# ---- block 1 ----
File: config.mk
export PLATFORM = sky130hd
export DESIGN_NAME = skinny_sbox8_dom1_sni_array
export DESIGN_NICKNAME = d
export VERILOG_FILES = /design/src/rtl/skinny_sbox8_dom1_sni_array.sv
export SDC_FILE = /design/constraint.sdc
export NUM_CORES = 2
export LEC_CHECK = 0
export CORE_ASPECT_RATIO = 1.4
export CORE_MARGIN = 1
export CORE_UTILIZATION = 28
export CTS_BUF_LIST = sky130_fd_sc_hd__clkbuf_8 sky130_fd_sc_hd__clkbuf_16
export CTS_CLUSTER_DIAMETER = 200
export DETAILED_ROUTE_END_ITERATION = 10
export MAX_ROUTING_LAYER = met4
export SYNTH_ARGS = -nofsm -noshare
export SYNTH_HDL_FRONTEND = slang
export SYNTH_SLANG_ARGS = --single-unit
File: constraint.sdc
create_clock -name clk -period 1.75 [get_ports clk]
set_clock_uncertainty 0.05 [all_clocks]
set_input_delay 0.525 -clock clk [delete_from_list [all_inputs] [get_ports clk]]
set_output_delay 0.525 -clock clk [all_outputs]
set_load 0.02 [all_outputs]
File: src/rtl/skinny_sbox8_dom1_sni_array.sv
// NSBOX parallel first-order DOM-indep masked SKINNY-128 8-bit S-boxes.
// Four registered gate layers; shares and refresh randomness are captured on accept.
module skinny_sbox8_dom1_sni_array #(
  parameter int unsigned NSBOX   = 16,
  parameter bit          ZEROIZE = 1'b1
) (
  input  logic               clk,
  input  logic               rst_n,
  input  logic               in_valid,
  output logic               in_ready,
  input  logic [8*NSBOX-1:0] si0,
  input  logic [8*NSBOX-1:0] si1,
  input  logic [8*NSBOX-1:0] r,
  output logic               out_valid,
  input  logic               out_ready,
  output logic [8*NSBOX-1:0] bo0,
  output logic [8*NSBOX-1:0] bo1
);

  localparam int unsigned W = 8 * NSBOX;

  typedef enum logic [2:0] {
    IDLE = 3'd0,
    L1   = 3'd1,
    L2   = 3'd2,
    L3   = 3'd3,
    L4   = 3'd4,
    DONE = 3'd5
  } state_e;

  state_e state_q, state_d;

  logic [W-1:0] s0_q, s0_d, s1_q, s1_d, r_q, r_d;
  // Gate flops: bit 8k+i holds gate a_i of S-box k
  logic [W-1:0] g0_q, g0_d, g1_q, g1_d, t0_q, t0_d, t1_q, t1_d;
  logic [W-1:0] cg0, cg1, ct0, ct1;
  logic [W-1:0] f0, f1;
  logic [W-1:0] lsel;
  logic [7:0]   lmask;
  logic         accept;
  logic         out_hs;

  // DOM-indep NOR-XOR gate; returns {g0, g1, t0, t1}, cross terms refreshed by rr
  function automatic logic [3:0] dom_gate(input logic x0, input logic x1,
                                          input logic y0, input logic y1,
                                          input logic z0, input logic z1,
                                          input logic rr);
    dom_gate = {(x0 & y0) ^ z0, (~x1 & ~y1) ^ z1, (~y1 & x0) ^ rr, (~x1 & y0) ^ rr};
  endfunction

  assign f0 = t0_q ^ g0_q;
  assign f1 = t1_q ^ g1_q;

  for (genvar k = 0; k < NSBOX; k++) begin : g_sbox
    logic [7:0]      b0, b1, p0, p1, rr;
    logic [7:0][3:0] gv;

    assign b0 = s0_q[8*k +: 8];
    assign b1 = s1_q[8*k +: 8];
    assign p0 = f0[8*k +: 8];
    assign p1 = f1[8*k +: 8];
    assign rr = r_q[8*k +: 8];

    assign gv[0] = dom_gate(b0[7], b1[7], b0[6], b1[6], b0[4], b1[4], rr[0]);
    assign gv[1] = dom_gate(b0[3], b1[3], b0[2], b1[2], b0[0], b1[0], rr[1]);
    assign gv[2] = dom_gate(b0[2], b1[2], b0[1], b1[1], b0[6], b1[6], rr[2]);
    assign gv[3] = dom_gate(p0[0], p1[0], p0[1], p1[1], b0[5], b1[5], rr[3]);
    assign gv[4] = dom_gate(p0[1], p1[1], b0[3], b1[3], b0[1], b1[1], rr[4]);
    assign gv[5] = dom_gate(p0[2], p1[2], p0[3], p1[3], b0[7], b1[7], rr[5]);
    assign gv[6] = dom_gate(p0[3], p1[3], p0[0], p1[0], b0[3], b1[3], rr[6]);
    assign gv[7] = dom_gate(p0[4], p1[4], p0[5], p1[5], b0[2], b1[2], rr[7]);

    for (genvar i = 0; i < 8; i++) begin : g_gate
      assign {cg0[8*k+i], cg1[8*k+i], ct0[8*k+i], ct1[8*k+i]} = gv[i];
    end

    assign bo0[8*k +: 8] = {p0[3], p0[0], p0[1], p0[6], p0[4], p0[2], p0[5], p0[7]};
    assign bo1[8*k +: 8] = {p1[3], p1[0], p1[1], p1[6], p1[4], p1[2], p1[5], p1[7]};
  end

  // Gates loaded in each layer state
  always_comb begin
    lmask = 8'h00;
    case (state_q)
      L1:      lmask = 8'b0000_0111;
      L2:      lmask = 8'b0001_1000;
      L3:      lmask = 8'b0110_0000;
      L4:      lmask = 8'b1000_0000;
      default: lmask = 8'h00;
    endcase
  end

  assign lsel = {NSBOX{lmask}};

  always_ff @(posedge clk or negedge rst_n) begin
    if (!rst_n) begin
      state_q <= IDLE;
    end else begin
      state_q <= state_d;
    end
  end

  always_comb begin
    state_d   = state_q;
    in_ready  = 1'b0;
    out_valid = 1'b0;
    case (state_q)
      IDLE:    in_ready = 1'b1;
      L1:      state_d = L2;
      L2:      state_d = L3;
      L3:      state_d = L4;
      L4:      state_d = DONE;
      DONE: begin
        out_valid = 1'b1;
        in_ready  = out_ready;
      end
      default: state_d = IDLE;
    endcase
    out_hs = out_valid & out_ready;
    accept = in_valid & in_ready;
    if (accept) begin
      state_d = L1;
    end else if (out_hs) begin
      state_d = IDLE;
    end
  end

  // Layer load, then zeroize on release, then input capture (highest priority)
  always_comb begin
    s0_d = s0_q;
    s1_d = s1_q;
    r_d  = r_q;
    g0_d = (g0_q & ~lsel) | (cg0 & lsel);
    g1_d = (g1_q & ~lsel) | (cg1 & lsel);
    t0_d = (t0_q & ~lsel) | (ct0 & lsel);
    t1_d = (t1_q & ~lsel) | (ct1 & lsel);
    if (out_hs && ZEROIZE) begin
      s0_d = '0;
      s1_d = '0;
      r_d  = '0;
      g0_d = '0;
      g1_d = '0;
      t0_d = '0;
      t1_d = '0;
    end
    if (accept) begin
      s0_d = si0;
      s1_d = si1;
      r_d  = r;
    end
  end

  always_ff @(posedge clk or negedge rst_n) begin
    if (!rst_n) begin
      s0_q <= '0;
      s1_q <= '0;
      r_q  <= '0;
      g0_q <= '0;
      g1_q <= '0;
      t0_q <= '0;
      t1_q <= '0;
    end else begin
      s0_q <= s0_d;
      s1_q <= s1_d;
      r_q  <= r_d;
      g0_q <= g0_d;
      g1_q <= g1_d;
      t0_q <= t0_d;
      t1_q <= t1_d;
    end
  end

endmodule

==> impl_metrics.env <==
# yosys + openroad results
export IMPL_status="finished with violations"
export IMPL_failed_checks="negative setup slack"
export IMPL_synthToLayoutAreaGrowth_pct=51.5
export IMPL_grt_max_degree=147
export IMPL_path_clk_slew_ns=0.06
export IMPL_drt_iter0_drc=2612
export IMPL_drtAntennaViolNets=0
export IMPL_synth_simple_area_share_pct=13.1
export IMPL_netlist_area_sq_um=43900
export IMPL_inv_count=114
export IMPL_fin_crit_sh_pct=136
export IMPL_fin_crit_ns=2.38
export IMPL_fin_ws_ns=-0.627
export IMPL_tns_ns=-277.03
export IMPL_yosys_area_sq_um=43900
export IMPL_setup_viol=1127
export IMPL_antenna_found_initial=6
export IMPL_r2r_end="s0_q[67]"
export IMPL_p_per_area_nw_per_um2=2600
export IMPL_tightest_slew_ns=0.540
export IMPL_vias=39300
export IMPL_hold_depth=3
export IMPL_leakage_uw=0.0285
export IMPL_drive_gt1_share_pct=26.8
==> layer usage <==
metal	wire (um)	vias up	share of wire, %	global-route usage, %
li1	-	18400	-	-
met1	73100	19400	44	26.7
met2	77800	1275	47	31.7
met3	10600	214	6.4	3.55
met4	4410	0	2.7	6.53
met5	0	-	0	-
==> registers in the layout (all words and copies together), names as in the netlist <==
signal and cells:
g0_q 128, g1_q 128, r_q 128, s0_q 128, s1_q 128, t0_q 128, t1_q 128, state_q 3
block_1/gate_families.png
The bar under the picture is 100 um long.
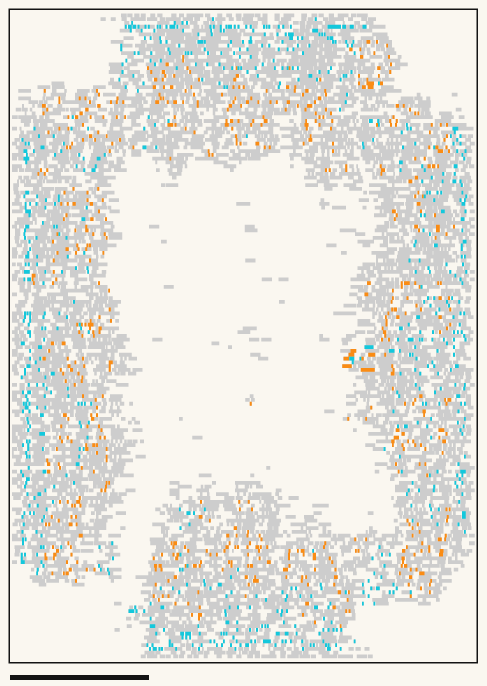
Orange stands for NOR gates, cells 664, most used nor2_1, where widely spread. Cyan stands for NAND gates, cells 806, most used nand2_1, where widely spread.
Commonest Layout Cell: dfrtp_1
Comb area share: 33.7%
Final Non-Filler Cells: 8149

block_1/final_congestion.png
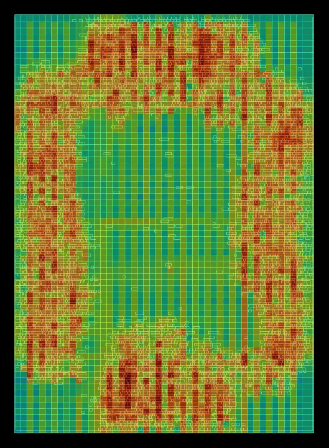
GRT busiest layer: met2
final core area utilization: 42.8%


# ---- block 2 ----
<file path="src/rtl/gcd_unit_4b_ctrl.sv">
// Iterative 4-bit GCD (Euclid by repeated subtraction) with val/rdy streams.
// A three-state FSM sequences one shared 4-bit subtractor.
//
// Ports:
//   clk, rst          clock, synchronous active-high reset
//   istream_val/rdy   operand handshake, in_a/in_b 4-bit unsigned operands
//   ostream_val/rdy   result handshake, result 4-bit gcd(A,B)
//   busy              high while computing or holding a result

module gcd_sub4 (
    input  logic [3:0] in0,
    input  logic [3:0] in1,
    input  logic       bin,
    output logic [3:0] diff,
    output logic       bout
);
    // The fifth bit of the widened difference is the borrow out.
    assign {bout, diff} = {1'b0, in0} - {1'b0, in1} - {4'b0, bin};
endmodule

module gcd_unit_4b_ctrl (
    input  logic       clk,
    input  logic       rst,
    input  logic       istream_val,
    output logic       istream_rdy,
    input  logic [3:0] in_a,
    input  logic [3:0] in_b,
    output logic       ostream_val,
    input  logic       ostream_rdy,
    output logic [3:0] result,
    output logic       busy
);
    typedef enum logic [1:0] {
        IDLE = 2'd0,
        CALC = 2'd1,
        DONE = 2'd2
    } state_e;

    state_e     state_q, state_d;
    logic [3:0] a_q, a_d;
    logic [3:0] b_q, b_d;

    logic [3:0] sub_diff;
    logic       sub_bout;

    gcd_sub4 u_sub (
        .in0  (a_q),
        .in1  (b_q),
        .bin  (1'b0),
        .diff (sub_diff),
        .bout (sub_bout)
    );

    always_ff @(posedge clk) begin
        if (rst) begin
            state_q <= IDLE;
            a_q     <= 4'd0;
            b_q     <= 4'd0;
        end else begin
            state_q <= state_d;
            a_q     <= a_d;
            b_q     <= b_d;
        end
    end

    always_comb begin
        state_d = state_q;
        a_d     = a_q;
        b_d     = b_q;
        case (state_q)
            IDLE: begin
                if (istream_val) begin
                    a_d     = in_a;
                    b_d     = in_b;
                    state_d = CALC;
                end
            end
            CALC: begin
                // Borrow out means A<B: swap so the next step can subtract.
                if (b_q == 4'd0) begin
                    state_d = DONE;
                end else if (sub_bout) begin
                    a_d = b_q;
                    b_d = a_q;
                end else begin
                    a_d = sub_diff;
                end
            end
            DONE: begin
                if (ostream_rdy) begin
                    state_d = IDLE;
                end
            end
            default: state_d = IDLE;
        endcase
    end

    // Outputs depend only on state and reset, never on the stream inputs.
    always_comb begin
        istream_rdy = 1'b0;
        ostream_val = 1'b0;
        busy        = 1'b0;
        result      = 4'd0;
        if (!rst) begin
            result = a_q;
            case (state_q)
                IDLE:    istream_rdy = 1'b1;
                CALC:    busy = 1'b1;
                DONE: begin
                    busy        = 1'b1;
                    ostream_val = 1'b1;
                end
                default: istream_rdy = 1'b0;
            endcase
        end
    end
endmodule

</file>
<file path="config.mk">
export PLATFORM = sky130hd
export DESIGN_NAME = gcd_unit_4b_ctrl
export DESIGN_NICKNAME = d
export VERILOG_FILES = /design/src/rtl/gcd_unit_4b_ctrl.sv
export SDC_FILE = /design/constraint.sdc
export NUM_CORES = 1
export LEC_CHECK = 0
export ABC_AREA = 1
export CORE_MARGIN = 2
export CORE_UTILIZATION = 40
export CTS_CLUSTER_DIAMETER = 120
export DETAILED_ROUTE_END_ITERATION = 10
export GPL_TIMING_DRIVEN = 0
export PLACE_DENSITY = 0.65
export SYNTH_ARGS = -nofsm -noshare
export SYNTH_HDL_FRONTEND = slang
export SYNTH_SLANG_ARGS = --single-unit
</file>
<file path="constraint.sdc">
create_clock -name clk -period 1.95 [get_ports clk]
set_clock_uncertainty 0.1 [all_clocks]
set_input_delay 0.2925 -clock clk [delete_from_list [all_inputs] [get_ports clk]]
set_output_delay 0.2925 -clock clk [all_outputs]
set_load 0.01 [all_outputs]
</file>
block_2/clock_map.png
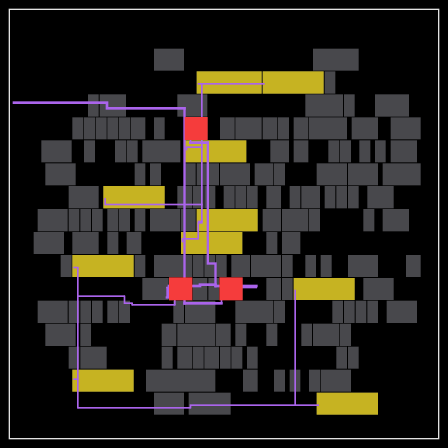
Yellow stands for flip-flops, count 10. Red stands for cells driving clock nets, count 3. Purple stands for clock wires, length 206 um.
There are 4 routed clock nets.
clock share of power: 8.6%
P_clk: 197 uW
Late-Pin Clk Latency: 0.28 ns

==> impl_metrics.env <==
# yosys + openroad results
export IMPL_status="completed"
export IMPL_cp_depth=3
export IMPL_mux_share_pct=4.58
export IMPL_clock_sinks=10
export IMPL_placed_area_sq_um=1080
export IMPL_holdPathEnd="state_q[0]"
export IMPL_place_ws_ns=0.0926
export IMPL_pg_comb_uw=1690
export IMPL_port_buffers=17
export IMPL_most_common_layout_cells="nand2_1 (29), nor2_1 (24), inv_1 (22)"
export IMPL_fin_nets=179
export IMPL_grt_max_degree=11
export IMPL_yosys_area_sq_um=875
export IMPL_critPathTopFamily="buffers and inverters"
export IMPL_critPathMaxStageDelay_ns=0.54
export IMPL_ys_sh_xor_pct=1.00
export IMPL_die_y_um=50.8
export IMPL_post_cts_resized=4
block_2/gate_families.png
The bar under the picture is 20 um long.
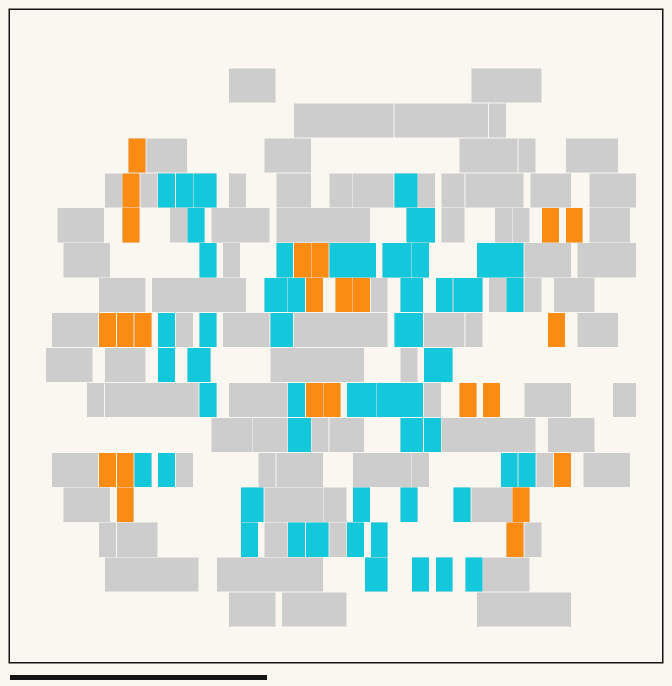
Cyan stands for NAND gates, cells 49, most used nand2_1. Orange stands for NOR gates, cells 24, most used nor2_1.

## metal layers
| metal | vias to the layer above | track usage, % | part of all wire (%) |
|---|---|---|---|
| met3 | 4 | 4.17 | 5.3 |
| met5 | - | 0 | 0 |
| met2 | 23 | 29.6 | 45 |
| met1 | 405 | 21.8 | 48 |
| li1 | 461 | - | - |
| met4 | 0 | 8.11 | 2.0 |
## final cells by class
type / count / area [sq um]
Inverter: 26 / 97.6
Buffer: 3 / 21.3
Tap cell: 27 / 33.8
Clock buffer: 4 / 36.3
Multi-Input combinational cell: 98 / 573
Timing Repair Buffer: 17 / 170
Sequential cell: 10 / 201
Fill cell: 204 / 888

# ---- block 3 ----
block_3/gate_families.png
The bar under the picture is 50 um long.
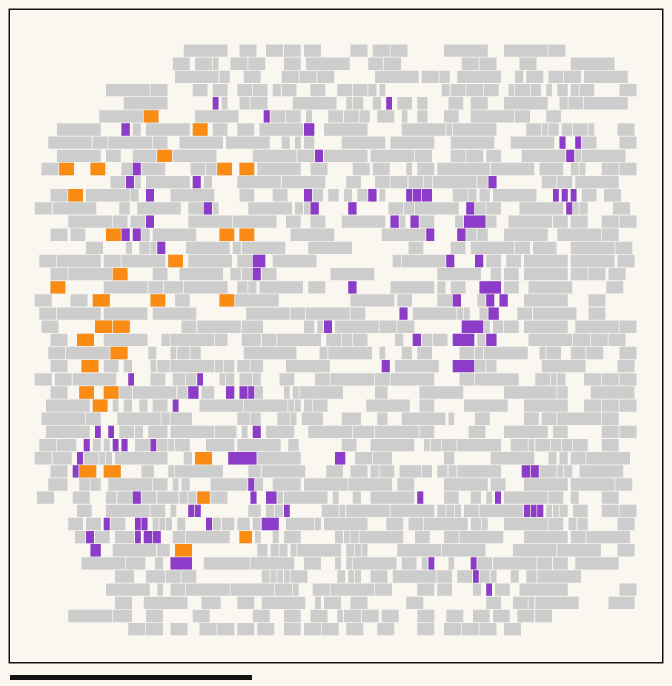
block_3/density.png
The die is cut into 13 by 13 equal tiles; dark blue is low, red is high, 0 to 100% covered.
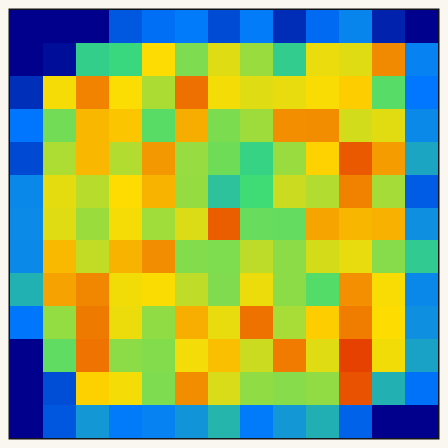
block_3/metal_stack.png
The bar under the picture is 50 um long.
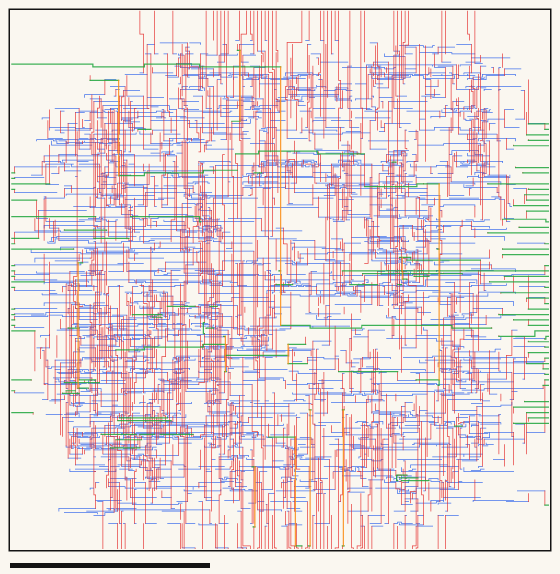
$ cat src/rtl/noc_pkt_injector.sv
// -----------------------------------------------------------------------------
// noc_pkt_injector
//   Packet source for the LOCAL port of a mesh router. One descriptor at a
//   time is taken in. It goes out as a header flit, a size flit and len
//   payload flits, and the router's credit line paces the transfers. After
//   the last flit the block stays quiet for GAP_CYCLES cycles. Packet, flit
//   and stall counters are kept for traffic statistics.
// -----------------------------------------------------------------------------
module noc_pkt_injector #(
    parameter int FLIT_WIDTH = 32,
    parameter int LEN_WIDTH  = 8,
    parameter int GAP_CYCLES = 1,
    parameter int CNT_WIDTH  = 32
) (
    input  logic                  clock,
    input  logic                  reset,
    input  logic                  req_valid,
    output logic                  req_ready,
    input  logic [7:0]            req_x,
    input  logic [7:0]            req_y,
    input  logic [LEN_WIDTH-1:0]  req_len,
    output logic [FLIT_WIDTH-1:0] data_o,
    output logic                  tx,
    input  logic                  credit_i,
    output logic                  clock_tx,
    output logic                  busy,
    output logic [CNT_WIDTH-1:0]  pkt_count,
    output logic [CNT_WIDTH-1:0]  flit_count,
    output logic [CNT_WIDTH-1:0]  stall_count
);

    // The gap counter needs at least one bit, even when no gap is configured.
    localparam int GW = (GAP_CYCLES > 1) ? $clog2(GAP_CYCLES + 1) : 1;
    localparam logic [GW-1:0]        GAP_LAST = GW'((GAP_CYCLES > 0) ? GAP_CYCLES - 1 : 0);
    localparam logic [GW-1:0]        GAP_ONE  = GW'(1);
    localparam logic [LEN_WIDTH-1:0] LEN_ONE  = LEN_WIDTH'(1);
    localparam logic [CNT_WIDTH-1:0] CNT_ONE  = CNT_WIDTH'(1);

    typedef enum logic [2:0] {
        S_IDLE,
        S_HEADER,
        S_SIZE,
        S_PAYLOAD,
        S_GAP
    } state_e;

    state_e                  state_q;
    logic                    req_ready_q;
    logic                    tx_q;
    logic [FLIT_WIDTH-1:0]   data_q;
    logic [LEN_WIDTH-1:0]    len_q;
    logic [LEN_WIDTH-1:0]    idx_q;
    logic [15:0]             seq_q;
    logic [GW-1:0]           gap_q;

    logic [CNT_WIDTH-1:0]    pkt_count_q,   pkt_count_d;
    logic [CNT_WIDTH-1:0]    flit_count_q,  flit_count_d;
    logic [CNT_WIDTH-1:0]    stall_count_q, stall_count_d;

    logic                    xfer;
    logic                    stall;
    logic                    last_flit;
    logic                    pkt_done;

    // Header flit: the target coordinates in the low 16 bits.
    function automatic logic [FLIT_WIDTH-1:0] header_flit(input logic [7:0] x,
                                                          input logic [7:0] y);
        logic [FLIT_WIDTH-1:0] f;
        f        = '0;
        f[15:8]  = x;
        f[7:0]   = y;
        return f;
    endfunction

    // Size flit: the payload length, zero-extended.
    function automatic logic [FLIT_WIDTH-1:0] size_flit(input logic [LEN_WIDTH-1:0] len);
        return FLIT_WIDTH'(len);
    endfunction

    // Payload flit: packet sequence number above the flit index.
    function automatic logic [FLIT_WIDTH-1:0] payload_flit(input logic [15:0]          seq,
                                                           input logic [LEN_WIDTH-1:0] idx);
        logic [FLIT_WIDTH-1:0] f;
        f         = '0;
        f[31:16]  = seq;
        f[15:0]   = 16'(idx);
        return f;
    endfunction

    // Transfer and stall qualifiers. Credit is ignored while no flit is offered.
    assign xfer      = tx_q && credit_i;
    assign stall     = tx_q && !credit_i;
    assign last_flit = ((state_q == S_SIZE)    && (len_q == '0)) ||
                       ((state_q == S_PAYLOAD) && (idx_q == len_q - LEN_ONE));
    assign pkt_done  = xfer && last_flit;

    // Packet sequencer: handles the descriptor handshake and drives the registered flit outputs.
    // NOTE: sequential state is written with non-blocking assignments only, so every
    // register samples the values from before the edge and the order of statements does not matter.
    always_ff @(posedge clock or negedge reset) begin
        if (!reset) begin
            state_q     <= S_IDLE;
            req_ready_q <= 1'b1;
            tx_q        <= 1'b0;
            data_q      <= '0;
            len_q       <= '0;
            idx_q       <= '0;
            seq_q       <= '0;
            gap_q       <= '0;
        end else if (pkt_done) begin
            // Last flit accepted: close the packet and move on to the gap, or straight to idle.
            tx_q   <= 1'b0;
            data_q <= '0;
            seq_q  <= seq_q + 16'd1;
            gap_q  <= '0;
            if (GAP_CYCLES == 0) begin
                state_q     <= S_IDLE;
                req_ready_q <= 1'b1;
            end else begin
                state_q     <= S_GAP;
            end
        end else begin
            case (state_q)
                S_IDLE: begin
                    if (req_valid && req_ready_q) begin
                        len_q       <= req_len;
                        req_ready_q <= 1'b0;
                        tx_q        <= 1'b1;
                        data_q      <= header_flit(req_x, req_y);
                        state_q     <= S_HEADER;
                    end
                end
                S_HEADER: begin
                    if (xfer) begin
                        data_q  <= size_flit(len_q);
                        state_q <= S_SIZE;
                    end
                end
                S_SIZE: begin
                    // len_q is non-zero here; a zero-length packet ends through pkt_done.
                    if (xfer) begin
                        idx_q   <= '0;
                        data_q  <= payload_flit(seq_q, '0);
                        state_q <= S_PAYLOAD;
                    end
                end
                S_PAYLOAD: begin
                    if (xfer) begin
                        idx_q  <= idx_q + LEN_ONE;
                        data_q <= payload_flit(seq_q, idx_q + LEN_ONE);
                    end
                end
                S_GAP: begin
                    if (gap_q == GAP_LAST) begin
                        state_q     <= S_IDLE;
                        req_ready_q <= 1'b1;
                    end else begin
                        gap_q <= gap_q + GAP_ONE;
                    end
                end
                default: begin
                    state_q     <= S_IDLE;
                    req_ready_q <= 1'b1;
                    tx_q        <= 1'b0;
                    data_q      <= '0;
                end
            endcase
        end
    end

    // Next-state values for the wrapping statistics counters.
    // NOTE: every output of this always_comb gets a default first, so no path can hold
    // an old value and infer a latch.
    always_comb begin
        pkt_count_d   = pkt_count_q;
        flit_count_d  = flit_count_q;
        stall_count_d = stall_count_q;
        if (pkt_done) begin
            pkt_count_d = pkt_count_q + CNT_ONE;
        end
        if (xfer) begin
            flit_count_d = flit_count_q + CNT_ONE;
        end
        if (stall) begin
            stall_count_d = stall_count_q + CNT_ONE;
        end
    end

    // Statistics counter registers. Reset clears them at once, so an aborted packet leaves no partial counts.
    always_ff @(posedge clock or negedge reset) begin
        if (!reset) begin
            pkt_count_q   <= '0;
            flit_count_q  <= '0;
            stall_count_q <= '0;
        end else begin
            pkt_count_q   <= pkt_count_d;
            flit_count_q  <= flit_count_d;
            stall_count_q <= stall_count_d;
        end
    end

    assign req_ready   = req_ready_q;
    assign tx          = tx_q;
    assign data_o      = data_q;
    assign busy        = (state_q != S_IDLE);
    assign clock_tx    = clock;
    assign pkt_count   = pkt_count_q;
    assign flit_count  = flit_count_q;
    assign stall_count = stall_count_q;

endmodule

$ cat config.mk
export PLATFORM = sky130hd
export DESIGN_NAME = noc_pkt_injector
export DESIGN_NICKNAME = d
export VERILOG_FILES = /design/src/rtl/noc_pkt_injector.sv
export SDC_FILE = /design/constraint.sdc
export NUM_CORES = 1
export LEC_CHECK = 0
export CAP_MARGIN = 20
export CORE_MARGIN = 5
export CORE_UTILIZATION = 50
export DETAILED_ROUTE_END_ITERATION = 6
export PLACE_DENSITY_LB_ADDON = 0.15
export SLEW_MARGIN = 40
export SYNTH_ARGS = -nofsm -noshare
export SYNTH_HDL_FRONTEND = slang
export SYNTH_SLANG_ARGS = --single-unit
export TNS_END_PERCENT = 30
$ cat constraint.sdc
create_clock -name clock -period 6.4 [get_ports clock]
set_input_delay 0.64 -clock clock [delete_from_list [all_inputs] [get_ports clock]]
set_output_delay 0.64 -clock clock [all_outputs]
set_load 0.02 [all_outputs]
==> impl_metrics.env <==
# yosys + openroad results
export IMPL_crit_path_top_delay_cell="clkdlybuf4s50_1"
export IMPL_synth_nets=762
export IMPL_r2r_start="state_q[0]"
export IMPL_relSlewSlack_pct=45.6
export IMPL_switching_share_pct=20.1
export IMPL_synthToLayoutAreaGrowth_pct=32.5
export IMPL_yosysTopAreaCell="dfrtp_1"
export IMPL_tns_ns=0
export IMPL_intPower_uw=1850
export IMPL_p_per_area_nw_per_um2=224
export IMPL_critPathMaxStageDelay_ns=0.52
export IMPL_gr_total_overflow=0
export IMPL_status="completed"
export IMPL_pg_clk_uw=1230
export IMPL_drt_met1_wl_um=8480
export IMPL_topCellsByArea="dfrtp_1 (53%), xor2_1 (7.3%), xnor2_1 (6.4%)"
export IMPL_drtAntennaViolNets=0
export IMPL_cts_setup_buffers=0
export IMPL_tightest_slew_ns=0.816
export IMPL_reg2reg_depth=6
export IMPL_r2r_end="data_o[2]"
export IMPL_numSynthFlops=165
export IMPL_yosys_warnings=0
export IMPL_finalMaxSlewViolations=0
export IMPL_top_layer="met4"
export IMPL_drive_gt1_share_pct=7.94
export IMPL_drt_first_pass_iters=5
export IMPL_place_detailed_hpwl_um=13500
export IMPL_dieArea_sq_um=18200
export IMPL_port_buffers=159
export IMPL_crit_start="clock"
export IMPL_grt_use_met3_pct=6.18
export IMPL_drc=0
export IMPL_use_met1_pct=28.6
export IMPL_grt_max_degree=99
export IMPL_finalWirelength_um=19500
export IMPL_seq_power_uw=1040
export IMPL_cp_cell_sequence="clkbuf_16, clkbuf_16, clkdlybuf4s50_1"
export IMPL_warning_count=27
export IMPL_holdWs_ns=0.473
export IMPL_fin_nets=915
export IMPL_synth_edff_count=0
export IMPL_drt_iter0_drc=534
export IMPL_reg2reg_setup_slack_ns=3.20
export IMPL_die_x_um=135
About block_3/gate_families.png:
Purple stands for NOR gates, cells 101, most used nor3_1. Orange stands for AND-OR and OR-AND gates, cells 31, most used a22o_1.

About block_3/density.png:
5.9% of the tiles are nearly empty. The fullest tile reaches 93%. The emptiest ninth of the die: upper left.
fp_density: 51.1%
CORE AREA: 15300 sq um
final core area utilization: 67.7%

About block_3/metal_stack.png:
Green stands for met3, wire length 972 um. Blue stands for met1, wire length 8480 um. Orange stands for met4, wire length 316 um. Red stands for met2, wire length 9690 um.
wire per inst: 17.6 um
vias: 6143
All-Layer GR Usage: 21.9%

## logic make-up after synthesis
group | share of synthesized area (%)
simple gates | 20.0
flops | 53.0
xor+xnor | 13.7
compound gates | 7.62
buf+inv | 2.71
mux | 2.01
fa+ha+maj | 0.963
## final cells by class
type | instances | area [sq um] | area share [%]
clock inverters | 11 | 171 | 1.66
repair buffers | 164 | 1660 | 16.0
well taps | 211 | 264 | 2.55
inverters | 14 | 55.1 | 0.533
clock buffers | 25 | 566 | 5.47
multi-input cells | 515 | 3490 | 33.8
flip-flops and latches | 165 | 4130 | 40.0

# ---- block 4 ----
block_4/final_congestion.png
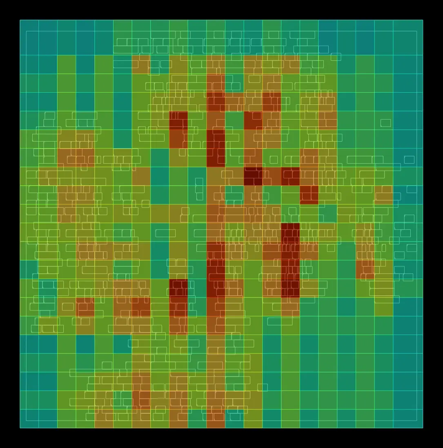
block_4/density.png
The die is cut into 15 by 15 equal tiles; dark blue is low, red is high, 0 to 100% covered.
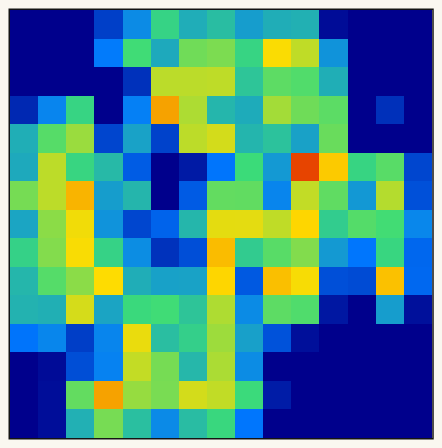
--- src/rtl/anspwm_sequencer.sv ---
// anspwm_sequencer
// Frame-rate sample sequencer for the ANS PWM quantizer pipeline.
// Buffers one incoming 32-bit target sample. Once per PWM frame it launches
// a sample onto pipe_a. After LATENCY clocks it captures the signed 16-bit
// pipeline result as the duty word for the PWM generator.
//
// Ports
//   clk, rst_n     system clock (rising edge), async active-low reset
//   en             synchronous run enable; low forces IDLE and drops pending
//   in_valid/in_ready/in_data   sample source handshake (in_ready is combinational)
//   pipe_a         registered target sample to stage 1 A input
//   pipe_c/pipe_csgn   pipeline result magnitude / sign
//   frame_start    one-cycle pulse in the first cycle of each frame
//   duty/duty_sgn  captured result; duty_valid pulses when they update
//   underrun_cnt   frames launched without a fresh sample (saturating)
//   busy           sequencer not idle
module anspwm_sequencer #(
   parameter int unsigned FRAME_LEN = 256,
   parameter int unsigned LATENCY   = 3
) (
   input  logic        clk,
   input  logic        rst_n,
   input  logic        en,
   input  logic        in_valid,
   input  logic [31:0] in_data,
   output logic        in_ready,
   output logic [31:0] pipe_a,
   input  logic [15:0] pipe_c,
   input  logic        pipe_csgn,
   output logic        frame_start,
   output logic [15:0] duty,
   output logic        duty_sgn,
   output logic        duty_valid,
   output logic [7:0]  underrun_cnt,
   output logic        busy
);

   localparam int unsigned FCNT_W = (FRAME_LEN > 1) ? $clog2(FRAME_LEN) : 1;
   localparam int unsigned LCNT_W = 4;
   localparam int unsigned DATA_W = 32;
   localparam int unsigned DUTY_W = 16;
   localparam int unsigned UR_W   = 8;

   localparam logic [FCNT_W-1:0] FCNT_LAST = FCNT_W'(FRAME_LEN - 1);
   localparam logic [LCNT_W-1:0] LCNT_LAST = LCNT_W'(LATENCY - 1);
   localparam logic [UR_W-1:0]   UR_MAX    = UR_W'(255);

   typedef enum logic [1:0] {
      S_IDLE = 2'd0,
      S_WAIT = 2'd1,
      S_HOLD = 2'd2
   } state_t;

   state_t              state, state_nxt;
   logic [FCNT_W-1:0]   fcnt, fcnt_nxt;
   logic [LCNT_W-1:0]   lcnt, lcnt_nxt;
   logic [DATA_W-1:0]   pend, pend_nxt;
   logic                pend_v, pend_v_nxt;
   logic [DATA_W-1:0]   pipe_a_nxt;
   logic [DUTY_W-1:0]   duty_nxt;
   logic                duty_sgn_nxt;
   logic [UR_W-1:0]     ur_nxt;
   logic                capture;
   logic                frame_end;
   logic                launch;
   logic                accept;

   // Launch is decided without in_ready so the handshake has no comb loop.
   // In IDLE the pending buffer is always empty, so in_valid alone accepts.
   assign frame_end = (state == S_HOLD) && (fcnt == FCNT_LAST);
   assign launch    = en && (((state == S_IDLE) && in_valid) || frame_end);
   assign in_ready  = en && (!pend_v || launch);
   assign accept    = in_valid && in_ready;

   // Next-state, datapath next values and capture strobe.
   always_comb begin
      state_nxt    = state;
      fcnt_nxt     = fcnt;
      lcnt_nxt     = lcnt;
      pend_nxt     = pend;
      pend_v_nxt   = pend_v;
      pipe_a_nxt   = pipe_a;
      duty_nxt     = duty;
      duty_sgn_nxt = duty_sgn;
      ur_nxt       = underrun_cnt;
      capture      = 1'b0;

      if (!en) begin
         // Abandon everything in flight; results and pipe_a keep their values.
         state_nxt  = S_IDLE;
         fcnt_nxt   = '0;
         lcnt_nxt   = '0;
         pend_v_nxt = 1'b0;
      end else begin
         if (state != S_IDLE) begin
            fcnt_nxt = (fcnt == FCNT_LAST) ? '0 : fcnt + 1'b1;
         end

         case (state)
            S_IDLE: begin
               // First sample after idle bypasses the pending buffer.
               if (accept) begin
                  pipe_a_nxt = in_data;
               end
            end

            S_WAIT: begin
               if (accept) begin
                  pend_nxt   = in_data;
                  pend_v_nxt = 1'b1;
               end
               if (lcnt == LCNT_LAST) begin
                  capture      = 1'b1;
                  duty_nxt     = pipe_c;
                  duty_sgn_nxt = pipe_csgn;
                  state_nxt    = S_HOLD;
               end else begin
                  lcnt_nxt = lcnt + 1'b1;
               end
            end

            S_HOLD: begin
               if (frame_end) begin
                  if (pend_v) begin
                     // Launch the buffered sample; a same-cycle accept refills it.
                     pipe_a_nxt = pend;
                     pend_v_nxt = accept;
                     if (accept) begin
                        pend_nxt = in_data;
                     end
                  end else if (accept) begin
                     pipe_a_nxt = in_data;
                  end else if (underrun_cnt != UR_MAX) begin
                     ur_nxt = underrun_cnt + 1'b1;
                  end
               end else if (accept) begin
                  pend_nxt   = in_data;
                  pend_v_nxt = 1'b1;
               end
            end

            default: begin
               state_nxt = S_IDLE;
            end
         endcase

         // Every launch (including an underrun) restarts frame and latency timing.
         if (launch) begin
            state_nxt = S_WAIT;
            fcnt_nxt  = '0;
            lcnt_nxt  = '0;
         end
      end
   end

   // State and output registers.
   always_ff @(posedge clk or negedge rst_n) begin
      if (!rst_n) begin
         state        <= S_IDLE;
         fcnt         <= '0;
         lcnt         <= '0;
         pend         <= '0;
         pend_v       <= 1'b0;
         pipe_a       <= '0;
         duty         <= '0;
         duty_sgn     <= 1'b0;
         duty_valid   <= 1'b0;
         frame_start  <= 1'b0;
         underrun_cnt <= '0;
         busy         <= 1'b0;
      end else begin
         state        <= state_nxt;
         fcnt         <= fcnt_nxt;
         lcnt         <= lcnt_nxt;
         pend         <= pend_nxt;
         pend_v       <= pend_v_nxt;
         pipe_a       <= pipe_a_nxt;
         duty         <= duty_nxt;
         duty_sgn     <= duty_sgn_nxt;
         duty_valid   <= capture;
         frame_start  <= launch;
         underrun_cnt <= ur_nxt;
         busy         <= (state_nxt != S_IDLE);
      end
   end

endmodule
--- config.mk ---
export PLATFORM = sky130hd
export DESIGN_NAME = anspwm_sequencer
export DESIGN_NICKNAME = d
export VERILOG_FILES = /design/src/rtl/anspwm_sequencer.sv
export SDC_FILE = /design/constraint.sdc
export NUM_CORES = 1
export LEC_CHECK = 0
export CAP_MARGIN = 20
export CORE_AREA = 2 2 147 149
export DETAILED_ROUTE_END_ITERATION = 10
export DIE_AREA = 0 0 149 151
export GPL_ROUTABILITY_DRIVEN = 0
export PLACE_DENSITY = 0.6
export SLEW_MARGIN = 10
export SYNTH_ARGS = -nofsm -noshare
export SYNTH_HDL_FRONTEND = slang
export SYNTH_SLANG_ARGS = --single-unit
--- constraint.sdc ---
create_clock -name clk -period 2.19 [get_ports clk]
set_input_delay 0.219 -clock clk [delete_from_list [all_inputs] [get_ports clk]]
set_output_delay 0.219 -clock clk [all_outputs]
set_load 0.05 [all_outputs]
==> impl_metrics.env <==
# yosys + openroad results
export IMPL_maxCapViolCount=0
export IMPL_n_clock_buffer=9
export IMPL_die_x_um=149
export IMPL_port_buffers=113
export IMPL_layout_top_cell="clkdlybuf4s50_1"
export IMPL_yosys_warnings=0
export IMPL_status="completed"
export IMPL_reg2reg_depth=6
export IMPL_viasPerCell=5.26
export IMPL_synthDominantCellAreaShare_pct=44.8
export IMPL_yosys_most_used_dff="dfrtp_1"
export IMPL_dieArea_sq_um=22500
export IMPL_yosysMostFrequentCell="dfrtp_1"
export IMPL_drtAntennaViolNets=0
export IMPL_rsz0062_at_grt="no"
export IMPL_ys_seq_share_pct=44.8
export IMPL_skew_ns=0.0106
export IMPL_comb_area_sq_um=3010
export IMPL_crit_arrival_ns=1.88
export IMPL_design_area_sq_um=7900
export IMPL_drt_iter0_drc=313
export IMPL_fmax_mhz=475
export IMPL_grt_first_pass_wirelength_um=26200
export IMPL_yosys_area_sq_um=5980
## Picture notes: block_4/final_congestion.png
GRT busiest layer: met2
GR Util met1: 18.6%
M2 GR Usage: 25.1%
wire per inst: 17.0 um
All-Layer GR Usage: 14.7%

## Picture notes: block_4/density.png
4.4% of the tiles are over 75% full. 23% of the tiles are nearly empty. The emptiest ninth of the die: lower right.

per-layer routing:
| metal | GRT usage (%) | part of all wire (%) | up-vias |
|---|---|---|---|
| li1 | - | - | 2262 |
| met1 | 18.6 | 44 | 2513 |
| met2 | 25.1 | 51 | 124 |
| met3 | 3.10 | 4.0 | 13 |
| met4 | 4.67 | 1.4 | 0 |
| met5 | 0 | 0 | - |
where the power goes:
group | total [uW] | switching, uW | internal, uW | leakage, uW
Clock | 1710 | 807 | 906 | 0.000145
Combinational | 2540 | 1320 | 1220 | 0.00204
Sequential | 2860 | 411 | 2440 | 0.00131
Total | 7110 | 2540 | 4570 | 0.00350

# ---- block 5 ----
===== config.mk =====
export PLATFORM = sky130hd
export DESIGN_NAME = shift_rotate_pipe
export DESIGN_NICKNAME = d
export VERILOG_FILES = /design/src/rtl/shift_rotate_pkg.sv /design/src/rtl/shift_rotate_stage.sv /design/src/rtl/shift_rotate_pipe.sv
export SDC_FILE = /design/constraint.sdc
export NUM_CORES = 1
export LEC_CHECK = 0
export CORE_MARGIN = 4
export CORE_UTILIZATION = 35
export CTS_CLUSTER_SIZE = 40
export DETAILED_ROUTE_END_ITERATION = 12
export PLACE_DENSITY = 0.59
export SETUP_SLACK_MARGIN = 0.5
export SYNTH_ARGS = -nofsm -noshare
export SYNTH_HDL_FRONTEND = slang
export SYNTH_SLANG_ARGS = --single-unit
export TNS_END_PERCENT = 50

===== constraint.sdc =====
create_clock -name clk -period 3.95 [get_ports clk]
set_input_delay 0.5925 -clock clk [delete_from_list [all_inputs] [get_ports clk]]
set_output_delay 0.5925 -clock clk [all_outputs]
set_load 0.005 [all_outputs]

===== src/rtl/shift_rotate_pkg.sv =====
// Shared opcode encoding and op-class helpers for the shift/rotate pipeline.
package shift_rotate_pkg;
    localparam int OP_W = 3;

    localparam logic [OP_W-1:0] OP_SLL  = 3'd0;
    localparam logic [OP_W-1:0] OP_SRL  = 3'd1;
    localparam logic [OP_W-1:0] OP_SRA  = 3'd2;
    localparam logic [OP_W-1:0] OP_ROL  = 3'd3;
    localparam logic [OP_W-1:0] OP_ROR  = 3'd4;
    localparam logic [OP_W-1:0] OP_RCL  = 3'd5;
    localparam logic [OP_W-1:0] OP_RCR  = 3'd6;
    localparam logic [OP_W-1:0] OP_PASS = 3'd7;

    // Left ops are computed as right ops on a bit-reversed operand.
    function automatic logic is_left(input logic [OP_W-1:0] op);
        return (op == OP_SLL) || (op == OP_ROL) || (op == OP_RCL);
    endfunction

    function automatic logic is_rot(input logic [OP_W-1:0] op);
        return (op == OP_ROL) || (op == OP_ROR);
    endfunction

    function automatic logic is_ring(input logic [OP_W-1:0] op);
        return (op == OP_RCL) || (op == OP_RCR);
    endfunction
endpackage


===== src/rtl/shift_rotate_stage.sv =====
// One right-shifting barrel level by SHIFT bits; the bits entering from the top
// are the fill (shifts), the word itself (rotates) or the carry ring (RCL/RCR).
module shift_rotate_stage
    import shift_rotate_pkg::*;
#(
    parameter int WIDTH = 32,
    parameter int SHIFT = 1
) (
    input  logic             en,
    input  logic [OP_W-1:0]  op,
    input  logic             fill,
    input  logic [WIDTH-1:0] d,
    input  logic             c,
    output logic [WIDTH-1:0] d_o,
    output logic             c_o
);
    logic             rot;
    logic             ring;
    logic [WIDTH-1:0] sh;

    assign rot  = is_rot(op);
    assign ring = is_ring(op);

    for (genvar i = 0; i < WIDTH; i++) begin : g_bit
        if (i + SHIFT < WIDTH) begin : g_mid
            assign sh[i] = d[i+SHIFT];
        end else if (i + SHIFT == WIDTH) begin : g_edge
            assign sh[i] = rot ? d[0] : (ring ? c : fill);
        end else begin : g_top
            assign sh[i] = rot ? d[i+SHIFT-WIDTH] : (ring ? d[i+SHIFT-WIDTH-1] : fill);
        end
    end

    // In every mode the last bit shifted out of the data word becomes the carry.
    assign d_o = en ? sh : d;
    assign c_o = en ? d[SHIFT-1] : c;
endmodule


===== src/rtl/shift_rotate_pipe.sv =====
// Pipelined shifter/rotator with valid/ready flow control; the SHAMT_W barrel
// levels are spread evenly over PIPE_STAGES register slices.
module shift_rotate_pipe
    import shift_rotate_pkg::*;
#(
    parameter  int WIDTH       = 32,
    parameter  int PIPE_STAGES = 2,
    localparam int SHAMT_W     = $clog2(WIDTH) + 1
) (
    input  logic               clk,
    input  logic               rst,
    input  logic               in_valid,
    output logic               in_ready,
    input  logic [WIDTH-1:0]   in_a,
    input  logic [OP_W-1:0]    in_op,
    input  logic [SHAMT_W-1:0] in_amt,
    input  logic               in_cin,
    output logic               out_valid,
    input  logic               out_ready,
    output logic [WIDTH-1:0]   out_c,
    output logic               out_carry
);
    typedef struct packed {
        logic [OP_W-1:0]    op;
        logic               fill;
        logic [SHAMT_W-1:0] amt;
        logic               c;
        logic [WIDTH-1:0]   d;
    } slice_t;

    localparam logic [SHAMT_W-1:0] RING_N = SHAMT_W'(WIDTH + 1);

    function automatic logic [WIDTH-1:0] bitrev(input logic [WIDTH-1:0] x);
        logic [WIDTH-1:0] r;
        for (int i = 0; i < WIDTH; i++) r[i] = x[WIDTH-1-i];
        return r;
    endfunction

    slice_t                 dec;
    slice_t [PIPE_STAGES-1:0] slice_d;
    slice_t [PIPE_STAGES-1:0] slice_q;
    slice_t                 last;
    logic [PIPE_STAGES-1:0] vld_pipe;
    logic [PIPE_STAGES-1:0] vprev;
    logic [PIPE_STAGES-1:0] take;
    logic                   unused_tail;

    always_comb begin
        dec      = '0;
        dec.op   = in_op;
        dec.d    = is_left(in_op) ? bitrev(in_a) : in_a;
        dec.fill = (in_op == OP_SRA) && in_a[WIDTH-1];
        dec.amt  = in_amt;
        if (in_op == OP_PASS)
            dec.amt = '0;
        else if (is_rot(in_op))
            dec.amt[SHAMT_W-1] = 1'b0;
        else if (is_ring(in_op) && (in_amt >= RING_N))
            dec.amt = in_amt - RING_N;
        // A rotate by a multiple of W still reports the result's edge bit, not cin.
        dec.c = (is_rot(in_op) && (in_amt != '0)) ? dec.d[WIDTH-1] : in_cin;
    end

    for (genvar k = 0; k < SHAMT_W; k++) begin : g_lvl
        localparam int G     = (k * PIPE_STAGES) / SHAMT_W;
        localparam bit FIRST = (k == 0) ? 1'b1 : (((k - 1) * PIPE_STAGES) / SHAMT_W != G);
        localparam bit LAST  = (k == SHAMT_W - 1) ? 1'b1 : (((k + 1) * PIPE_STAGES) / SHAMT_W != G);

        slice_t           din;
        slice_t           dout;
        logic [WIDTH-1:0] d_n;
        logic             c_n;

        if (k == 0) begin : g_src_dec
            assign din = dec;
        end else if (FIRST) begin : g_src_reg
            assign din = slice_q[G-1];
        end else begin : g_src_lvl
            assign din = g_lvl[k-1].dout;
        end

        shift_rotate_stage #(.WIDTH(WIDTH), .SHIFT(1 << k)) u_stage (
            .en   (din.amt[k]),
            .op   (din.op),
            .fill (din.fill),
            .d    (din.d),
            .c    (din.c),
            .d_o  (d_n),
            .c_o  (c_n)
        );

        assign dout = '{op: din.op, fill: din.fill, amt: din.amt, c: c_n, d: d_n};

        if (LAST) begin : g_to_reg
            assign slice_d[G] = dout;
        end
    end

    // A slice can load when it, or any slice after it, has a hole, or the sink drains.
    for (genvar j = 0; j < PIPE_STAGES; j++) begin : g_flow
        assign take[j] = out_ready || !(&vld_pipe[PIPE_STAGES-1:j]);
        if (j == 0) begin : g_head
            assign vprev[j] = in_valid;
        end else begin : g_body
            assign vprev[j] = vld_pipe[j-1];
        end
    end

    always_ff @(posedge clk) begin
        if (rst) begin
            vld_pipe <= '0;
            slice_q  <= '0;
        end else begin
            for (int j = 0; j < PIPE_STAGES; j++) begin
                if (take[j]) begin
                    vld_pipe[j] <= vprev[j];
                    slice_q[j]  <= slice_d[j];
                end
            end
        end
    end

    assign last        = slice_q[PIPE_STAGES-1];
    assign in_ready    = take[0];
    assign out_valid   = vld_pipe[PIPE_STAGES-1];
    assign out_c       = is_left(last.op) ? bitrev(last.d) : last.d;
    assign out_carry   = last.c;
    assign unused_tail = ^{last.fill, last.amt};
endmodule


block_5/clock_map.png
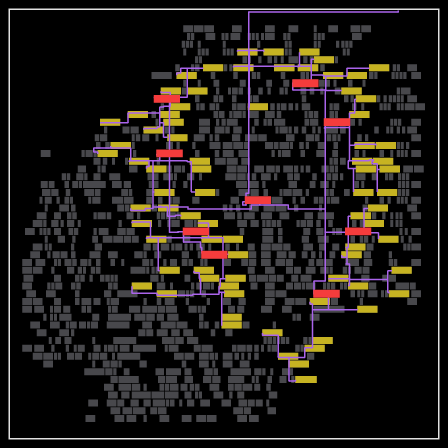
Red stands for cells driving clock nets, count 9. Yellow stands for flip-flops, count 78. Purple stands for clock wires, length 1040 um.
There are 10 routed clock nets.

==> layout make-up <==
cell class              instances  area (sq um)
fillers                      2088         11200
multi-input cells             817          5020
flip-flops and latches         78          1560
repair buffers                115          1110
well taps                     265           332
clock buffers                  13           260
clock inverters                 3          42.5
inverters                       8          30.0
==> worst max-delay path: cells and delay by family <==
kind | cells | cell delay (ns)
compound gates | 4 | 1.29
mux | 2 | 0.71
buf+inv | 2 | 0.57
fa+ha+maj | 1 | 0.21
simple gates | 2 | 0.14
==> impl_metrics.env <==
# yosys + openroad results
export IMPL_status="completed"
export IMPL_r2r_end="last[22]"
export IMPL_pg_clk_uw=835
export IMPL_first_global_vias=6539
export IMPL_endpoint="g_lvl[3].din[28]"
export IMPL_relSlewSlack_pct=30.7
export IMPL_vias=7303
export IMPL_switching_share_pct=34.8
export IMPL_busiest_layer="met2"
export IMPL_warning_count=29
export IMPL_yosys_cells=994
export IMPL_grt_use_met3_pct=2.55
export IMPL_drt_met1_wl_um=10300
export IMPL_clk_path_buf_depth=2
export IMPL_fin_crit_ns=3.32
export IMPL_clock_sinks=78
export IMPL_holdPathEnd="out_carry"
export IMPL_cts_tree="done"
export IMPL_switchingPower_uw=1030
export IMPL_synthDominantCellAreaShare_pct=22.3
export IMPL_synth_cell_types=66
export IMPL_numSynthFlops=78
export IMPL_async_flop_share_pct=0
export IMPL_design_area_sq_um=8360
export IMPL_start_kind="input pin"

# ---- block 6 ----
block_6/density.png
The die is cut into 12 by 12 equal tiles; dark blue is low, red is high, 0 to 100% covered.
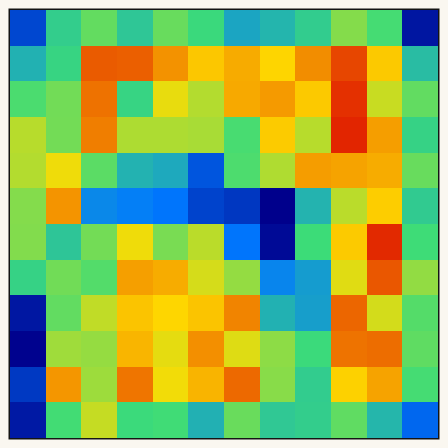
block_6/clock_map.png
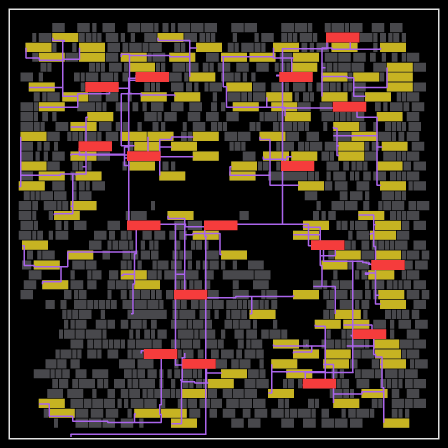
### config.mk
export PLATFORM = sky130hd
export DESIGN_NAME = merge_split
export DESIGN_NICKNAME = d
export VERILOG_FILES = /design/src/rtl/merge_split_pkg.sv /design/src/rtl/merge_split.sv
export SDC_FILE = /design/constraint.sdc
export NUM_CORES = 1
export LEC_CHECK = 0
export CAP_MARGIN = 15
export CORE_MARGIN = 2
export CORE_UTILIZATION = 43
export CTS_CLUSTER_DIAMETER = 50
export DETAILED_ROUTE_END_ITERATION = 6
export PLACE_DENSITY = 0.81
export RECOVER_POWER = 100
export SYNTH_ARGS = -nofsm -noshare
export SYNTH_HDL_FRONTEND = slang
export SYNTH_SLANG_ARGS = --single-unit
export TNS_END_PERCENT = 20
### constraint.sdc
create_clock -name clk -period 4.7 [get_ports clk]
set_clock_uncertainty 0.1 [all_clocks]
set_input_delay 0.705 -clock clk [delete_from_list [all_inputs] [get_ports clk]]
set_output_delay 0.705 -clock clk [all_outputs]
set_load 0.005 [all_outputs]
### src/rtl/merge_split_pkg.sv
// merge_split shared types: FSM states, frame count, merge-side widths.
// Imported by the frame splitter and the merge FIFO.
package merge_split_pkg;

  localparam int DW_DEF   = 32;
  localparam int SHW_DEF  = 32;
  localparam int THW_DEF  = 6;
  localparam int THHW_DEF = 32;

  localparam int NFRAMES = 1 << THW_DEF;

  typedef logic [DW_DEF-1:0]   triple_t;
  typedef logic [SHW_DEF-1:0]  sh_t;
  typedef logic [THHW_DEF-1:0] thh_t;

  typedef enum logic [1:0] {
    IDLE,
    RUN,
    GAP,
    FLUSH
  } state_t;

  function automatic int nframes(input int thw);
    return 1 << thw;
  endfunction

endpackage

### src/rtl/merge_split.sv
// merge_split: re-segments one merged, th-sorted frame into 2^THW frames.
// Missing th indices become one-beat empty marker frames.
module merge_split
  import merge_split_pkg::*;
#(
  parameter int DW   = DW_DEF,
  parameter int SHW  = SHW_DEF,
  parameter int THW  = THW_DEF,
  parameter int THHW = THHW_DEF
) (
  input  logic            clk,
  input  logic            reset,
  output logic            i_ready,
  input  logic            i_valid,
  input  logic            i_last,
  input  logic [DW-1:0]   i_data,
  input  logic [THW-1:0]  i_th,
  input  logic [SHW-1:0]  i_sh,
  input  logic [THHW-1:0] i_thh,
  input  logic            o_ready,
  output logic            o_valid,
  output logic            o_last,
  output logic            o_empty,
  output logic [DW-1:0]   o_data,
  output logic [THW-1:0]  o_th,
  output logic [SHW-1:0]  o_sh,
  output logic [THHW-1:0] o_thh,
  output logic            o_err
);

  localparam int NF = (THW == THW_DEF) ? NFRAMES : nframes(THW);
  localparam logic [THW:0] NF_E = NF[THW:0];

  state_t          state;
  logic [DW-1:0]   h_data;
  logic [THW-1:0]  h_th;
  logic            h_last;
  logic [THW:0]    e;
  logic [SHW-1:0]  sh_q;
  logic [THHW-1:0] thh_q;
  logic            err_q;

  logic [THW-1:0]  in_th;
  logic [THW:0]    h_nxt;
  logic [THW:0]    e_inc;
  logic            th_gt;
  logic            emit_ok;
  logic            marker;
  logic            run_last;
  logic            emit_hs;
  logic            mark_hs;
  logic            acc;

  // Handshake and frame-boundary decode from H, E and the lookahead beat.
  always_comb begin
    in_th    = (i_th < h_th) ? h_th : i_th;
    h_nxt    = {1'b0, h_th} + 1'b1;
    e_inc    = e + 1'b1;
    th_gt    = {1'b0, h_th} > e;
    emit_ok  = (state == RUN) && !th_gt
               && (i_valid || h_last);
    marker   = (state == GAP) || (state == FLUSH);
    run_last = h_last || (in_th != h_th);
    emit_hs  = emit_ok && o_ready;
    mark_hs  = marker && o_ready;
    i_ready  = !reset
               && ((state == IDLE)
                   || (emit_hs && !h_last));
    acc      = i_valid && i_ready;
  end

  // Output beat: held data beat, empty marker, or idle zeros.
  always_comb begin
    o_valid = 1'b0;
    o_last  = 1'b0;
    o_empty = 1'b0;
    o_data  = '0;
    o_th    = '0;
    if (!reset) begin
      unique case (1'b1)
        marker: begin
          o_valid = 1'b1;
          o_last  = 1'b1;
          o_empty = 1'b1;
          o_th    = e[THW-1:0];
        end
        emit_ok: begin
          o_valid = 1'b1;
          o_last  = run_last;
          o_data  = h_data;
          o_th    = h_th;
        end
        default: ;
      endcase
    end
  end

  assign o_sh  = sh_q;
  assign o_thh = thh_q;
  assign o_err = err_q;

  // FSM: H load/reload, open-frame counter and sticky order error.
  always_ff @(posedge clk) begin
    if (reset) begin
      state  <= IDLE;
      h_data <= '0;
      h_th   <= '0;
      h_last <= 1'b0;
      e      <= '0;
      sh_q   <= '0;
      thh_q  <= '0;
      err_q  <= 1'b0;
    end else begin
      unique case (state)
        IDLE: begin
          if (acc) begin
            h_data <= i_data;
            h_th   <= i_th;
            h_last <= i_last;
            sh_q   <= i_sh;
            thh_q  <= i_thh;
            e      <= '0;
            state  <= (i_th != '0) ? GAP : RUN;
          end
        end
        RUN: begin
          if (th_gt) begin
            state <= GAP;
          end else if (emit_hs) begin
            if (run_last) e <= h_nxt;
            if (h_last) begin
              h_last <= 1'b0;
              if (h_nxt == NF_E) begin
                e     <= '0;
                state <= IDLE;
              end else begin
                state <= FLUSH;
              end
            end else if (acc) begin
              h_data <= i_data;
              h_th   <= in_th;
              h_last <= i_last;
              if (i_th < h_th) err_q <= 1'b1;
              if (run_last && ({1'b0, in_th} > h_nxt))
                state <= GAP;
            end
          end
        end
        GAP: begin
          if (mark_hs) begin
            e <= e_inc;
            if (e_inc == {1'b0, h_th}) state <= RUN;
          end
        end
        FLUSH: begin
          if (mark_hs) begin
            if (e_inc == NF_E) begin
              e     <= '0;
              state <= IDLE;
            end else begin
              e <= e_inc;
            end
          end
        end
        default: state <= IDLE;
      endcase
    end
  end

endmodule
==> impl_metrics.env <==
# yosys + openroad results
export IMPL_status="finished with violations"
export IMPL_failed_checks="max-capacitance violations, max-slew violations"
export IMPL_cp_cell_sequence="inv_1, ha_1, a211oi_2, nor3_1, or4b_1, a21oi_2, nor2b_2, buf_6, a22o_1, dlygate4sd3_1"
export IMPL_hold_buffers=0
export IMPL_p_per_area_nw_per_um2=427
export IMPL_taps=172
export IMPL_die_x_um=118
export IMPL_sh_comb_area_pct=35.8
export IMPL_r2r_end="state[1]"
export IMPL_fmax_mhz=225
export IMPL_cp_end_kind="primary output"
export IMPL_numSynthFlops=113
export IMPL_async_flop_share_pct=0
export IMPL_maxCapViolCount=2
export IMPL_path_clk_slew_ns=0.05
export IMPL_warning_count=26
export IMPL_flop_area_sq_um=2260
export IMPL_buffer_area_share_pct=26.6
export IMPL_dominant_cells="combinational gates"
export IMPL_viasPerCell=5.12
export IMPL_tightest_slew_ns=2.69
export IMPL_grt_max_degree=65
export IMPL_comb_cells=556
export IMPL_comb_area_sq_um=2990
export IMPL_track_usage_pct=24.0
export IMPL_finalMaxSlewViolations=99
export IMPL_placed_cells=1086
export IMPL_hp_class="reg2reg"
export IMPL_use_met1_pct=30.3
export IMPL_r2r_start="h_th[5]"
export IMPL_antenna_found_initial=0
export IMPL_yosys_cells=740
export IMPL_vias=5714
export IMPL_diodes=0
export IMPL_post_cts_resized=0
export IMPL_switching_share_pct=32.4
export IMPL_hold_viol=0
export IMPL_fin_crit_ns=4.45
export IMPL_gr_total_overflow=0
export IMPL_nFlopsAndLatches=113
export IMPL_crit_path_top_delay_cell="or4b_1"
Notes on block_6/density.png above:
The emptiest ninth of the die: center. The mean over all tiles is 59%. 1.4% of the tiles are nearly empty. The fullest tile reaches 96%.
CORE AREA: 12600 sq um
final core area utilization: 66.0%
fp_density: 44.1%

Notes on block_6/clock_map.png above:
Red stands for cells driving clock nets, count 17. Yellow stands for flip-flops, count 113. Purple stands for clock wires, length 1480 um.
There are 18 routed clock nets. Position of the flops: widely spread.
clock share of power: 35.2%
P_clk: 1250 uW
Late-Pin Clk Latency: 0.41 ns

## cell usage after synthesis (4+ instances only)
cell type	n
a311oi_1	5
clkbuf_1	35
a22o_1	7
buf_1	6
o31ai_1	4
a211oi_1	5
dfxtp_1	113
nand2b_1	8
buf_2	8
nor2_1	30
inv_1	20
nor4_1	4
a22oi_1	5
mux2i_1	7
and2_1	35
nand3_1	11
xnor2_1	15
ha_1	17
nor2b_1	6
o21ai_0	13
nand2_1	224
a21oi_1	114
## sequential cells by signal, summed over array words and instances (netlist names)
signal	flops
o_thh	32
o_err	1
e	7
h_th	6
state	2
h_last	1
o_sh	32
h_data	32

# ---- block 7 ----
block_7/gate_families.png
The bar under the picture is 20 um long.
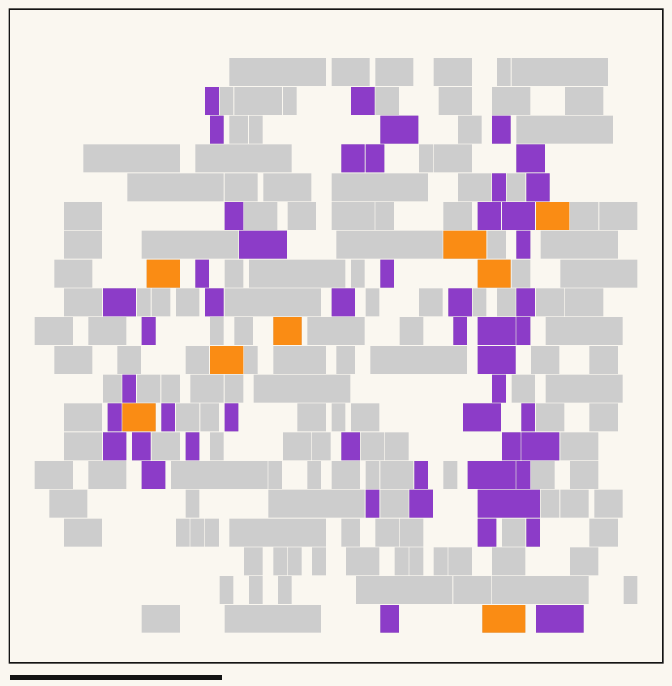
block_7/density.png
The die is cut into 6 by 6 equal tiles; dark blue is low, red is high, 0 to 100% covered.
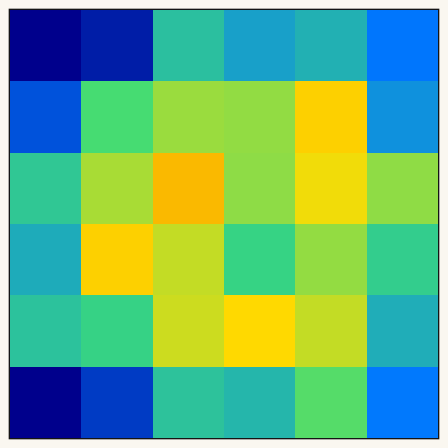
`src/rtl/multicycle_ctrl.sv`:
```
// multicycle_ctrl: MIPS multicycle control FSM with parameterised
// memory wait states and an Enter-paced IN instruction.
module multicycle_ctrl #(
  parameter int unsigned MEM_WAIT   = 0,
  parameter bit          ENTER_EDGE = 1'b1
) (
  input  logic       CLK,
  input  logic       reset,
  input  logic [5:0] opcode,
  input  logic [5:0] funct,
  input  logic       zero,
  input  logic       enter,
  output logic       pc_write,
  output logic       ir_write,
  output logic       iord,
  output logic       mem_read,
  output logic       mem_write,
  output logic       reg_write,
  output logic [1:0] reg_dst,
  output logic [1:0] mem_to_reg,
  output logic       alu_src_a,
  output logic [1:0] alu_src_b,
  output logic [2:0] alu_op,
  output logic [1:0] pc_source,
  output logic       out_write,
  output logic       halted,
  output logic       illegal,
  output logic [3:0] state
);

  typedef enum logic [3:0] {
    S_FETCH     = 4'd0,
    S_DECODE    = 4'd1,
    S_MEM_ADDR  = 4'd2,
    S_MEM_READ  = 4'd3,
    S_MEM_WB    = 4'd4,
    S_MEM_WRITE = 4'd5,
    S_EXEC      = 4'd6,
    S_ALU_WB    = 4'd7,
    S_BRANCH    = 4'd8,
    S_JUMP      = 4'd9,
    S_ADDI_EX   = 4'd10,
    S_IN_WAIT   = 4'd11,
    S_OUT       = 4'd12,
    S_HALT      = 4'd13
  } state_t;

  localparam logic [5:0] OP_R    = 6'b000000;
  localparam logic [5:0] OP_LW   = 6'b100011;
  localparam logic [5:0] OP_SW   = 6'b101011;
  localparam logic [5:0] OP_BEQ  = 6'b000100;
  localparam logic [5:0] OP_BNE  = 6'b000101;
  localparam logic [5:0] OP_ADDI = 6'b001000;
  localparam logic [5:0] OP_J    = 6'b000010;
  localparam logic [5:0] OP_JAL  = 6'b000011;
  localparam logic [5:0] OP_IN   = 6'b111100;
  localparam logic [5:0] OP_OUT  = 6'b111101;
  localparam logic [5:0] OP_HALT = 6'b111111;
  localparam logic [5:0] FN_JR   = 6'b001000;
  localparam logic [3:0] W_LAST  = 4'(MEM_WAIT);

  state_t     st, st_nx;
  logic [3:0] cnt, cnt_nx;
  logic [5:0] op_q;
  logic       run_q, ill_q, enter_q, jr_q;
  logic       set_ill, last, rel, is_jr;

  assign last    = (cnt == W_LAST);
  assign rel     = ENTER_EDGE ? (enter & ~enter_q) : enter;
  assign is_jr   = (opcode == OP_R) && (funct == FN_JR);
  assign illegal = ill_q;
  assign state   = st;

  // run_q holds outputs quiet until the first edge after reset
  always_ff @(posedge CLK or negedge reset) begin
    if (!reset) begin
      st      <= S_FETCH;
      cnt     <= '0;
      run_q   <= 1'b0;
      ill_q   <= 1'b0;
      enter_q <= 1'b0;
      op_q    <= '0;
      jr_q    <= 1'b0;
    end else begin
      st      <= st_nx;
      cnt     <= cnt_nx;
      run_q   <= 1'b1;
      enter_q <= enter;
      if (set_ill) ill_q <= 1'b1;
      if (st == S_DECODE) begin
        op_q <= opcode;
        jr_q <= is_jr;
      end
    end
  end

  always_comb begin
    st_nx      = st;
    cnt_nx     = '0;
    set_ill    = 1'b0;
    pc_write   = 1'b0;
    ir_write   = 1'b0;
    iord       = 1'b0;
    mem_read   = 1'b0;
    mem_write  = 1'b0;
    reg_write  = 1'b0;
    reg_dst    = 2'b00;
    mem_to_reg = 2'b00;
    alu_src_a  = 1'b0;
    alu_src_b  = 2'b00;
    alu_op     = 3'b000;
    pc_source  = 2'b00;
    out_write  = 1'b0;
    halted     = 1'b0;
    if (run_q) begin
      unique case (st)
        S_FETCH: begin
          mem_read  = 1'b1;
          alu_src_b = 2'b01;
          if (last) begin
            ir_write = 1'b1;
            pc_write = 1'b1;
            st_nx    = S_DECODE;
          end else begin
            cnt_nx = cnt + 4'd1;
          end
        end
        S_DECODE: begin
          alu_src_b = 2'b11;
          unique case (1'b1)
            (opcode == OP_LW) || (opcode == OP_SW):
              st_nx = S_MEM_ADDR;
            is_jr:
              st_nx = S_JUMP;
            (opcode == OP_R) && !is_jr:
              st_nx = S_EXEC;
            (opcode == OP_BEQ) || (opcode == OP_BNE):
              st_nx = S_BRANCH;
            (opcode == OP_ADDI):
              st_nx = S_ADDI_EX;
            (opcode == OP_J) || (opcode == OP_JAL):
              st_nx = S_JUMP;
            (opcode == OP_IN):
              st_nx = S_IN_WAIT;
            (opcode == OP_OUT):
              st_nx = S_OUT;
            (opcode == OP_HALT):
              st_nx = S_HALT;
            default: begin
              set_ill = 1'b1;
              st_nx   = S_FETCH;
            end
          endcase
        end
        S_MEM_ADDR: begin
          alu_src_a = 1'b1;
          alu_src_b = 2'b10;
          st_nx = (op_q == OP_SW) ? S_MEM_WRITE : S_MEM_READ;
        end
        S_MEM_READ: begin
          mem_read = 1'b1;
          iord     = 1'b1;
          if (last) st_nx = S_MEM_WB;
          else cnt_nx = cnt + 4'd1;
        end
        S_MEM_WB: begin
          reg_write  = 1'b1;
          mem_to_reg = 2'b01;
          st_nx      = S_FETCH;
        end
        S_MEM_WRITE: begin
          iord = 1'b1;
          if (last) begin
            mem_write = 1'b1;
            st_nx     = S_FETCH;
          end else begin
            cnt_nx = cnt + 4'd1;
          end
        end
        S_EXEC: begin
          alu_src_a = 1'b1;
          alu_op    = 3'b010;
          st_nx     = S_ALU_WB;
        end
        S_ALU_WB: begin
          reg_write = 1'b1;
          reg_dst   = (op_q == OP_ADDI) ? 2'b00 : 2'b01;
          st_nx     = S_FETCH;
        end
        S_ADDI_EX: begin
          alu_src_a = 1'b1;
          alu_src_b = 2'b10;
          st_nx     = S_ALU_WB;
        end
        S_BRANCH: begin
          alu_src_a = 1'b1;
          alu_op    = 3'b001;
          pc_source = 2'b01;
          pc_write  = ((op_q == OP_BEQ) & zero)
                    | ((op_q == OP_BNE) & ~zero);
          st_nx     = S_FETCH;
        end
        S_JUMP: begin
          pc_write  = 1'b1;
          pc_source = jr_q ? 2'b11 : 2'b10;
          if (op_q == OP_JAL) begin
            reg_write  = 1'b1;
            reg_dst    = 2'b10;
            mem_to_reg = 2'b10;
          end
          st_nx = S_FETCH;
        end
        S_IN_WAIT: begin
          if (rel) begin
            reg_write  = 1'b1;
            mem_to_reg = 2'b11;
            st_nx      = S_FETCH;
          end
        end
        S_OUT: begin
          out_write = 1'b1;
          st_nx     = S_FETCH;
        end
        S_HALT: begin
          halted = 1'b1;
        end
        default: st_nx = S_FETCH;
      endcase
    end
  end

endmodule

```
`config.mk`:
```
export PLATFORM = sky130hd
export DESIGN_NAME = multicycle_ctrl
export DESIGN_NICKNAME = d
export VERILOG_FILES = /design/src/rtl/multicycle_ctrl.sv
export SDC_FILE = /design/constraint.sdc
export NUM_CORES = 1
export LEC_CHECK = 0
export CAP_MARGIN = 20
export CORE_MARGIN = 2
export CORE_UTILIZATION = 40
export CTS_CLUSTER_DIAMETER = 150
export DETAILED_ROUTE_END_ITERATION = 6
export PLACE_DENSITY_LB_ADDON = 0.15
export SYNTH_ARGS = -nofsm -noshare
export SYNTH_HDL_FRONTEND = slang
export SYNTH_SLANG_ARGS = --single-unit
```
`constraint.sdc`:
```
create_clock -name CLK -period 5.05 [get_ports CLK]
set_input_delay 1.515 -clock CLK [delete_from_list [all_inputs] [get_ports CLK]]
set_output_delay 1.515 -clock CLK [all_outputs]
set_load 0.1 [all_outputs]
```
==> impl_metrics.env <==
# yosys + openroad results
export IMPL_status="completed"
export IMPL_flop_area_sq_um=450
export IMPL_min_delay_start="illegal"
export IMPL_dieArea_sq_um=3800
export IMPL_nFlopsAndLatches=18
export IMPL_fin_crit_ns=4.36
export IMPL_topCellsByArea="dfrtp_1 (34%), nand2_1 (6.5%), nor2_1 (5.6%)"
export IMPL_warning_count=28
export IMPL_synth_cell_types=44
export IMPL_gr_usage_met2_pct=34.7
export IMPL_ys_seq_share_pct=33.9
export IMPL_ir_drop_mv=0.156
export IMPL_aoi_share_pct=17.4
export IMPL_synth_nets=188
export IMPL_worstSetupPathType="in2out"
export IMPL_cts_root_buf="clkbuf_4"
export IMPL_fillers=306
export IMPL_hold_viol=0
export IMPL_cts_tree="done"
export IMPL_clkCellAreaFrac_pct=1.98
export IMPL_vias=1365
export IMPL_wl_per_cell_um=14.5
export IMPL_crit_fanout=1
export IMPL_drt_first_pass_iters=4
export IMPL_buffer_area_share_pct=22.5
export IMPL_yosys_cells=170
export IMPL_drt_iter0_drc=106
export IMPL_top_layer="met4"
export IMPL_track_usage_pct=21.1
export IMPL_diodes=0
export IMPL_antenna_found_initial=0
export IMPL_final_core_util_pct=58.9
export IMPL_yosysMostFrequentCell="nand2_1"
export IMPL_dominant_cells="combinational gates"
export IMPL_wl_met3_um=175
export IMPL_crit_path_top_delay_cell="clkdlybuf4s50_1"
export IMPL_hold_buffers=0
export IMPL_regMostFlops="op_q"
export IMPL_place_ws_ns=0.678
export IMPL_taps=44
export IMPL_reg2reg_depth=4
export IMPL_syn_inst=170
export IMPL_place_detailed_hpwl_um=2720
export IMPL_initCoreUtil_pct=42.8
export IMPL_design_area_sq_um=1830
export IMPL_p_per_area_nw_per_um2=509
export IMPL_fp_row_count=20
About block_7/gate_families.png:
Orange stands for AND-OR and OR-AND gates, cells 8, most used a31o_2. Purple stands for NOR gates, cells 51, most used nor2_1.
Comb area share: 46.7%
Final Non-Filler Cells: 248
Commonest Layout Cell: clkdlybuf4s50_1

About block_7/density.png:
11% of the tiles are over 75% full. The mean over all tiles is 47%. 5.6% of the tiles are nearly empty. The emptiest ninth of the die: upper left. The fullest tile reaches 79%.

-- power by group --
| part | switching, uW | leakage, uW | internal (uW) |
|---|---|---|---|
| clock | 48.3 | 0.0000210 | 44.0 |
| combinational | 417 | 0.000489 | 170 |
| sequential | 71.6 | 0.000227 | 179 |
| total | 537 | 0.000737 | 393 |
-- critical path, delay by kind of cell --
| kind | cells | cell delay [ns] |
|---|---|---|
| buf+inv | 2 | 0.59 |
| compound gates | 1 | 0.32 |
| simple gates | 2 | 0.28 |
| xor+xnor | 1 | 0.13 |

# ---- block 8 ----
## src/rtl/gray_conv_arbiter.sv

```systemverilog
// rtl/gray_conv_arbiter.sv - round-robin shared binary-to-Gray converter; optional Gray-to-binary under GRAY2BIN_EN
module gray_conv_arbiter #(
   parameter int WIDTH = 4,
   parameter int NREQ  = 4,
   parameter int IDW   = 2
) (
   input  logic                  clk,
   input  logic                  rst_n,
   input  logic [NREQ-1:0]       req_valid,
   input  logic [NREQ*WIDTH-1:0] req_data,
   input  logic [NREQ-1:0]       req_mode,
   output logic [NREQ-1:0]       req_ready,
   output logic                  out_valid,
   input  logic                  out_ready,
   output logic [WIDTH-1:0]      out_data,
   output logic [IDW-1:0]        out_id,
   output logic                  busy,
   output logic [15:0]           conv_count
);

   typedef enum logic [1:0] {IDLE, CONVERT, HOLD} state_t;

   state_t           state, state_nxt;
   logic [IDW-1:0]   rr_ptr;
   logic [IDW-1:0]   grant;
   logic             found;
   logic [WIDTH-1:0] op;
   logic [IDW-1:0]   id;
   logic             accept;
   logic             conv_done;

   always_comb begin
      int idx;
      idx   = 0;
      grant = '0;
      found = 1'b0;
      for (int i = 0; i < NREQ; i++) begin
         idx = int'(rr_ptr) + i;
         if (idx >= NREQ) idx = idx - NREQ;
         if (!found && req_valid[idx]) begin
            found = 1'b1;
            grant = IDW'(idx);
         end
      end
   end

   assign accept = (state == IDLE) && found;
   assign busy   = (state != IDLE);

   always_comb begin
      req_ready = '0;
      if (accept) req_ready[grant] = 1'b1;
   end

`ifdef GRAY2BIN_EN
   localparam int BCW = (WIDTH > 2) ? $clog2(WIDTH - 1) : 1;
   logic             mode;
   logic [BCW-1:0]   bit_cnt;
   logic [WIDTH-1:0] res, res_nxt;

   // One Gray-to-binary bit per cycle, MSB already seeded into res at accept.
   always_comb begin
      res_nxt = res;
      for (int k = 0; k < WIDTH - 1; k++)
         if (k == int'(bit_cnt)) res_nxt[k] = res_nxt[k+1] ^ op[k];
   end

   assign conv_done = !mode || (bit_cnt == '0);

   always_ff @(posedge clk or negedge rst_n) begin
      if (!rst_n) begin
         mode    <= 1'b0;
         bit_cnt <= '0;
         res     <= '0;
      end else if (accept) begin
         mode           <= req_mode[grant];
         bit_cnt        <= BCW'((WIDTH > 1) ? WIDTH - 2 : 0);
         res            <= '0;
         res[WIDTH-1]   <= req_data[int'(grant)*WIDTH + WIDTH - 1];
      end else if (state == CONVERT && mode) begin
         res <= res_nxt;
         if (bit_cnt != '0) bit_cnt <= bit_cnt - 1'b1;
      end
   end
`else
   logic unused_mode;
   assign unused_mode = ^req_mode;
   assign conv_done   = 1'b1;
`endif

   always_comb begin
      state_nxt = state;
      case (state)
         IDLE:    if (accept) state_nxt = CONVERT;
         CONVERT: if (conv_done) state_nxt = HOLD;
         HOLD:    if (out_ready) state_nxt = IDLE;
         default: state_nxt = IDLE;
      endcase
   end

   always_ff @(posedge clk or negedge rst_n) begin
      if (!rst_n) begin
         state      <= IDLE;
         rr_ptr     <= '0;
         op         <= '0;
         id         <= '0;
         out_valid  <= 1'b0;
         out_data   <= '0;
         out_id     <= '0;
         conv_count <= '0;
      end else begin
         state <= state_nxt;
         if (accept) begin
            op     <= req_data[int'(grant)*WIDTH +: WIDTH];
            id     <= grant;
            rr_ptr <= (int'(grant) == NREQ - 1) ? '0 : grant + 1'b1;
         end
         if (state == CONVERT && conv_done) begin
            out_id    <= id;
            out_valid <= 1'b1;
`ifdef GRAY2BIN_EN
            out_data  <= mode ? res_nxt : (op ^ (op >> 1));
`else
            out_data  <= op ^ (op >> 1);
`endif
         end
         if (state == HOLD && out_ready) begin
            out_valid <= 1'b0;
            if (conv_count != 16'hFFFF) conv_count <= conv_count + 16'd1;
         end
      end
   end

endmodule

```

## config.mk

```make
export PLATFORM = sky130hd
export DESIGN_NAME = gray_conv_arbiter
export DESIGN_NICKNAME = d
export VERILOG_FILES = /design/src/rtl/gray_conv_arbiter.sv
export SDC_FILE = /design/constraint.sdc
export NUM_CORES = 1
export LEC_CHECK = 0
export CORE_MARGIN = 3
export CORE_UTILIZATION = 40
export CTS_CLUSTER_DIAMETER = 80
export DETAILED_ROUTE_END_ITERATION = 16
export GPL_TIMING_DRIVEN = 0
export PLACE_DENSITY = 0.75
export SKIP_CTS_REPAIR_TIMING = 1
export SLEW_MARGIN = 5
export SYNTH_ARGS = -nofsm -noshare
export SYNTH_HDL_FRONTEND = slang
export SYNTH_SLANG_ARGS = --single-unit
export TNS_END_PERCENT = 10
```

## constraint.sdc

```tcl
create_clock -name clk -period 2.04 [get_ports clk]
set_input_delay 0.408 -clock clk [delete_from_list [all_inputs] [get_ports clk]]
set_output_delay 0.408 -clock clk [all_outputs]
set_load 0.05 [all_outputs]
```

block_8/clock_map.png
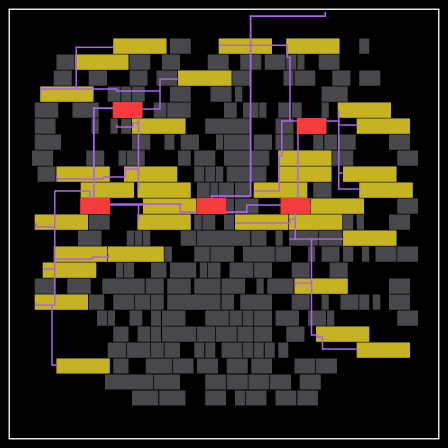
Purple stands for clock wires, length 414 um. Red stands for cells driving clock nets, count 5. Yellow stands for flip-flops, count 33.
There are 6 routed clock nets.
P_clk: 481 uW
Final Skew: 0.00594 ns
Late-Pin Clk Latency: 0.28 ns
clock share of power: 14.0%

block_8/metal_stack.png
The bar under the picture is 20 um long.
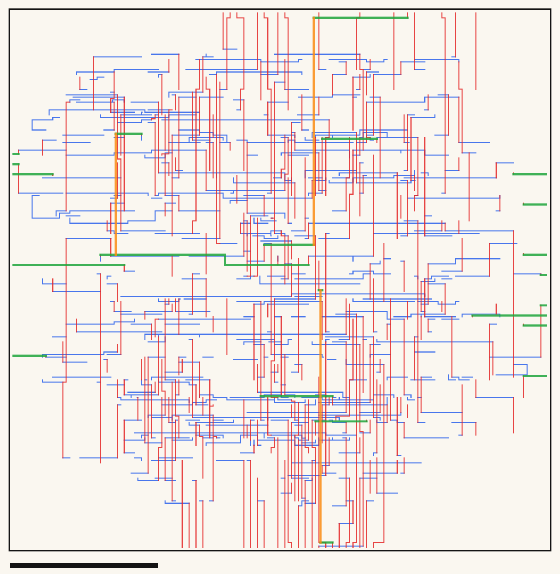
Green stands for met3, wire length 132 um. Blue stands for met1, wire length 1770 um. Orange stands for met4, wire length 80.9 um. Red stands for met2, wire length 2050 um.
All-Layer GR Usage: 15.8%
vias: 1441
DRT Wirelength: 4030 um
wire per inst: 14.3 um

==> impl_metrics.env <==
# yosys + openroad results
export IMPL_intPower_uw=1930
export IMPL_async_flop_share_pct=100
export IMPL_synth_simple_area_share_pct=21.2
export IMPL_aoi_share_pct=12.3
export IMPL_netlist_area_sq_um=1780
export IMPL_hold_viol=0
export IMPL_die_y_um=72.8
export IMPL_top_cells_by_count="dfrtp_1 (33), nand2_1 (15), xnor2_1 (12), o21ai_0 (10)"
export IMPL_switching_share_pct=44.1
export IMPL_ys_seq_share_pct=46.3
export IMPL_top_regs="conv_count: 16 flops, op: 4 flops, out_data: 4 flops"
export IMPL_cts_buffers=5
export IMPL_layout_top_cell="clkdlybuf4s50_1"
export IMPL_top_logic_kind="simple AND/OR/NAND/NOR gates"
export IMPL_endpoint="req_ready[1]"
export IMPL_seq_power_uw=1060
export IMPL_status="finished with violations"
export IMPL_failed_checks="negative setup slack"
export IMPL_fmax_mhz=434
export IMPL_maxPowerGroup="combinational cells"
export IMPL_cts_tree="done"
export IMPL_regMostFlops="conv_count"
export IMPL_io_pins=55
export IMPL_p_total_uw=3450
export IMPL_place_detailed_hpwl_um=3000
export IMPL_yosys_warnings=0
export IMPL_path_clk_slew_ns=0.07
export IMPL_rsz0062_at_grt="yes"
export IMPL_cp_depth=7
export IMPL_yosys_cells=167
export IMPL_ys_sh_xor_pct=8.35
export IMPL_yosysMostFrequentCell="dfrtp_1"
export IMPL_fin_ws_ns=-0.263
export IMPL_reg2reg_depth=6
export IMPL_mux_share_pct=5.33
export IMPL_worstSetupPathType="reg2out"
export IMPL_synthDominantCellAreaShare_pct=46.3
export IMPL_yosys_area_sq_um=1780
export IMPL_tightest_slew_ns=0.719
export IMPL_avgSynthCellArea_sq_um=10.7
export IMPL_finalMaxSlewViolations=0
export IMPL_cp_required_ns=1.63
export IMPL_setup_viol=4
export IMPL_tns_ns=-0.969
export IMPL_start_kind="register"
export IMPL_critPathTopFamily="flip-flops"
export IMPL_diodes=0
export IMPL_cp_cell_sequence="nand2b_1, a21oi_4, nor2_4, buf_4, ha_4, and3_4, buf_8"
block_8/density.png
The die is cut into 7 by 7 equal tiles; dark blue is low, red is high, 0 to 100% covered.
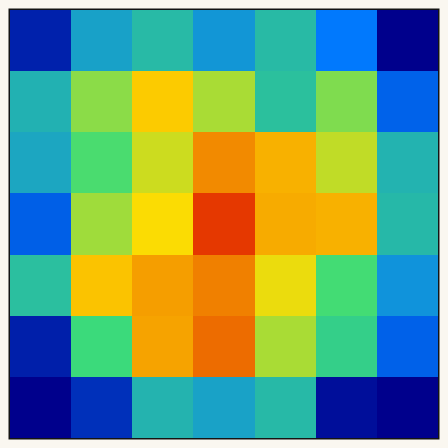
22% of the tiles are over 75% full. 6.1% of the tiles are nearly empty. The mean over all tiles is 48%.
final core area utilization: 62.9%
fp_density: 43.1%
CORE AREA: 4140 sq um

-- metal layers --
metal / vias to the layer above / part of all wire [%] / GRT usage (%)
met4: 0 / 2.0 / 5.53
li1: 729 / - / -
met5: - / 0 / 0
met1: 679 / 44 / 21.4
met3: 6 / 3.3 / 3.99
met2: 27 / 51 / 24.4
-- cell type report --
| type | instances | area, sq um |
|---|---|---|
| repair buffers | 58 | 583 |
| clock buffers | 7 | 86.3 |
| flip-flops and latches | 33 | 827 |
| multi-input cells | 121 | 981 |
| plain buffers | 3 | 22.5 |
| inverters | 10 | 45.0 |
| well taps | 50 | 62.6 |
| fillers | 346 | 1540 |

# ---- block 9 ----
$ cat config.mk
export PLATFORM = sky130hd
export DESIGN_NAME = pic16_idec_flat
export DESIGN_NICKNAME = d
export VERILOG_FILES = /design/src/rtl/pic16_idec_if.sv /design/src/rtl/pic16_idec.sv /design/src/flat_wrapper.sv
export SDC_FILE = /design/constraint.sdc
export NUM_CORES = 1
export LEC_CHECK = 0
export CORE_MARGIN = 1
export CORE_UTILIZATION = 35
export CTS_BUF_LIST = sky130_fd_sc_hd__clkbuf_8
export CTS_CLUSTER_DIAMETER = 80
export DETAILED_ROUTE_END_ITERATION = 7
export PLACE_DENSITY = 0.67
export SYNTH_ARGS = -nofsm -noshare
export SYNTH_HDL_FRONTEND = slang
export SYNTH_SLANG_ARGS = --single-unit
$ cat constraint.sdc
create_clock -name clk -period 2.75 [get_ports clk]
set_input_delay 0.4125 -clock clk [delete_from_list [all_inputs] [get_ports clk]]
set_output_delay 0.4125 -clock clk [all_outputs]
set_load 0.05 [all_outputs]
$ cat src/rtl/pic16_idec_if.sv
// Handshake and ALU-control bundle between the PIC16 decode stage (slave)
// and the surrounding core / ALU (master).
interface pic16_idec_if;
  logic [13:0] ir;
  logic        ir_vld;
  logic        ir_rdy;
  logic [4:0]  cb;
  logic [2:0]  b;
  logic [7:0]  lit;
  logic        lsel;
  logic [6:0]  fadr;
  logic        fre;
  logic        we;
  logic        fwe;
  logic        ci;
  logic        co;
  logic        dc;
  logic        z;
  logic        c_f;
  logic        dc_f;
  logic        z_f;
  logic        stw;
  logic [2:0]  sdi;
  logic        br;

  modport slave (
    input  ir, ir_vld, co, dc, z, stw, sdi,
    output ir_rdy, cb, b, lit, lsel, fadr, fre, we, fwe, ci, c_f, dc_f, z_f, br
  );

  modport master (
    output ir, ir_vld, co, dc, z, stw, sdi,
    input  ir_rdy, cb, b, lit, lsel, fadr, fre, we, fwe, ci, c_f, dc_f, z_f, br
  );
endinterface

$ cat src/rtl/pic16_idec.sv
// PIC16 instruction decode and Q1-Q4 sequencer: drives ALU control and write
// strobes, owns the STATUS C/DC/Z flags and the skip-next-instruction state.
module pic16_idec (
  input  logic        clk,
  input  logic        rst,
  pic16_idec_if.slave bus
);
  // ALU op codes, same values as alu_op.v
  localparam logic [4:0] IADD  = 5'd0;
  localparam logic [4:0] ISUB  = 5'd1;
  localparam logic [4:0] IAND  = 5'd2;
  localparam logic [4:0] IIOR  = 5'd3;
  localparam logic [4:0] IXOR  = 5'd4;
  localparam logic [4:0] ICLR  = 5'd5;
  localparam logic [4:0] INTF  = 5'd6;
  localparam logic [4:0] IDEC1 = 5'd7;
  localparam logic [4:0] IDEC2 = 5'd8;
  localparam logic [4:0] IINC1 = 5'd9;
  localparam logic [4:0] IINC2 = 5'd10;
  localparam logic [4:0] IPSF  = 5'd11;
  localparam logic [4:0] IPSW  = 5'd12;
  localparam logic [4:0] IRLF  = 5'd13;
  localparam logic [4:0] IRRF  = 5'd14;
  localparam logic [4:0] ISWP  = 5'd15;
  localparam logic [4:0] IBCF  = 5'd16;
  localparam logic [4:0] IBSF  = 5'd17;
  localparam logic [4:0] IBTF  = 5'd18;

  localparam logic [2:0] S_IDLE = 3'd0;
  localparam logic [2:0] S_Q1   = 3'd1;
  localparam logic [2:0] S_Q2   = 3'd2;
  localparam logic [2:0] S_Q3   = 3'd3;
  localparam logic [2:0] S_Q4   = 3'd4;

  logic [2:0]  state;
  logic [13:0] ir_q;
  logic        skip_pend;
  logic        c_f, dc_f, z_f;

  logic [4:0]  op;
  logic        lit_op, br_op, wr_w, wr_f, rd_f;
  logic        upd_c, upd_dc, upd_z, sk_z, sk_nz;
  logic        accept, active, exec, in_q4, flag_upd, skip_set;

  always_comb begin
    op     = IPSW;
    lit_op = 1'b0;
    br_op  = 1'b0;
    wr_w   = 1'b0;
    wr_f   = 1'b0;
    rd_f   = 1'b0;
    upd_c  = 1'b0;
    upd_dc = 1'b0;
    upd_z  = 1'b0;
    sk_z   = 1'b0;
    sk_nz  = 1'b0;
    case (ir_q[13:12])
      2'b00: begin
        // Byte ops: d selects the file register (1) or W (0) as destination.
        rd_f  = 1'b1;
        upd_z = 1'b1;
        wr_f  = ir_q[7];
        wr_w  = ~ir_q[7];
        case (ir_q[11:8])
          4'b0111: begin op = IADD; upd_c = 1'b1; upd_dc = 1'b1; end
          4'b0010: begin op = ISUB; upd_c = 1'b1; upd_dc = 1'b1; end
          4'b0101: op = IAND;
          4'b0100: op = IIOR;
          4'b0110: op = IXOR;
          4'b0001: begin op = ICLR; rd_f = 1'b0; end
          4'b1001: op = INTF;
          4'b0011: op = IDEC1;
          4'b1010: op = IINC1;
          4'b1000: op = IPSF;
          4'b1011: begin op = IDEC2; upd_z = 1'b0; sk_z = 1'b1; end
          4'b1111: begin op = IINC2; upd_z = 1'b0; sk_z = 1'b1; end
          4'b1101: begin op = IRLF; upd_c = 1'b1; upd_z = 1'b0; end
          4'b1100: begin op = IRRF; upd_c = 1'b1; upd_z = 1'b0; end
          4'b1110: begin op = ISWP; upd_z = 1'b0; end
          // 0000: MOVWF when d=1, otherwise a NOP-class encoding.
          default: begin rd_f = 1'b0; upd_z = 1'b0; wr_w = 1'b0; end
        endcase
      end
      2'b01: begin
        rd_f = 1'b1;
        case (ir_q[11:10])
          2'b00:   begin op = IBCF; wr_f = 1'b1; end
          2'b01:   begin op = IBSF; wr_f = 1'b1; end
          2'b10:   begin op = IBTF; sk_z = 1'b1; end
          default: begin op = IBTF; sk_nz = 1'b1; end
        endcase
      end
      2'b10: br_op = 1'b1;
      default: begin
        casez (ir_q[11:8])
          4'b00??: begin op = IPSF; lit_op = 1'b1; wr_w = 1'b1; end
          4'b01??: begin op = IPSF; lit_op = 1'b1; wr_w = 1'b1; br_op = 1'b1; end
          4'b111?: begin op = IADD; lit_op = 1'b1; wr_w = 1'b1; upd_c = 1'b1; upd_dc = 1'b1; upd_z = 1'b1; end
          4'b110?: begin op = ISUB; lit_op = 1'b1; wr_w = 1'b1; upd_c = 1'b1; upd_dc = 1'b1; upd_z = 1'b1; end
          4'b1001: begin op = IAND; lit_op = 1'b1; wr_w = 1'b1; upd_z = 1'b1; end
          4'b1000: begin op = IIOR; lit_op = 1'b1; wr_w = 1'b1; upd_z = 1'b1; end
          4'b1010: begin op = IXOR; lit_op = 1'b1; wr_w = 1'b1; upd_z = 1'b1; end
          default: ;
        endcase
      end
    endcase
  end

  assign active   = (state != S_IDLE);
  assign exec     = active & ~skip_pend;
  assign in_q4    = (state == S_Q4);
  assign flag_upd = exec & in_q4;
  assign skip_set = (sk_z & bus.z) | (sk_nz & ~bus.z);

  assign bus.ir_rdy = (state == S_IDLE) | in_q4;
  assign accept     = bus.ir_vld & bus.ir_rdy;

  // CALL/GOTO leave rd_f low: they never touch the register file.
  assign bus.cb   = active ? op : IPSW;
  assign bus.lsel = active & lit_op;
  assign bus.br   = exec & br_op;
  assign bus.fre  = exec & (state == S_Q2) & rd_f;
  assign bus.we   = flag_upd & wr_w;
  assign bus.fwe  = flag_upd & wr_f;
  assign bus.b    = ir_q[9:7];
  assign bus.lit  = ir_q[7:0];
  assign bus.fadr = ir_q[6:0];
  assign bus.ci   = c_f;
  assign bus.c_f  = c_f;
  assign bus.dc_f = dc_f;
  assign bus.z_f  = z_f;

  always_ff @(posedge clk or posedge rst) begin
    if (rst) begin
      state     <= S_IDLE;
      ir_q      <= 14'h0000;
      skip_pend <= 1'b0;
    end else begin
      case (state)
        S_IDLE:  if (accept) state <= S_Q1;
        S_Q1:    state <= S_Q2;
        S_Q2:    state <= S_Q3;
        S_Q3:    state <= S_Q4;
        S_Q4:    state <= accept ? S_Q1 : S_IDLE;
        default: state <= S_IDLE;
      endcase
      if (accept) ir_q <= bus.ir;
      // A skipped instruction only clears the pending skip; it never sets one.
      if (in_q4) skip_pend <= ~skip_pend & skip_set;
    end
  end

  // Instruction flag updates take priority over a coincident STATUS write.
  always_ff @(posedge clk or posedge rst) begin
    if (rst) begin
      c_f  <= 1'b0;
      dc_f <= 1'b0;
      z_f  <= 1'b0;
    end else begin
      if (flag_upd & upd_c)       c_f  <= bus.co;
      else if (bus.stw)           c_f  <= bus.sdi[0];
      if (flag_upd & upd_dc)      dc_f <= bus.dc;
      else if (bus.stw)           dc_f <= bus.sdi[1];
      if (flag_upd & upd_z)       z_f  <= bus.z;
      else if (bus.stw)           z_f  <= bus.sdi[2];
    end
  end
endmodule
$ cat src/flat_wrapper.sv
// flat-port wrapper written by rule: the top's interface ports become plain ports
module pic16_idec_flat 
  (clk, rst, bus_ir, bus_ir_vld, bus_co, bus_dc, bus_z, bus_stw, bus_sdi, bus_ir_rdy, bus_cb, bus_b, bus_lit, bus_lsel, bus_fadr, bus_fre, bus_we, bus_fwe, bus_ci, bus_c_f, bus_dc_f, bus_z_f, bus_br);
  pic16_idec_if bus_i ();
  input  logic clk;
  input  logic rst;
  input wire logic [$bits(bus_i.ir)-1:0] bus_ir;
  input wire logic [$bits(bus_i.ir_vld)-1:0] bus_ir_vld;
  input wire logic [$bits(bus_i.co)-1:0] bus_co;
  input wire logic [$bits(bus_i.dc)-1:0] bus_dc;
  input wire logic [$bits(bus_i.z)-1:0] bus_z;
  input wire logic [$bits(bus_i.stw)-1:0] bus_stw;
  input wire logic [$bits(bus_i.sdi)-1:0] bus_sdi;
  output wire logic [$bits(bus_i.ir_rdy)-1:0] bus_ir_rdy;
  output wire logic [$bits(bus_i.cb)-1:0] bus_cb;
  output wire logic [$bits(bus_i.b)-1:0] bus_b;
  output wire logic [$bits(bus_i.lit)-1:0] bus_lit;
  output wire logic [$bits(bus_i.lsel)-1:0] bus_lsel;
  output wire logic [$bits(bus_i.fadr)-1:0] bus_fadr;
  output wire logic [$bits(bus_i.fre)-1:0] bus_fre;
  output wire logic [$bits(bus_i.we)-1:0] bus_we;
  output wire logic [$bits(bus_i.fwe)-1:0] bus_fwe;
  output wire logic [$bits(bus_i.ci)-1:0] bus_ci;
  output wire logic [$bits(bus_i.c_f)-1:0] bus_c_f;
  output wire logic [$bits(bus_i.dc_f)-1:0] bus_dc_f;
  output wire logic [$bits(bus_i.z_f)-1:0] bus_z_f;
  output wire logic [$bits(bus_i.br)-1:0] bus_br;
  assign bus_i.ir = bus_ir;
  assign bus_i.ir_vld = bus_ir_vld;
  assign bus_i.co = bus_co;
  assign bus_i.dc = bus_dc;
  assign bus_i.z = bus_z;
  assign bus_i.stw = bus_stw;
  assign bus_i.sdi = bus_sdi;
  assign bus_ir_rdy = bus_i.ir_rdy;
  assign bus_cb = bus_i.cb;
  assign bus_b = bus_i.b;
  assign bus_lit = bus_i.lit;
  assign bus_lsel = bus_i.lsel;
  assign bus_fadr = bus_i.fadr;
  assign bus_fre = bus_i.fre;
  assign bus_we = bus_i.we;
  assign bus_fwe = bus_i.fwe;
  assign bus_ci = bus_i.ci;
  assign bus_c_f = bus_i.c_f;
  assign bus_dc_f = bus_i.dc_f;
  assign bus_z_f = bus_i.z_f;
  assign bus_br = bus_i.br;
  pic16_idec u_core (.clk(clk), .rst(rst), .bus(bus_i));
endmodule
==> impl_metrics.env <==
# yosys + openroad results
export IMPL_most_common_layout_cells="clkdlybuf4s50_1 (48), dfrtp_1 (21), nand2_1 (15)"
export IMPL_cp_required_ns=2.34
export IMPL_min_delay_start="u_core.ir_q[0]"
export IMPL_design_area_sq_um=1950
export IMPL_cts_buffers=3
export IMPL_numSynthFlops=21
export IMPL_largest_reg_flops=14
export IMPL_async_flop_share_pct=100
export IMPL_worstSetupPathType="reg2out"
export IMPL_nFlopsAndLatches=21
export IMPL_die_y_um=66.3
export IMPL_taps=50
export IMPL_routabilityCongestion=0.851
export IMPL_viasPerCell=5.23
export IMPL_vias=1272
export IMPL_synth_cell_types=43
export IMPL_synthToLayoutAreaGrowth_pct=34.4
export IMPL_layout_top_cell="clkdlybuf4s50_1"
export IMPL_tns_ns=0
export IMPL_placed_area_sq_um=1900
export IMPL_synth_edff_count=0
export IMPL_cts_tree="done"
export IMPL_fillers=396
export IMPL_clock_latency_ns=0.26
export IMPL_reg2reg_depth=5
export IMPL_fmax_mhz=400
export IMPL_grt_first_pass_wirelength_um=5990
export IMPL_cts_setup_buffers=0
export IMPL_skew_ns=0.000501
export IMPL_crit_arrival_ns=2.09
export IMPL_reg2reg_setup_slack_ns=0.78
export IMPL_io_pins=57
export IMPL_hp_class="reg2reg"
export IMPL_hold_buffers=0
export IMPL_cts_root_buf="clkbuf_8"
export IMPL_r2r_start="u_core.ir_q[10]"
export IMPL_status="completed"
export IMPL_crit_fanout=18
export IMPL_drtAntennaViolNets=0
export IMPL_regMostFlops="u_core.ir_q"
export IMPL_synth_nets=180
export IMPL_flop_area_sq_um=526
export IMPL_clock_sinks=21
export IMPL_dominant_cells="combinational gates"
export IMPL_rsz0062_at_grt="no"
export IMPL_buffer_area_share_pct=30.4
export IMPL_antenna_found_initial=0
export IMPL_wl_per_cell_um=14.5
export IMPL_synth_simple_area_share_pct=16.6
export IMPL_ys_seq_share_pct=36.3
export IMPL_finalMaxSlewViolations=0
export IMPL_setup_viol=0
export IMPL_fin_crit_sh_pct=90.9
export IMPL_wl_met3_um=226
export IMPL_sh_comb_area_pct=35.9
export IMPL_cp_cell_sequence="o311ai_1, nor2_1, clkdlybuf4s50_1"
export IMPL_avgSynthCellArea_sq_um=9.28
export IMPL_comb_area_sq_um=698
export IMPL_drc=0
## stage by stage
stage / std cells / util (%) / worst slack (ns)
floorplan: 156 / - / 0.0482
global route: 243 / 49.0 / 0.0786
global placement: 239 / 47.8 / 0.502
detailed placement: 239 / 47.8 / 0.474
CTS: 243 / 48.9 / 0.190
finish: 243 / 49.0 / 0.250
## routing by layer
layer	vias to the layer above	track usage [%]
li1	604	-
met3	8	3.62
met2	51	30.0
met1	609	22.9
met4	0	6.12
met5	-	0
## timing repair
item,in CTS,in global routing
setup endpoints to repair,0,1
resized,0,1
hold endpoints to repair,0,0
block_9/metal_stack.png
The bar under the picture is 20 um long.
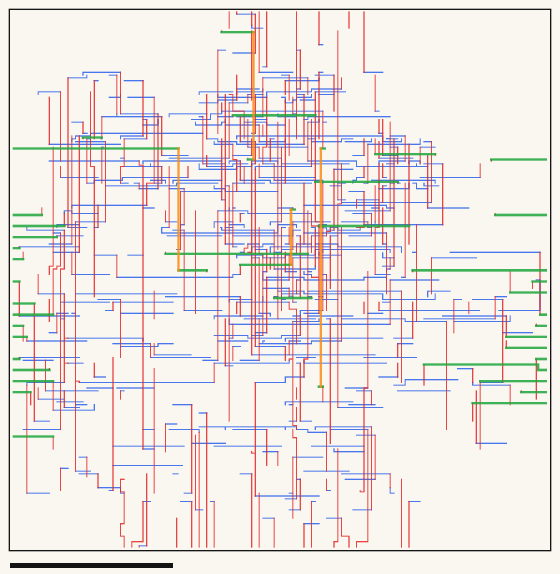
Orange stands for met4, wire length 66.6 um. Blue stands for met1, wire length 1540 um. Red stands for met2, wire length 1700 um. Green stands for met3, wire length 226 um.
DRT Wirelength: 3540 um
All-Layer GR Usage: 18.0%

block_9/clock_map.png
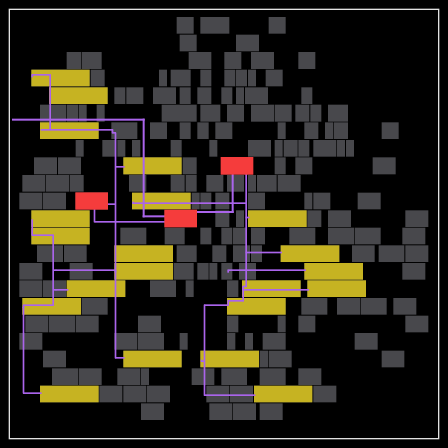
Purple stands for clock wires, length 285 um. Yellow stands for flip-flops, count 21. Red stands for cells driving clock nets, count 3.
There are 4 routed clock nets.


# ---- block 10 ----
[config.mk]
export PLATFORM = sky130hd
export DESIGN_NAME = enc_stream_feeder
export DESIGN_NICKNAME = d
export VERILOG_FILES = /design/src/rtl/enc_stream_feeder.sv
export SDC_FILE = /design/constraint.sdc
export NUM_CORES = 1
export LEC_CHECK = 0
export ABC_CLOCK_PERIOD_IN_PS = 7650
export CORE_AREA = 2 2 169 187
export CTS_CLUSTER_DIAMETER = 80
export DETAILED_ROUTE_END_ITERATION = 12
export DIE_AREA = 0 0 171 189
export MAX_ROUTING_LAYER = met4
export PLACE_DENSITY = 0.7
export REMOVE_ABC_BUFFERS = 1
export SETUP_SLACK_MARGIN = 0.05
export SLEW_MARGIN = 20
export SYNTH_ARGS = -nofsm -noshare
export SYNTH_HDL_FRONTEND = slang
export SYNTH_SLANG_ARGS = --single-unit
export TNS_END_PERCENT = 1
[constraint.sdc]
create_clock -name clk -period 7.65 [get_ports clk]
set_clock_uncertainty 0.1 [all_clocks]
set_input_delay 1.1475 -clock clk [delete_from_list [all_inputs] [get_ports clk]]
set_output_delay 1.1475 -clock clk [all_outputs]
set_load 0.005 [all_outputs]
[src/rtl/enc_stream_feeder.sv]
// Feeds a 36-bit block cipher core: assembles key/plaintext from a 9-bit stream and returns ciphertext as 4 words.
// One block in flight; output words hold under out_ready=0, input stalls via in_ready.
module enc_stream_feeder #(
  parameter int TIMEOUT = 255
) (
  input  logic         clk,
  input  logic         rst_n,
  input  logic [8:0]   in_data,
  input  logic         in_valid,
  input  logic         in_is_key,
  output logic         in_ready,
  output logic [143:0] keyin,
  output logic [35:0]  S_I,
  output logic         encrypt_en,
  input  logic         encr_done,
  input  logic [35:0]  S_j,
  output logic [8:0]   out_data,
  output logic         out_valid,
  input  logic         out_ready,
  output logic         key_loaded,
  output logic         busy,
  output logic         err
);

  localparam int TW = $clog2(TIMEOUT + 1);

  typedef enum logic [1:0] {LOAD, START, WAIT, DRAIN} state_t;

  state_t        state, state_nxt;
  logic [3:0]    kcnt;
  logic [1:0]    bcnt;
  logic [1:0]    ocnt;
  logic [TW-1:0] tcnt;
  logic [35:0]   cap;
  logic          in_xfer;
  logic          out_xfer;
  logic          tmo;

  // Key words are held off mid-block so the key cannot change under a half-built block.
  assign in_ready  = (state == LOAD) && (in_is_key ? (bcnt == 2'd0) : key_loaded);
  assign in_xfer   = in_valid && in_ready;
  assign out_valid = (state == DRAIN);
  assign out_data  = cap[35:27];
  assign out_xfer  = out_valid && out_ready;
  assign busy      = (state != LOAD);
  assign tmo       = (tcnt == TW'(TIMEOUT - 1));

  always_ff @(posedge clk or negedge rst_n) begin
    if (!rst_n) state <= LOAD;
    else        state <= state_nxt;
  end

  always_comb begin
    state_nxt = state;
    case (state)
      LOAD:    if (in_xfer && !in_is_key && bcnt == 2'd3) state_nxt = START;
      START:   if (!encr_done) state_nxt = WAIT;
      WAIT: begin
        if (encr_done) state_nxt = DRAIN;
        else if (tmo)  state_nxt = LOAD;
      end
      DRAIN:   if (out_xfer && ocnt == 2'd3) state_nxt = LOAD;
      default: state_nxt = LOAD;
    endcase
  end

  always_ff @(posedge clk or negedge rst_n) begin
    if (!rst_n) begin
      keyin      <= '0;
      S_I        <= '0;
      encrypt_en <= 1'b0;
      key_loaded <= 1'b0;
      err        <= 1'b0;
      kcnt       <= '0;
      bcnt       <= '0;
      ocnt       <= '0;
      tcnt       <= '0;
      cap        <= '0;
    end else begin
      case (state)
        LOAD: begin
          if (in_xfer && in_is_key) begin
            keyin[143 - 9*int'(kcnt) -: 9] <= in_data;
            kcnt <= kcnt + 4'd1;
            if (kcnt == 4'd0)  key_loaded <= 1'b0;
            if (kcnt == 4'd15) key_loaded <= 1'b1;
          end else if (in_xfer) begin
            S_I[35 - 9*int'(bcnt) -: 9] <= in_data;
            bcnt <= bcnt + 2'd1;
          end
        end
        START: begin
          // A done level left over from the previous operation must clear before starting.
          if (!encr_done) begin
            encrypt_en <= 1'b1;
            tcnt       <= '0;
            err        <= 1'b0;
            ocnt       <= '0;
          end
        end
        WAIT: begin
          if (encr_done) begin
            cap        <= S_j;
            encrypt_en <= 1'b0;
          end else begin
            tcnt <= tcnt + 1'b1;
            if (tmo) begin
              err        <= 1'b1;
              encrypt_en <= 1'b0;
              bcnt       <= '0;
            end
          end
        end
        DRAIN: begin
          if (out_xfer) begin
            cap  <= {cap[26:0], 9'd0};
            ocnt <= ocnt + 2'd1;
            if (ocnt == 2'd3) bcnt <= '0;
          end
        end
        default: ;
      endcase
    end
  end

endmodule

==> impl_metrics.env <==
# yosys + openroad results
export IMPL_path_clk_slew_ns=0.06
export IMPL_flop_area_sq_um=5930
export IMPL_critPathMostFrequentCell="ha_1"
export IMPL_status="completed"
export IMPL_track_usage_pct=28.4
export IMPL_taps=414
export IMPL_placed_cells=2023
export IMPL_fillers=2787
export IMPL_top_regs="keyin: 144 flops, S_I: 36 flops, cap: 36 flops"
export IMPL_hold_buffers=0
export IMPL_synth_simple_area_share_pct=19.3
export IMPL_placed_area_sq_um=16400
export IMPL_yosys_warnings=0
export IMPL_clock_sinks=237
export IMPL_cts_root_buf="clkbuf_16"
export IMPL_nFlopsAndLatches=237
export IMPL_cp_end_kind="register"
worst paths after layout:
check / startpoint / to / slack (ns) / depth (start not counted)
setup / recovery: kcnt[3] / keyin[135] / 0.96 / 18
hold / removal: cap[15] / cap[15] / 0.38 / 2
hold reg to reg: cap[15] / cap[15] / 0.38 / 2
min in group asynchronous: rst_n / cap[23] / 0.49 / 1
setup reg to reg: kcnt[3] / keyin[135] / 0.96 / 18
max in group asynchronous: rst_n / keyin[8] / 5.40 / 2
per-layer routing:
metal,vias up,track usage (%)
met5,-,-
met4,0,8.90
met3,84,6.73
met2,555,42.6
met1,5883,38.3
li1,5542,-
block_10/gate_families.png
The bar under the picture is 50 um long.
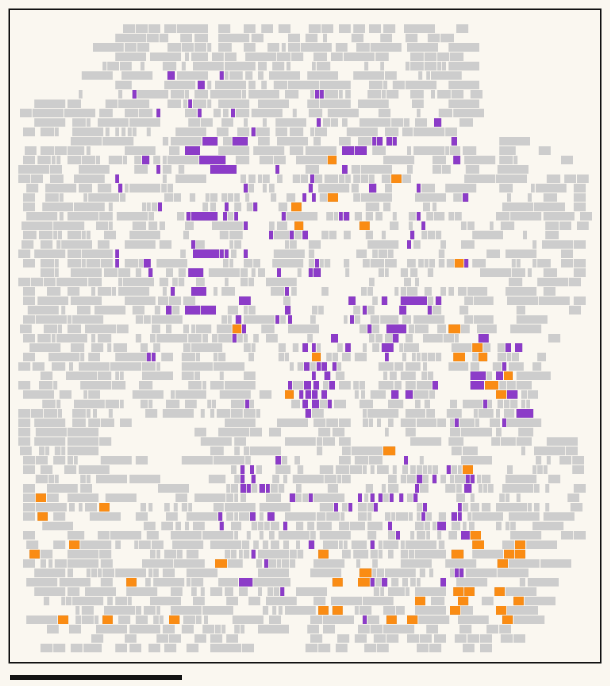
Purple stands for NOR gates, cells 193, most used nor2_1. Orange stands for AND-OR and OR-AND gates, cells 53, most used a22o_1.

block_10/density.png
The die is cut into 17 by 19 equal tiles; dark blue is low, red is high, 0 to 100% covered.
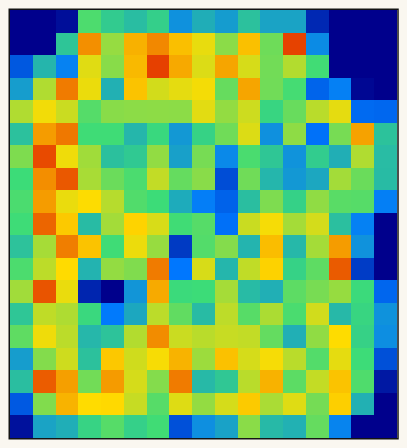
The fullest tile reaches 93%. 6.8% of the tiles are nearly empty. The emptiest ninth of the die: upper right.
final core area utilization: 56.9%
fp_density: 44.6%


# ---- block 11 ----
block_11/gate_families.png
The bar under the picture is 100 um long.
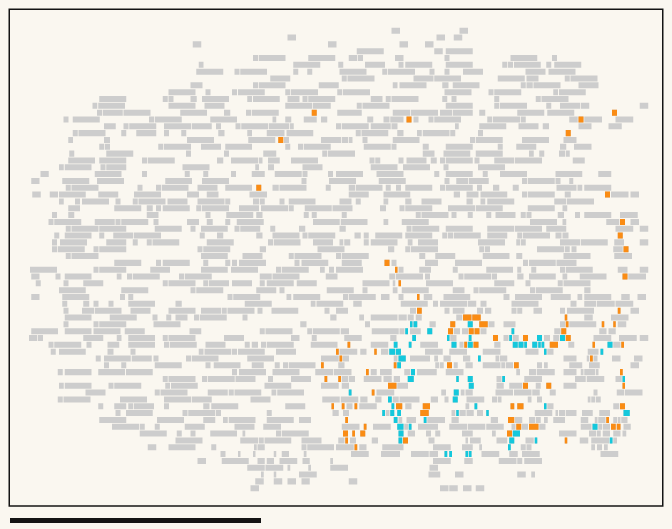
block_11/metal_stack.png
The bar under the picture is 100 um long.
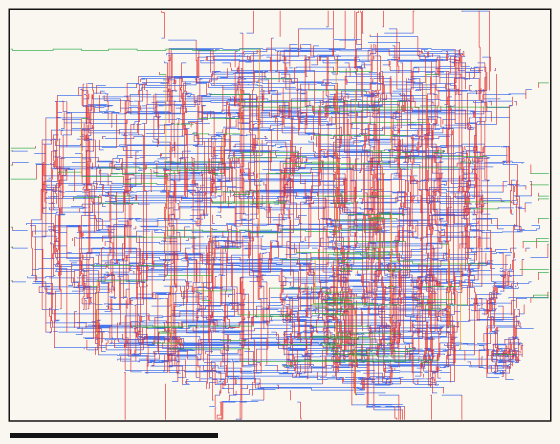
==> config.mk <==
export PLATFORM = sky130hd
export DESIGN_NAME = rob_commit_unit
export DESIGN_NICKNAME = d
export VERILOG_FILES = /design/src/rtl/rename_pkg.sv /design/src/rtl/rob_ptr_ctrl.sv /design/src/rtl/rob_commit_unit.sv
export SDC_FILE = /design/constraint.sdc
export NUM_CORES = 1
export LEC_CHECK = 0
export CAP_MARGIN = 40
export CORE_ASPECT_RATIO = 0.75
export CORE_MARGIN = 5
export CORE_UTILIZATION = 35
export CTS_BUF_LIST = sky130_fd_sc_hd__clkbuf_4 sky130_fd_sc_hd__clkbuf_8
export CTS_CLUSTER_DIAMETER = 80
export CTS_CLUSTER_SIZE = 12
export DETAILED_ROUTE_END_ITERATION = 16
export PLACE_DENSITY = 0.49
export SLEW_MARGIN = 15
export SYNTH_ARGS = -nofsm -noshare
export SYNTH_HDL_FRONTEND = slang
export SYNTH_SLANG_ARGS = --single-unit
==> constraint.sdc <==
create_clock -name clk -period 5.3 [get_ports clk]
set_clock_uncertainty 0.15 [all_clocks]
set_input_delay 1.06 -clock clk [delete_from_list [all_inputs] [get_ports clk]]
set_output_delay 1.06 -clock clk [all_outputs]
set_load 0.02 [all_outputs]
==> src/rtl/rename_pkg.sv <==
// Shared types and sizing for the rename / retirement pipeline.
package rename_pkg;

    localparam int ROB_DEPTH = 16;  // power of two so pointers wrap naturally
    localparam int IDX_W     = 4;   // log2(ROB_DEPTH)
    localparam int ARCH_W    = 5;
    localparam int PHYS_W    = 6;

    typedef logic [IDX_W-1:0] rob_idx_t;
    typedef logic [IDX_W:0]   rob_cnt_t;  // one extra bit so "full" is representable

    typedef struct packed {
        logic              valid;
        logic              done;
        logic              has_dest;
        logic [ARCH_W-1:0] dest_arch;
        logic [PHYS_W-1:0] new_phys;
        logic [PHYS_W-1:0] old_phys;
    } rob_entry_t;

endpackage

==> src/rtl/rob_ptr_ctrl.sv <==
// Head/tail/count bookkeeping for the reorder buffer, with full/empty flags.
module rob_ptr_ctrl
    import rename_pkg::*;
(
    input  logic     clk,
    input  logic     reset,
    input  logic     i_flush,
    input  logic     i_push,
    input  logic     i_pop,
    output rob_idx_t o_head,
    output rob_idx_t o_tail,
    output rob_cnt_t o_count,
    output logic     o_full,
    output logic     o_empty
);

    rob_idx_t r_head;
    rob_idx_t r_tail;
    rob_cnt_t r_count;

    // Advance pointers on push/pop; flush and reset both return to an empty ROB.
    always_ff @(posedge clk) begin
        if (reset || i_flush) begin
            r_head  <= '0;
            r_tail  <= '0;
            r_count <= '0;
        end else begin
            if (i_push) r_tail <= r_tail + rob_idx_t'(1);
            if (i_pop)  r_head <= r_head + rob_idx_t'(1);
            case ({i_push, i_pop})
                2'b10:   r_count <= r_count + rob_cnt_t'(1);
                2'b01:   r_count <= r_count - rob_cnt_t'(1);
                default: r_count <= r_count;
            endcase
        end
    end

    assign o_head  = r_head;
    assign o_tail  = r_tail;
    assign o_count = r_count;
    assign o_full  = (r_count == rob_cnt_t'(ROB_DEPTH));
    assign o_empty = (r_count == '0);

endmodule

==> src/rtl/rob_commit_unit.sv <==
// In-order retirement: records renamed instructions, tracks completion and
// retires one done instruction per cycle from the head, freeing its old
// physical register and publishing the committed mapping.
//
// Dispatch handshake: an instruction transfers on a rising edge where
// disp_valid && disp_ready. disp_ready depends only on the current count
// (never on a same-cycle retire). While disp_valid is high and disp_ready is
// low the upstream stage must hold the instruction stable.
module rob_commit_unit
    import rename_pkg::*;
(
    input  logic              clk,
    input  logic              reset,
    input  logic              disp_valid,
    input  logic              disp_has_dest,
    input  logic [ARCH_W-1:0] disp_dest_arch,
    input  logic [PHYS_W-1:0] disp_new_phys,
    input  logic [PHYS_W-1:0] disp_old_phys,
    output logic              disp_ready,
    output logic [IDX_W-1:0]  disp_rob_idx,
    input  logic              cmpl_valid,
    input  logic [IDX_W-1:0]  cmpl_rob_idx,
    input  logic              flush,
    output logic              commit_valid,
    output logic [ARCH_W-1:0] commit_arch_reg,
    output logic [PHYS_W-1:0] commit_phys_reg,
    output logic              free_valid,
    output logic [PHYS_W-1:0] free_phys_reg,
    output logic              rob_empty
);

    rob_entry_t r_rob [ROB_DEPTH];

    rob_idx_t   w_head;
    rob_idx_t   w_tail;
    rob_cnt_t   w_count;
    logic       w_full;
    logic       w_empty;
    logic       w_accept;
    logic       w_retire;
    rob_entry_t w_head_entry;
    rob_entry_t w_new_entry;

    logic              r_commit_valid;
    logic [ARCH_W-1:0] r_commit_arch_reg;
    logic [PHYS_W-1:0] r_commit_phys_reg;
    logic              r_free_valid;
    logic [PHYS_W-1:0] r_free_phys_reg;

    rob_ptr_ctrl u_ptr (
        .clk     (clk),
        .reset   (reset),
        .i_flush (flush),
        .i_push  (w_accept),
        .i_pop   (w_retire),
        .o_head  (w_head),
        .o_tail  (w_tail),
        .o_count (w_count),
        .o_full  (w_full),
        .o_empty (w_empty)
    );

    // Accept/retire decisions and the entry image written on dispatch.
    always_comb begin
        w_head_entry          = r_rob[w_head];
        w_accept              = disp_valid && !w_full;
        w_retire              = w_head_entry.valid && w_head_entry.done && !flush;
        w_new_entry           = '0;
        w_new_entry.valid     = 1'b1;
        w_new_entry.done      = 1'b0;
        w_new_entry.has_dest  = disp_has_dest;
        w_new_entry.dest_arch = disp_dest_arch;
        w_new_entry.new_phys  = disp_new_phys;
        w_new_entry.old_phys  = disp_old_phys;
    end

    // Entry array: retire clears head, completion marks done, dispatch (written
    // last) overrides a same-index completion so the new entry starts not-done.
    always_ff @(posedge clk) begin
        if (reset || flush) begin
            for (int i = 0; i < ROB_DEPTH; i++) r_rob[i] <= '0;
        end else begin
            if (w_retire) r_rob[w_head].valid <= 1'b0;
            if (cmpl_valid && r_rob[cmpl_rob_idx].valid) r_rob[cmpl_rob_idx].done <= 1'b1;
            if (w_accept) r_rob[w_tail] <= w_new_entry;
        end
    end

    // Registered commit/free outputs; data fields hold between retires.
    always_ff @(posedge clk) begin
        if (reset) begin
            r_commit_valid    <= 1'b0;
            r_commit_arch_reg <= '0;
            r_commit_phys_reg <= '0;
            r_free_valid      <= 1'b0;
            r_free_phys_reg   <= '0;
        end else begin
            r_commit_valid <= w_retire;
            r_free_valid   <= w_retire && w_head_entry.has_dest;
            if (w_retire) begin
                r_commit_arch_reg <= w_head_entry.has_dest ? w_head_entry.dest_arch : '0;
                r_commit_phys_reg <= w_head_entry.new_phys;
                r_free_phys_reg   <= w_head_entry.old_phys;
            end
        end
    end

    assign disp_ready      = !w_full;
    assign disp_rob_idx    = w_tail;
    assign rob_empty       = w_empty;
    assign commit_valid    = r_commit_valid;
    assign commit_arch_reg = r_commit_arch_reg;
    assign commit_phys_reg = r_commit_phys_reg;
    assign free_valid      = r_free_valid;
    assign free_phys_reg   = r_free_phys_reg;

endmodule
==> impl_metrics.env <==
# yosys + openroad results
export IMPL_status="completed"
export IMPL_fmax_mhz=263
export IMPL_drc=0
export IMPL_yosys_cells=1172
export IMPL_avgSynthCellArea_sq_um=14.0
export IMPL_place_ws_ns=1.08
export IMPL_intPower_uw=4050
export IMPL_drt_met1_wl_um=23400
export IMPL_drt_first_pass_iters=5
export IMPL_path_buffers=1
export IMPL_critPathMostFrequentCell="or3b_2"
export IMPL_holdWs_ns=0.332
export IMPL_reg2reg_setup_slack_ns=1.50
export IMPL_critPathMaxStageDelay_ns=0.78
export IMPL_ir_drop_mv=0.145
export IMPL_relSlewSlack_pct=37.7
export IMPL_clock_latency_ns=0.58
export IMPL_cp_required_ns=5.67
export IMPL_sh_comb_area_pct=31.9
export IMPL_r2r_end="u_ptr.o_count[3]"
export IMPL_pg_comb_uw=249
export IMPL_design_area_sq_um=18400
export IMPL_gr_total_overflow=0
export IMPL_seqPwrFrac_pct=59.8
export IMPL_cp_cell_sequence="nor2b_1, nand4_1, o21ai_2, or4_1, inv_2, ha_1, or3b_2, a21boi_0, nor3_1, or3b_2, a21oi_1"
export IMPL_leakage_uw=0.00666
export IMPL_dieArea_sq_um=51200
export IMPL_buffer_area_share_pct=5.02
export IMPL_seq_power_uw=3130
export IMPL_die_x_um=260
export IMPL_cts_tree="done"
export IMPL_grt_use_met3_pct=3.04
export IMPL_die_y_um=197
export IMPL_antenna_found_initial=2
export IMPL_first_global_vias=9588
export IMPL_p_total_uw=5240
export IMPL_cts_setup_buffers=0
export IMPL_diodes=1
export IMPL_syn_inst=1172
export IMPL_placed_area_sq_um=17700
export IMPL_fin_crit_ns=3.80
export IMPL_synth_cell_types=58
export IMPL_async_flop_share_pct=0
export IMPL_tightest_slew_ns=0.922
## Picture notes: block_11/gate_families.png
Cyan stands for NAND gates, cells 66, most used nand2_1. Orange stands for NOR gates, cells 81, most used nor2_1.
Commonest Layout Cell: and2_1
Final Non-Filler Cells: 1867

## Picture notes: block_11/metal_stack.png
Red stands for met2, wire length 20.4 mm. Orange stands for met4, wire length 771 um. Blue stands for met1, wire length 23.4 mm. Green stands for met3, wire length 2990 um.
vias: 9758
wire per inst: 25.4 um

[logic make-up (layout without fill, tap and decap cells)]
logic type | after synthesis | after routing | share of synthesized area, %
AND-OR/OR-AND | 121 | 121 | 5.33
XOR/XNOR | 6 | 6 | 0.321
adder cells (fa/ha/maj) | 12 | 12 | 0.917
buffers and inverters | 117 | 181 | 3.37
flip-flops | 356 | 356 | 61.1
multiplexers | 103 | 103 | 12.5
other | 0 | 1 | 0
AND/OR/NAND/NOR | 457 | 457 | 16.4


## Gallery

Cell area per tile.
(a)
The die is cut into 15 by 15 equal tiles; dark blue is low, red is high, 0 to 100% covered.
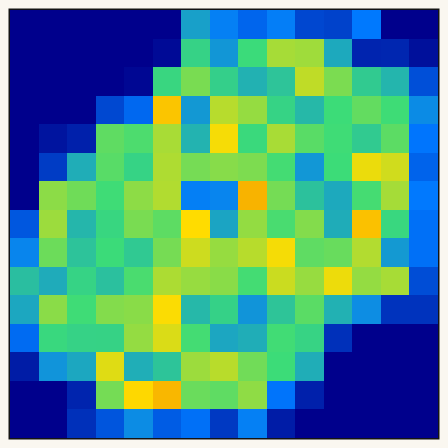
(b)
The die is cut into 7 by 7 equal tiles; dark blue is low, red is high, 0 to 100% covered.
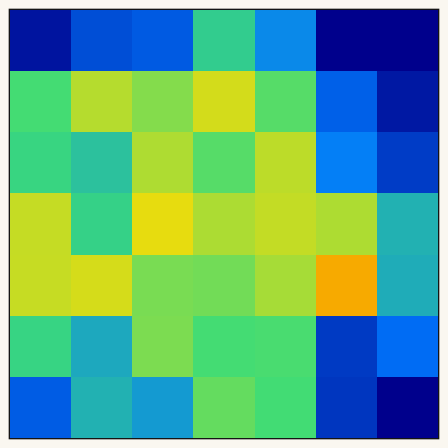
(c)
The die is cut into 17 by 24 equal tiles; dark blue is low, red is high, 0 to 100% covered.
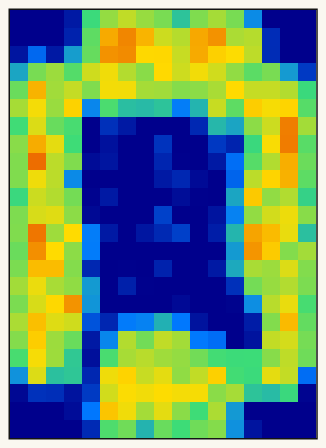
(d)
The die is cut into 10 by 10 equal tiles; dark blue is low, red is high, 0 to 100% covered.
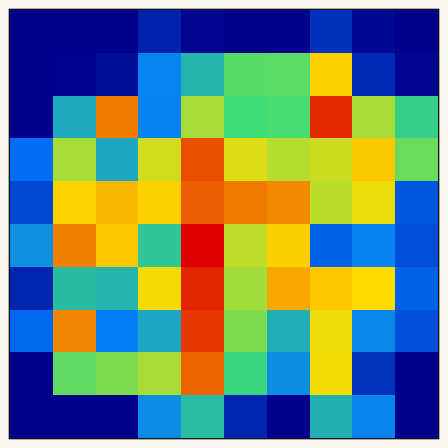
(e)
The die is cut into 26 by 20 equal tiles; dark blue is low, red is high, 0 to 100% covered.
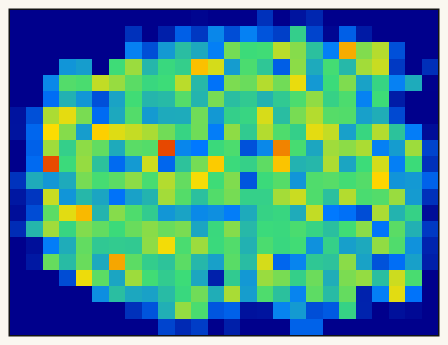
(a) is block 5.
(c) is block 1.
(e) is block 11.
(d) is block 2.
(b) is block 9.


==> layout pictures side by side <==
Selected gate families.
Plate I
The bar under the picture is 20 um long.
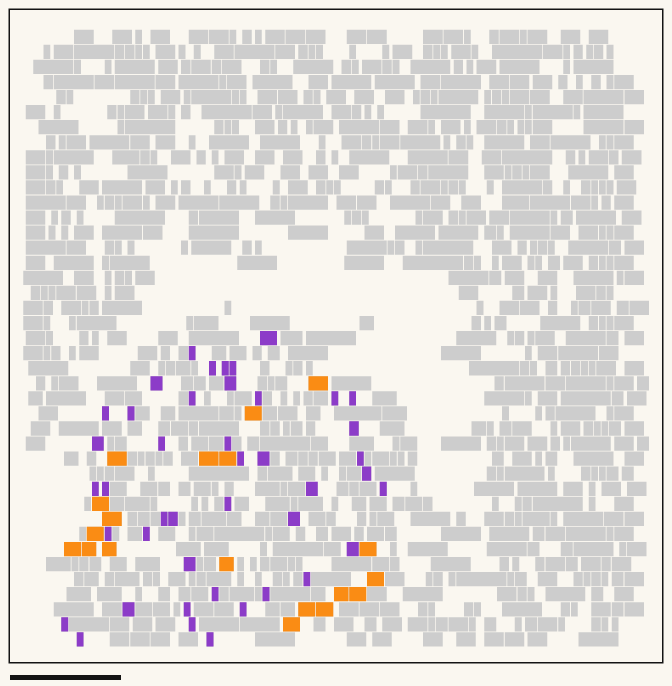
Plate II
The bar under the picture is 20 um long.
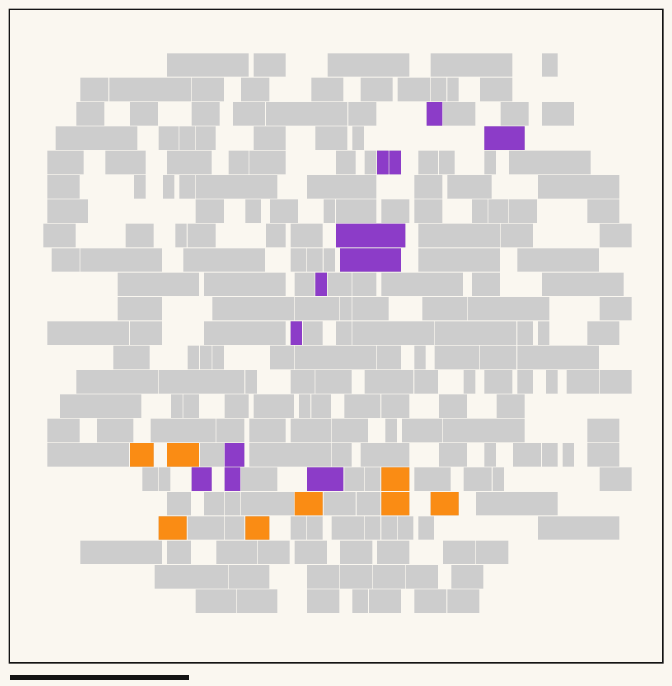
Plate III
The bar under the picture is 20 um long.
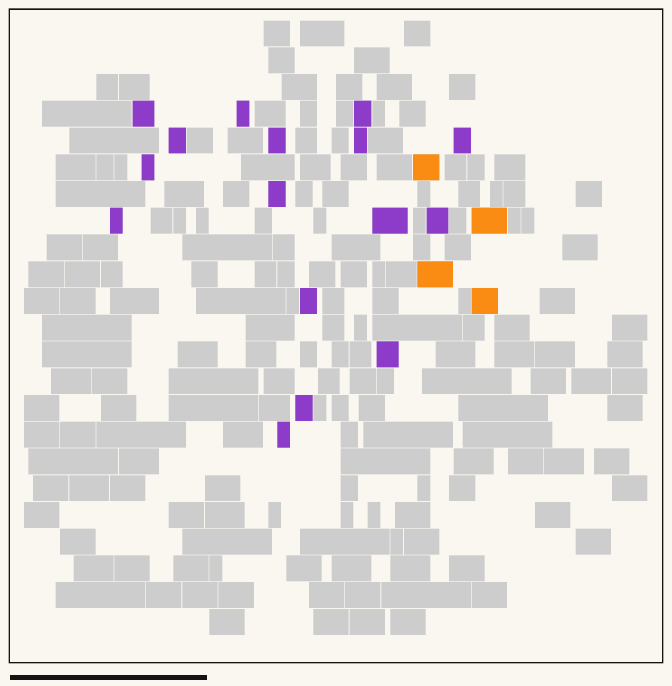
Plate IV
The bar under the picture is 50 um long.
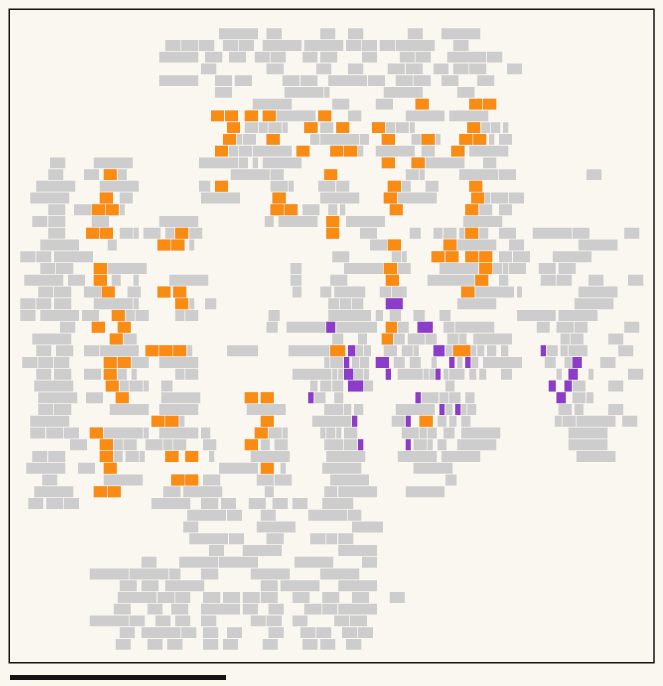
Plate V
The bar under the picture is 50 um long.
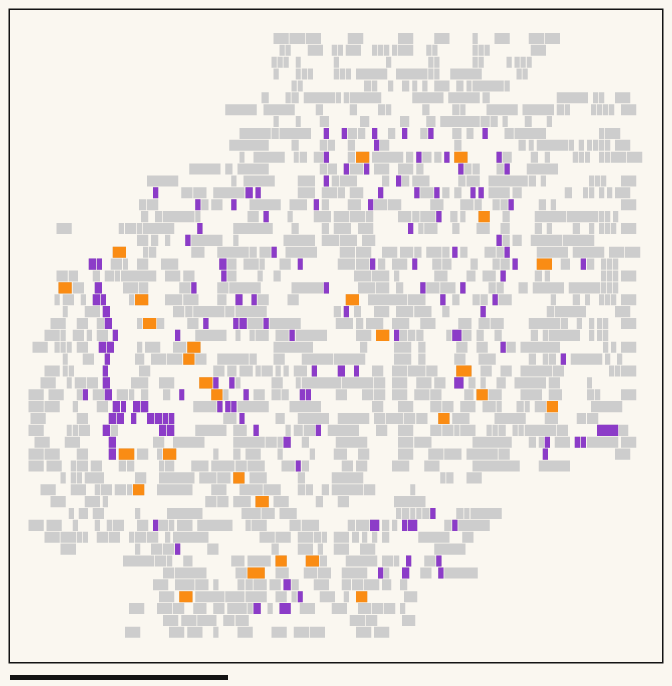
block 5 -> Plate V
block 8 -> Plate II
block 4 -> Plate IV
block 9 -> Plate III
block 6 -> Plate I

Power and IR drop assume default switching activity.
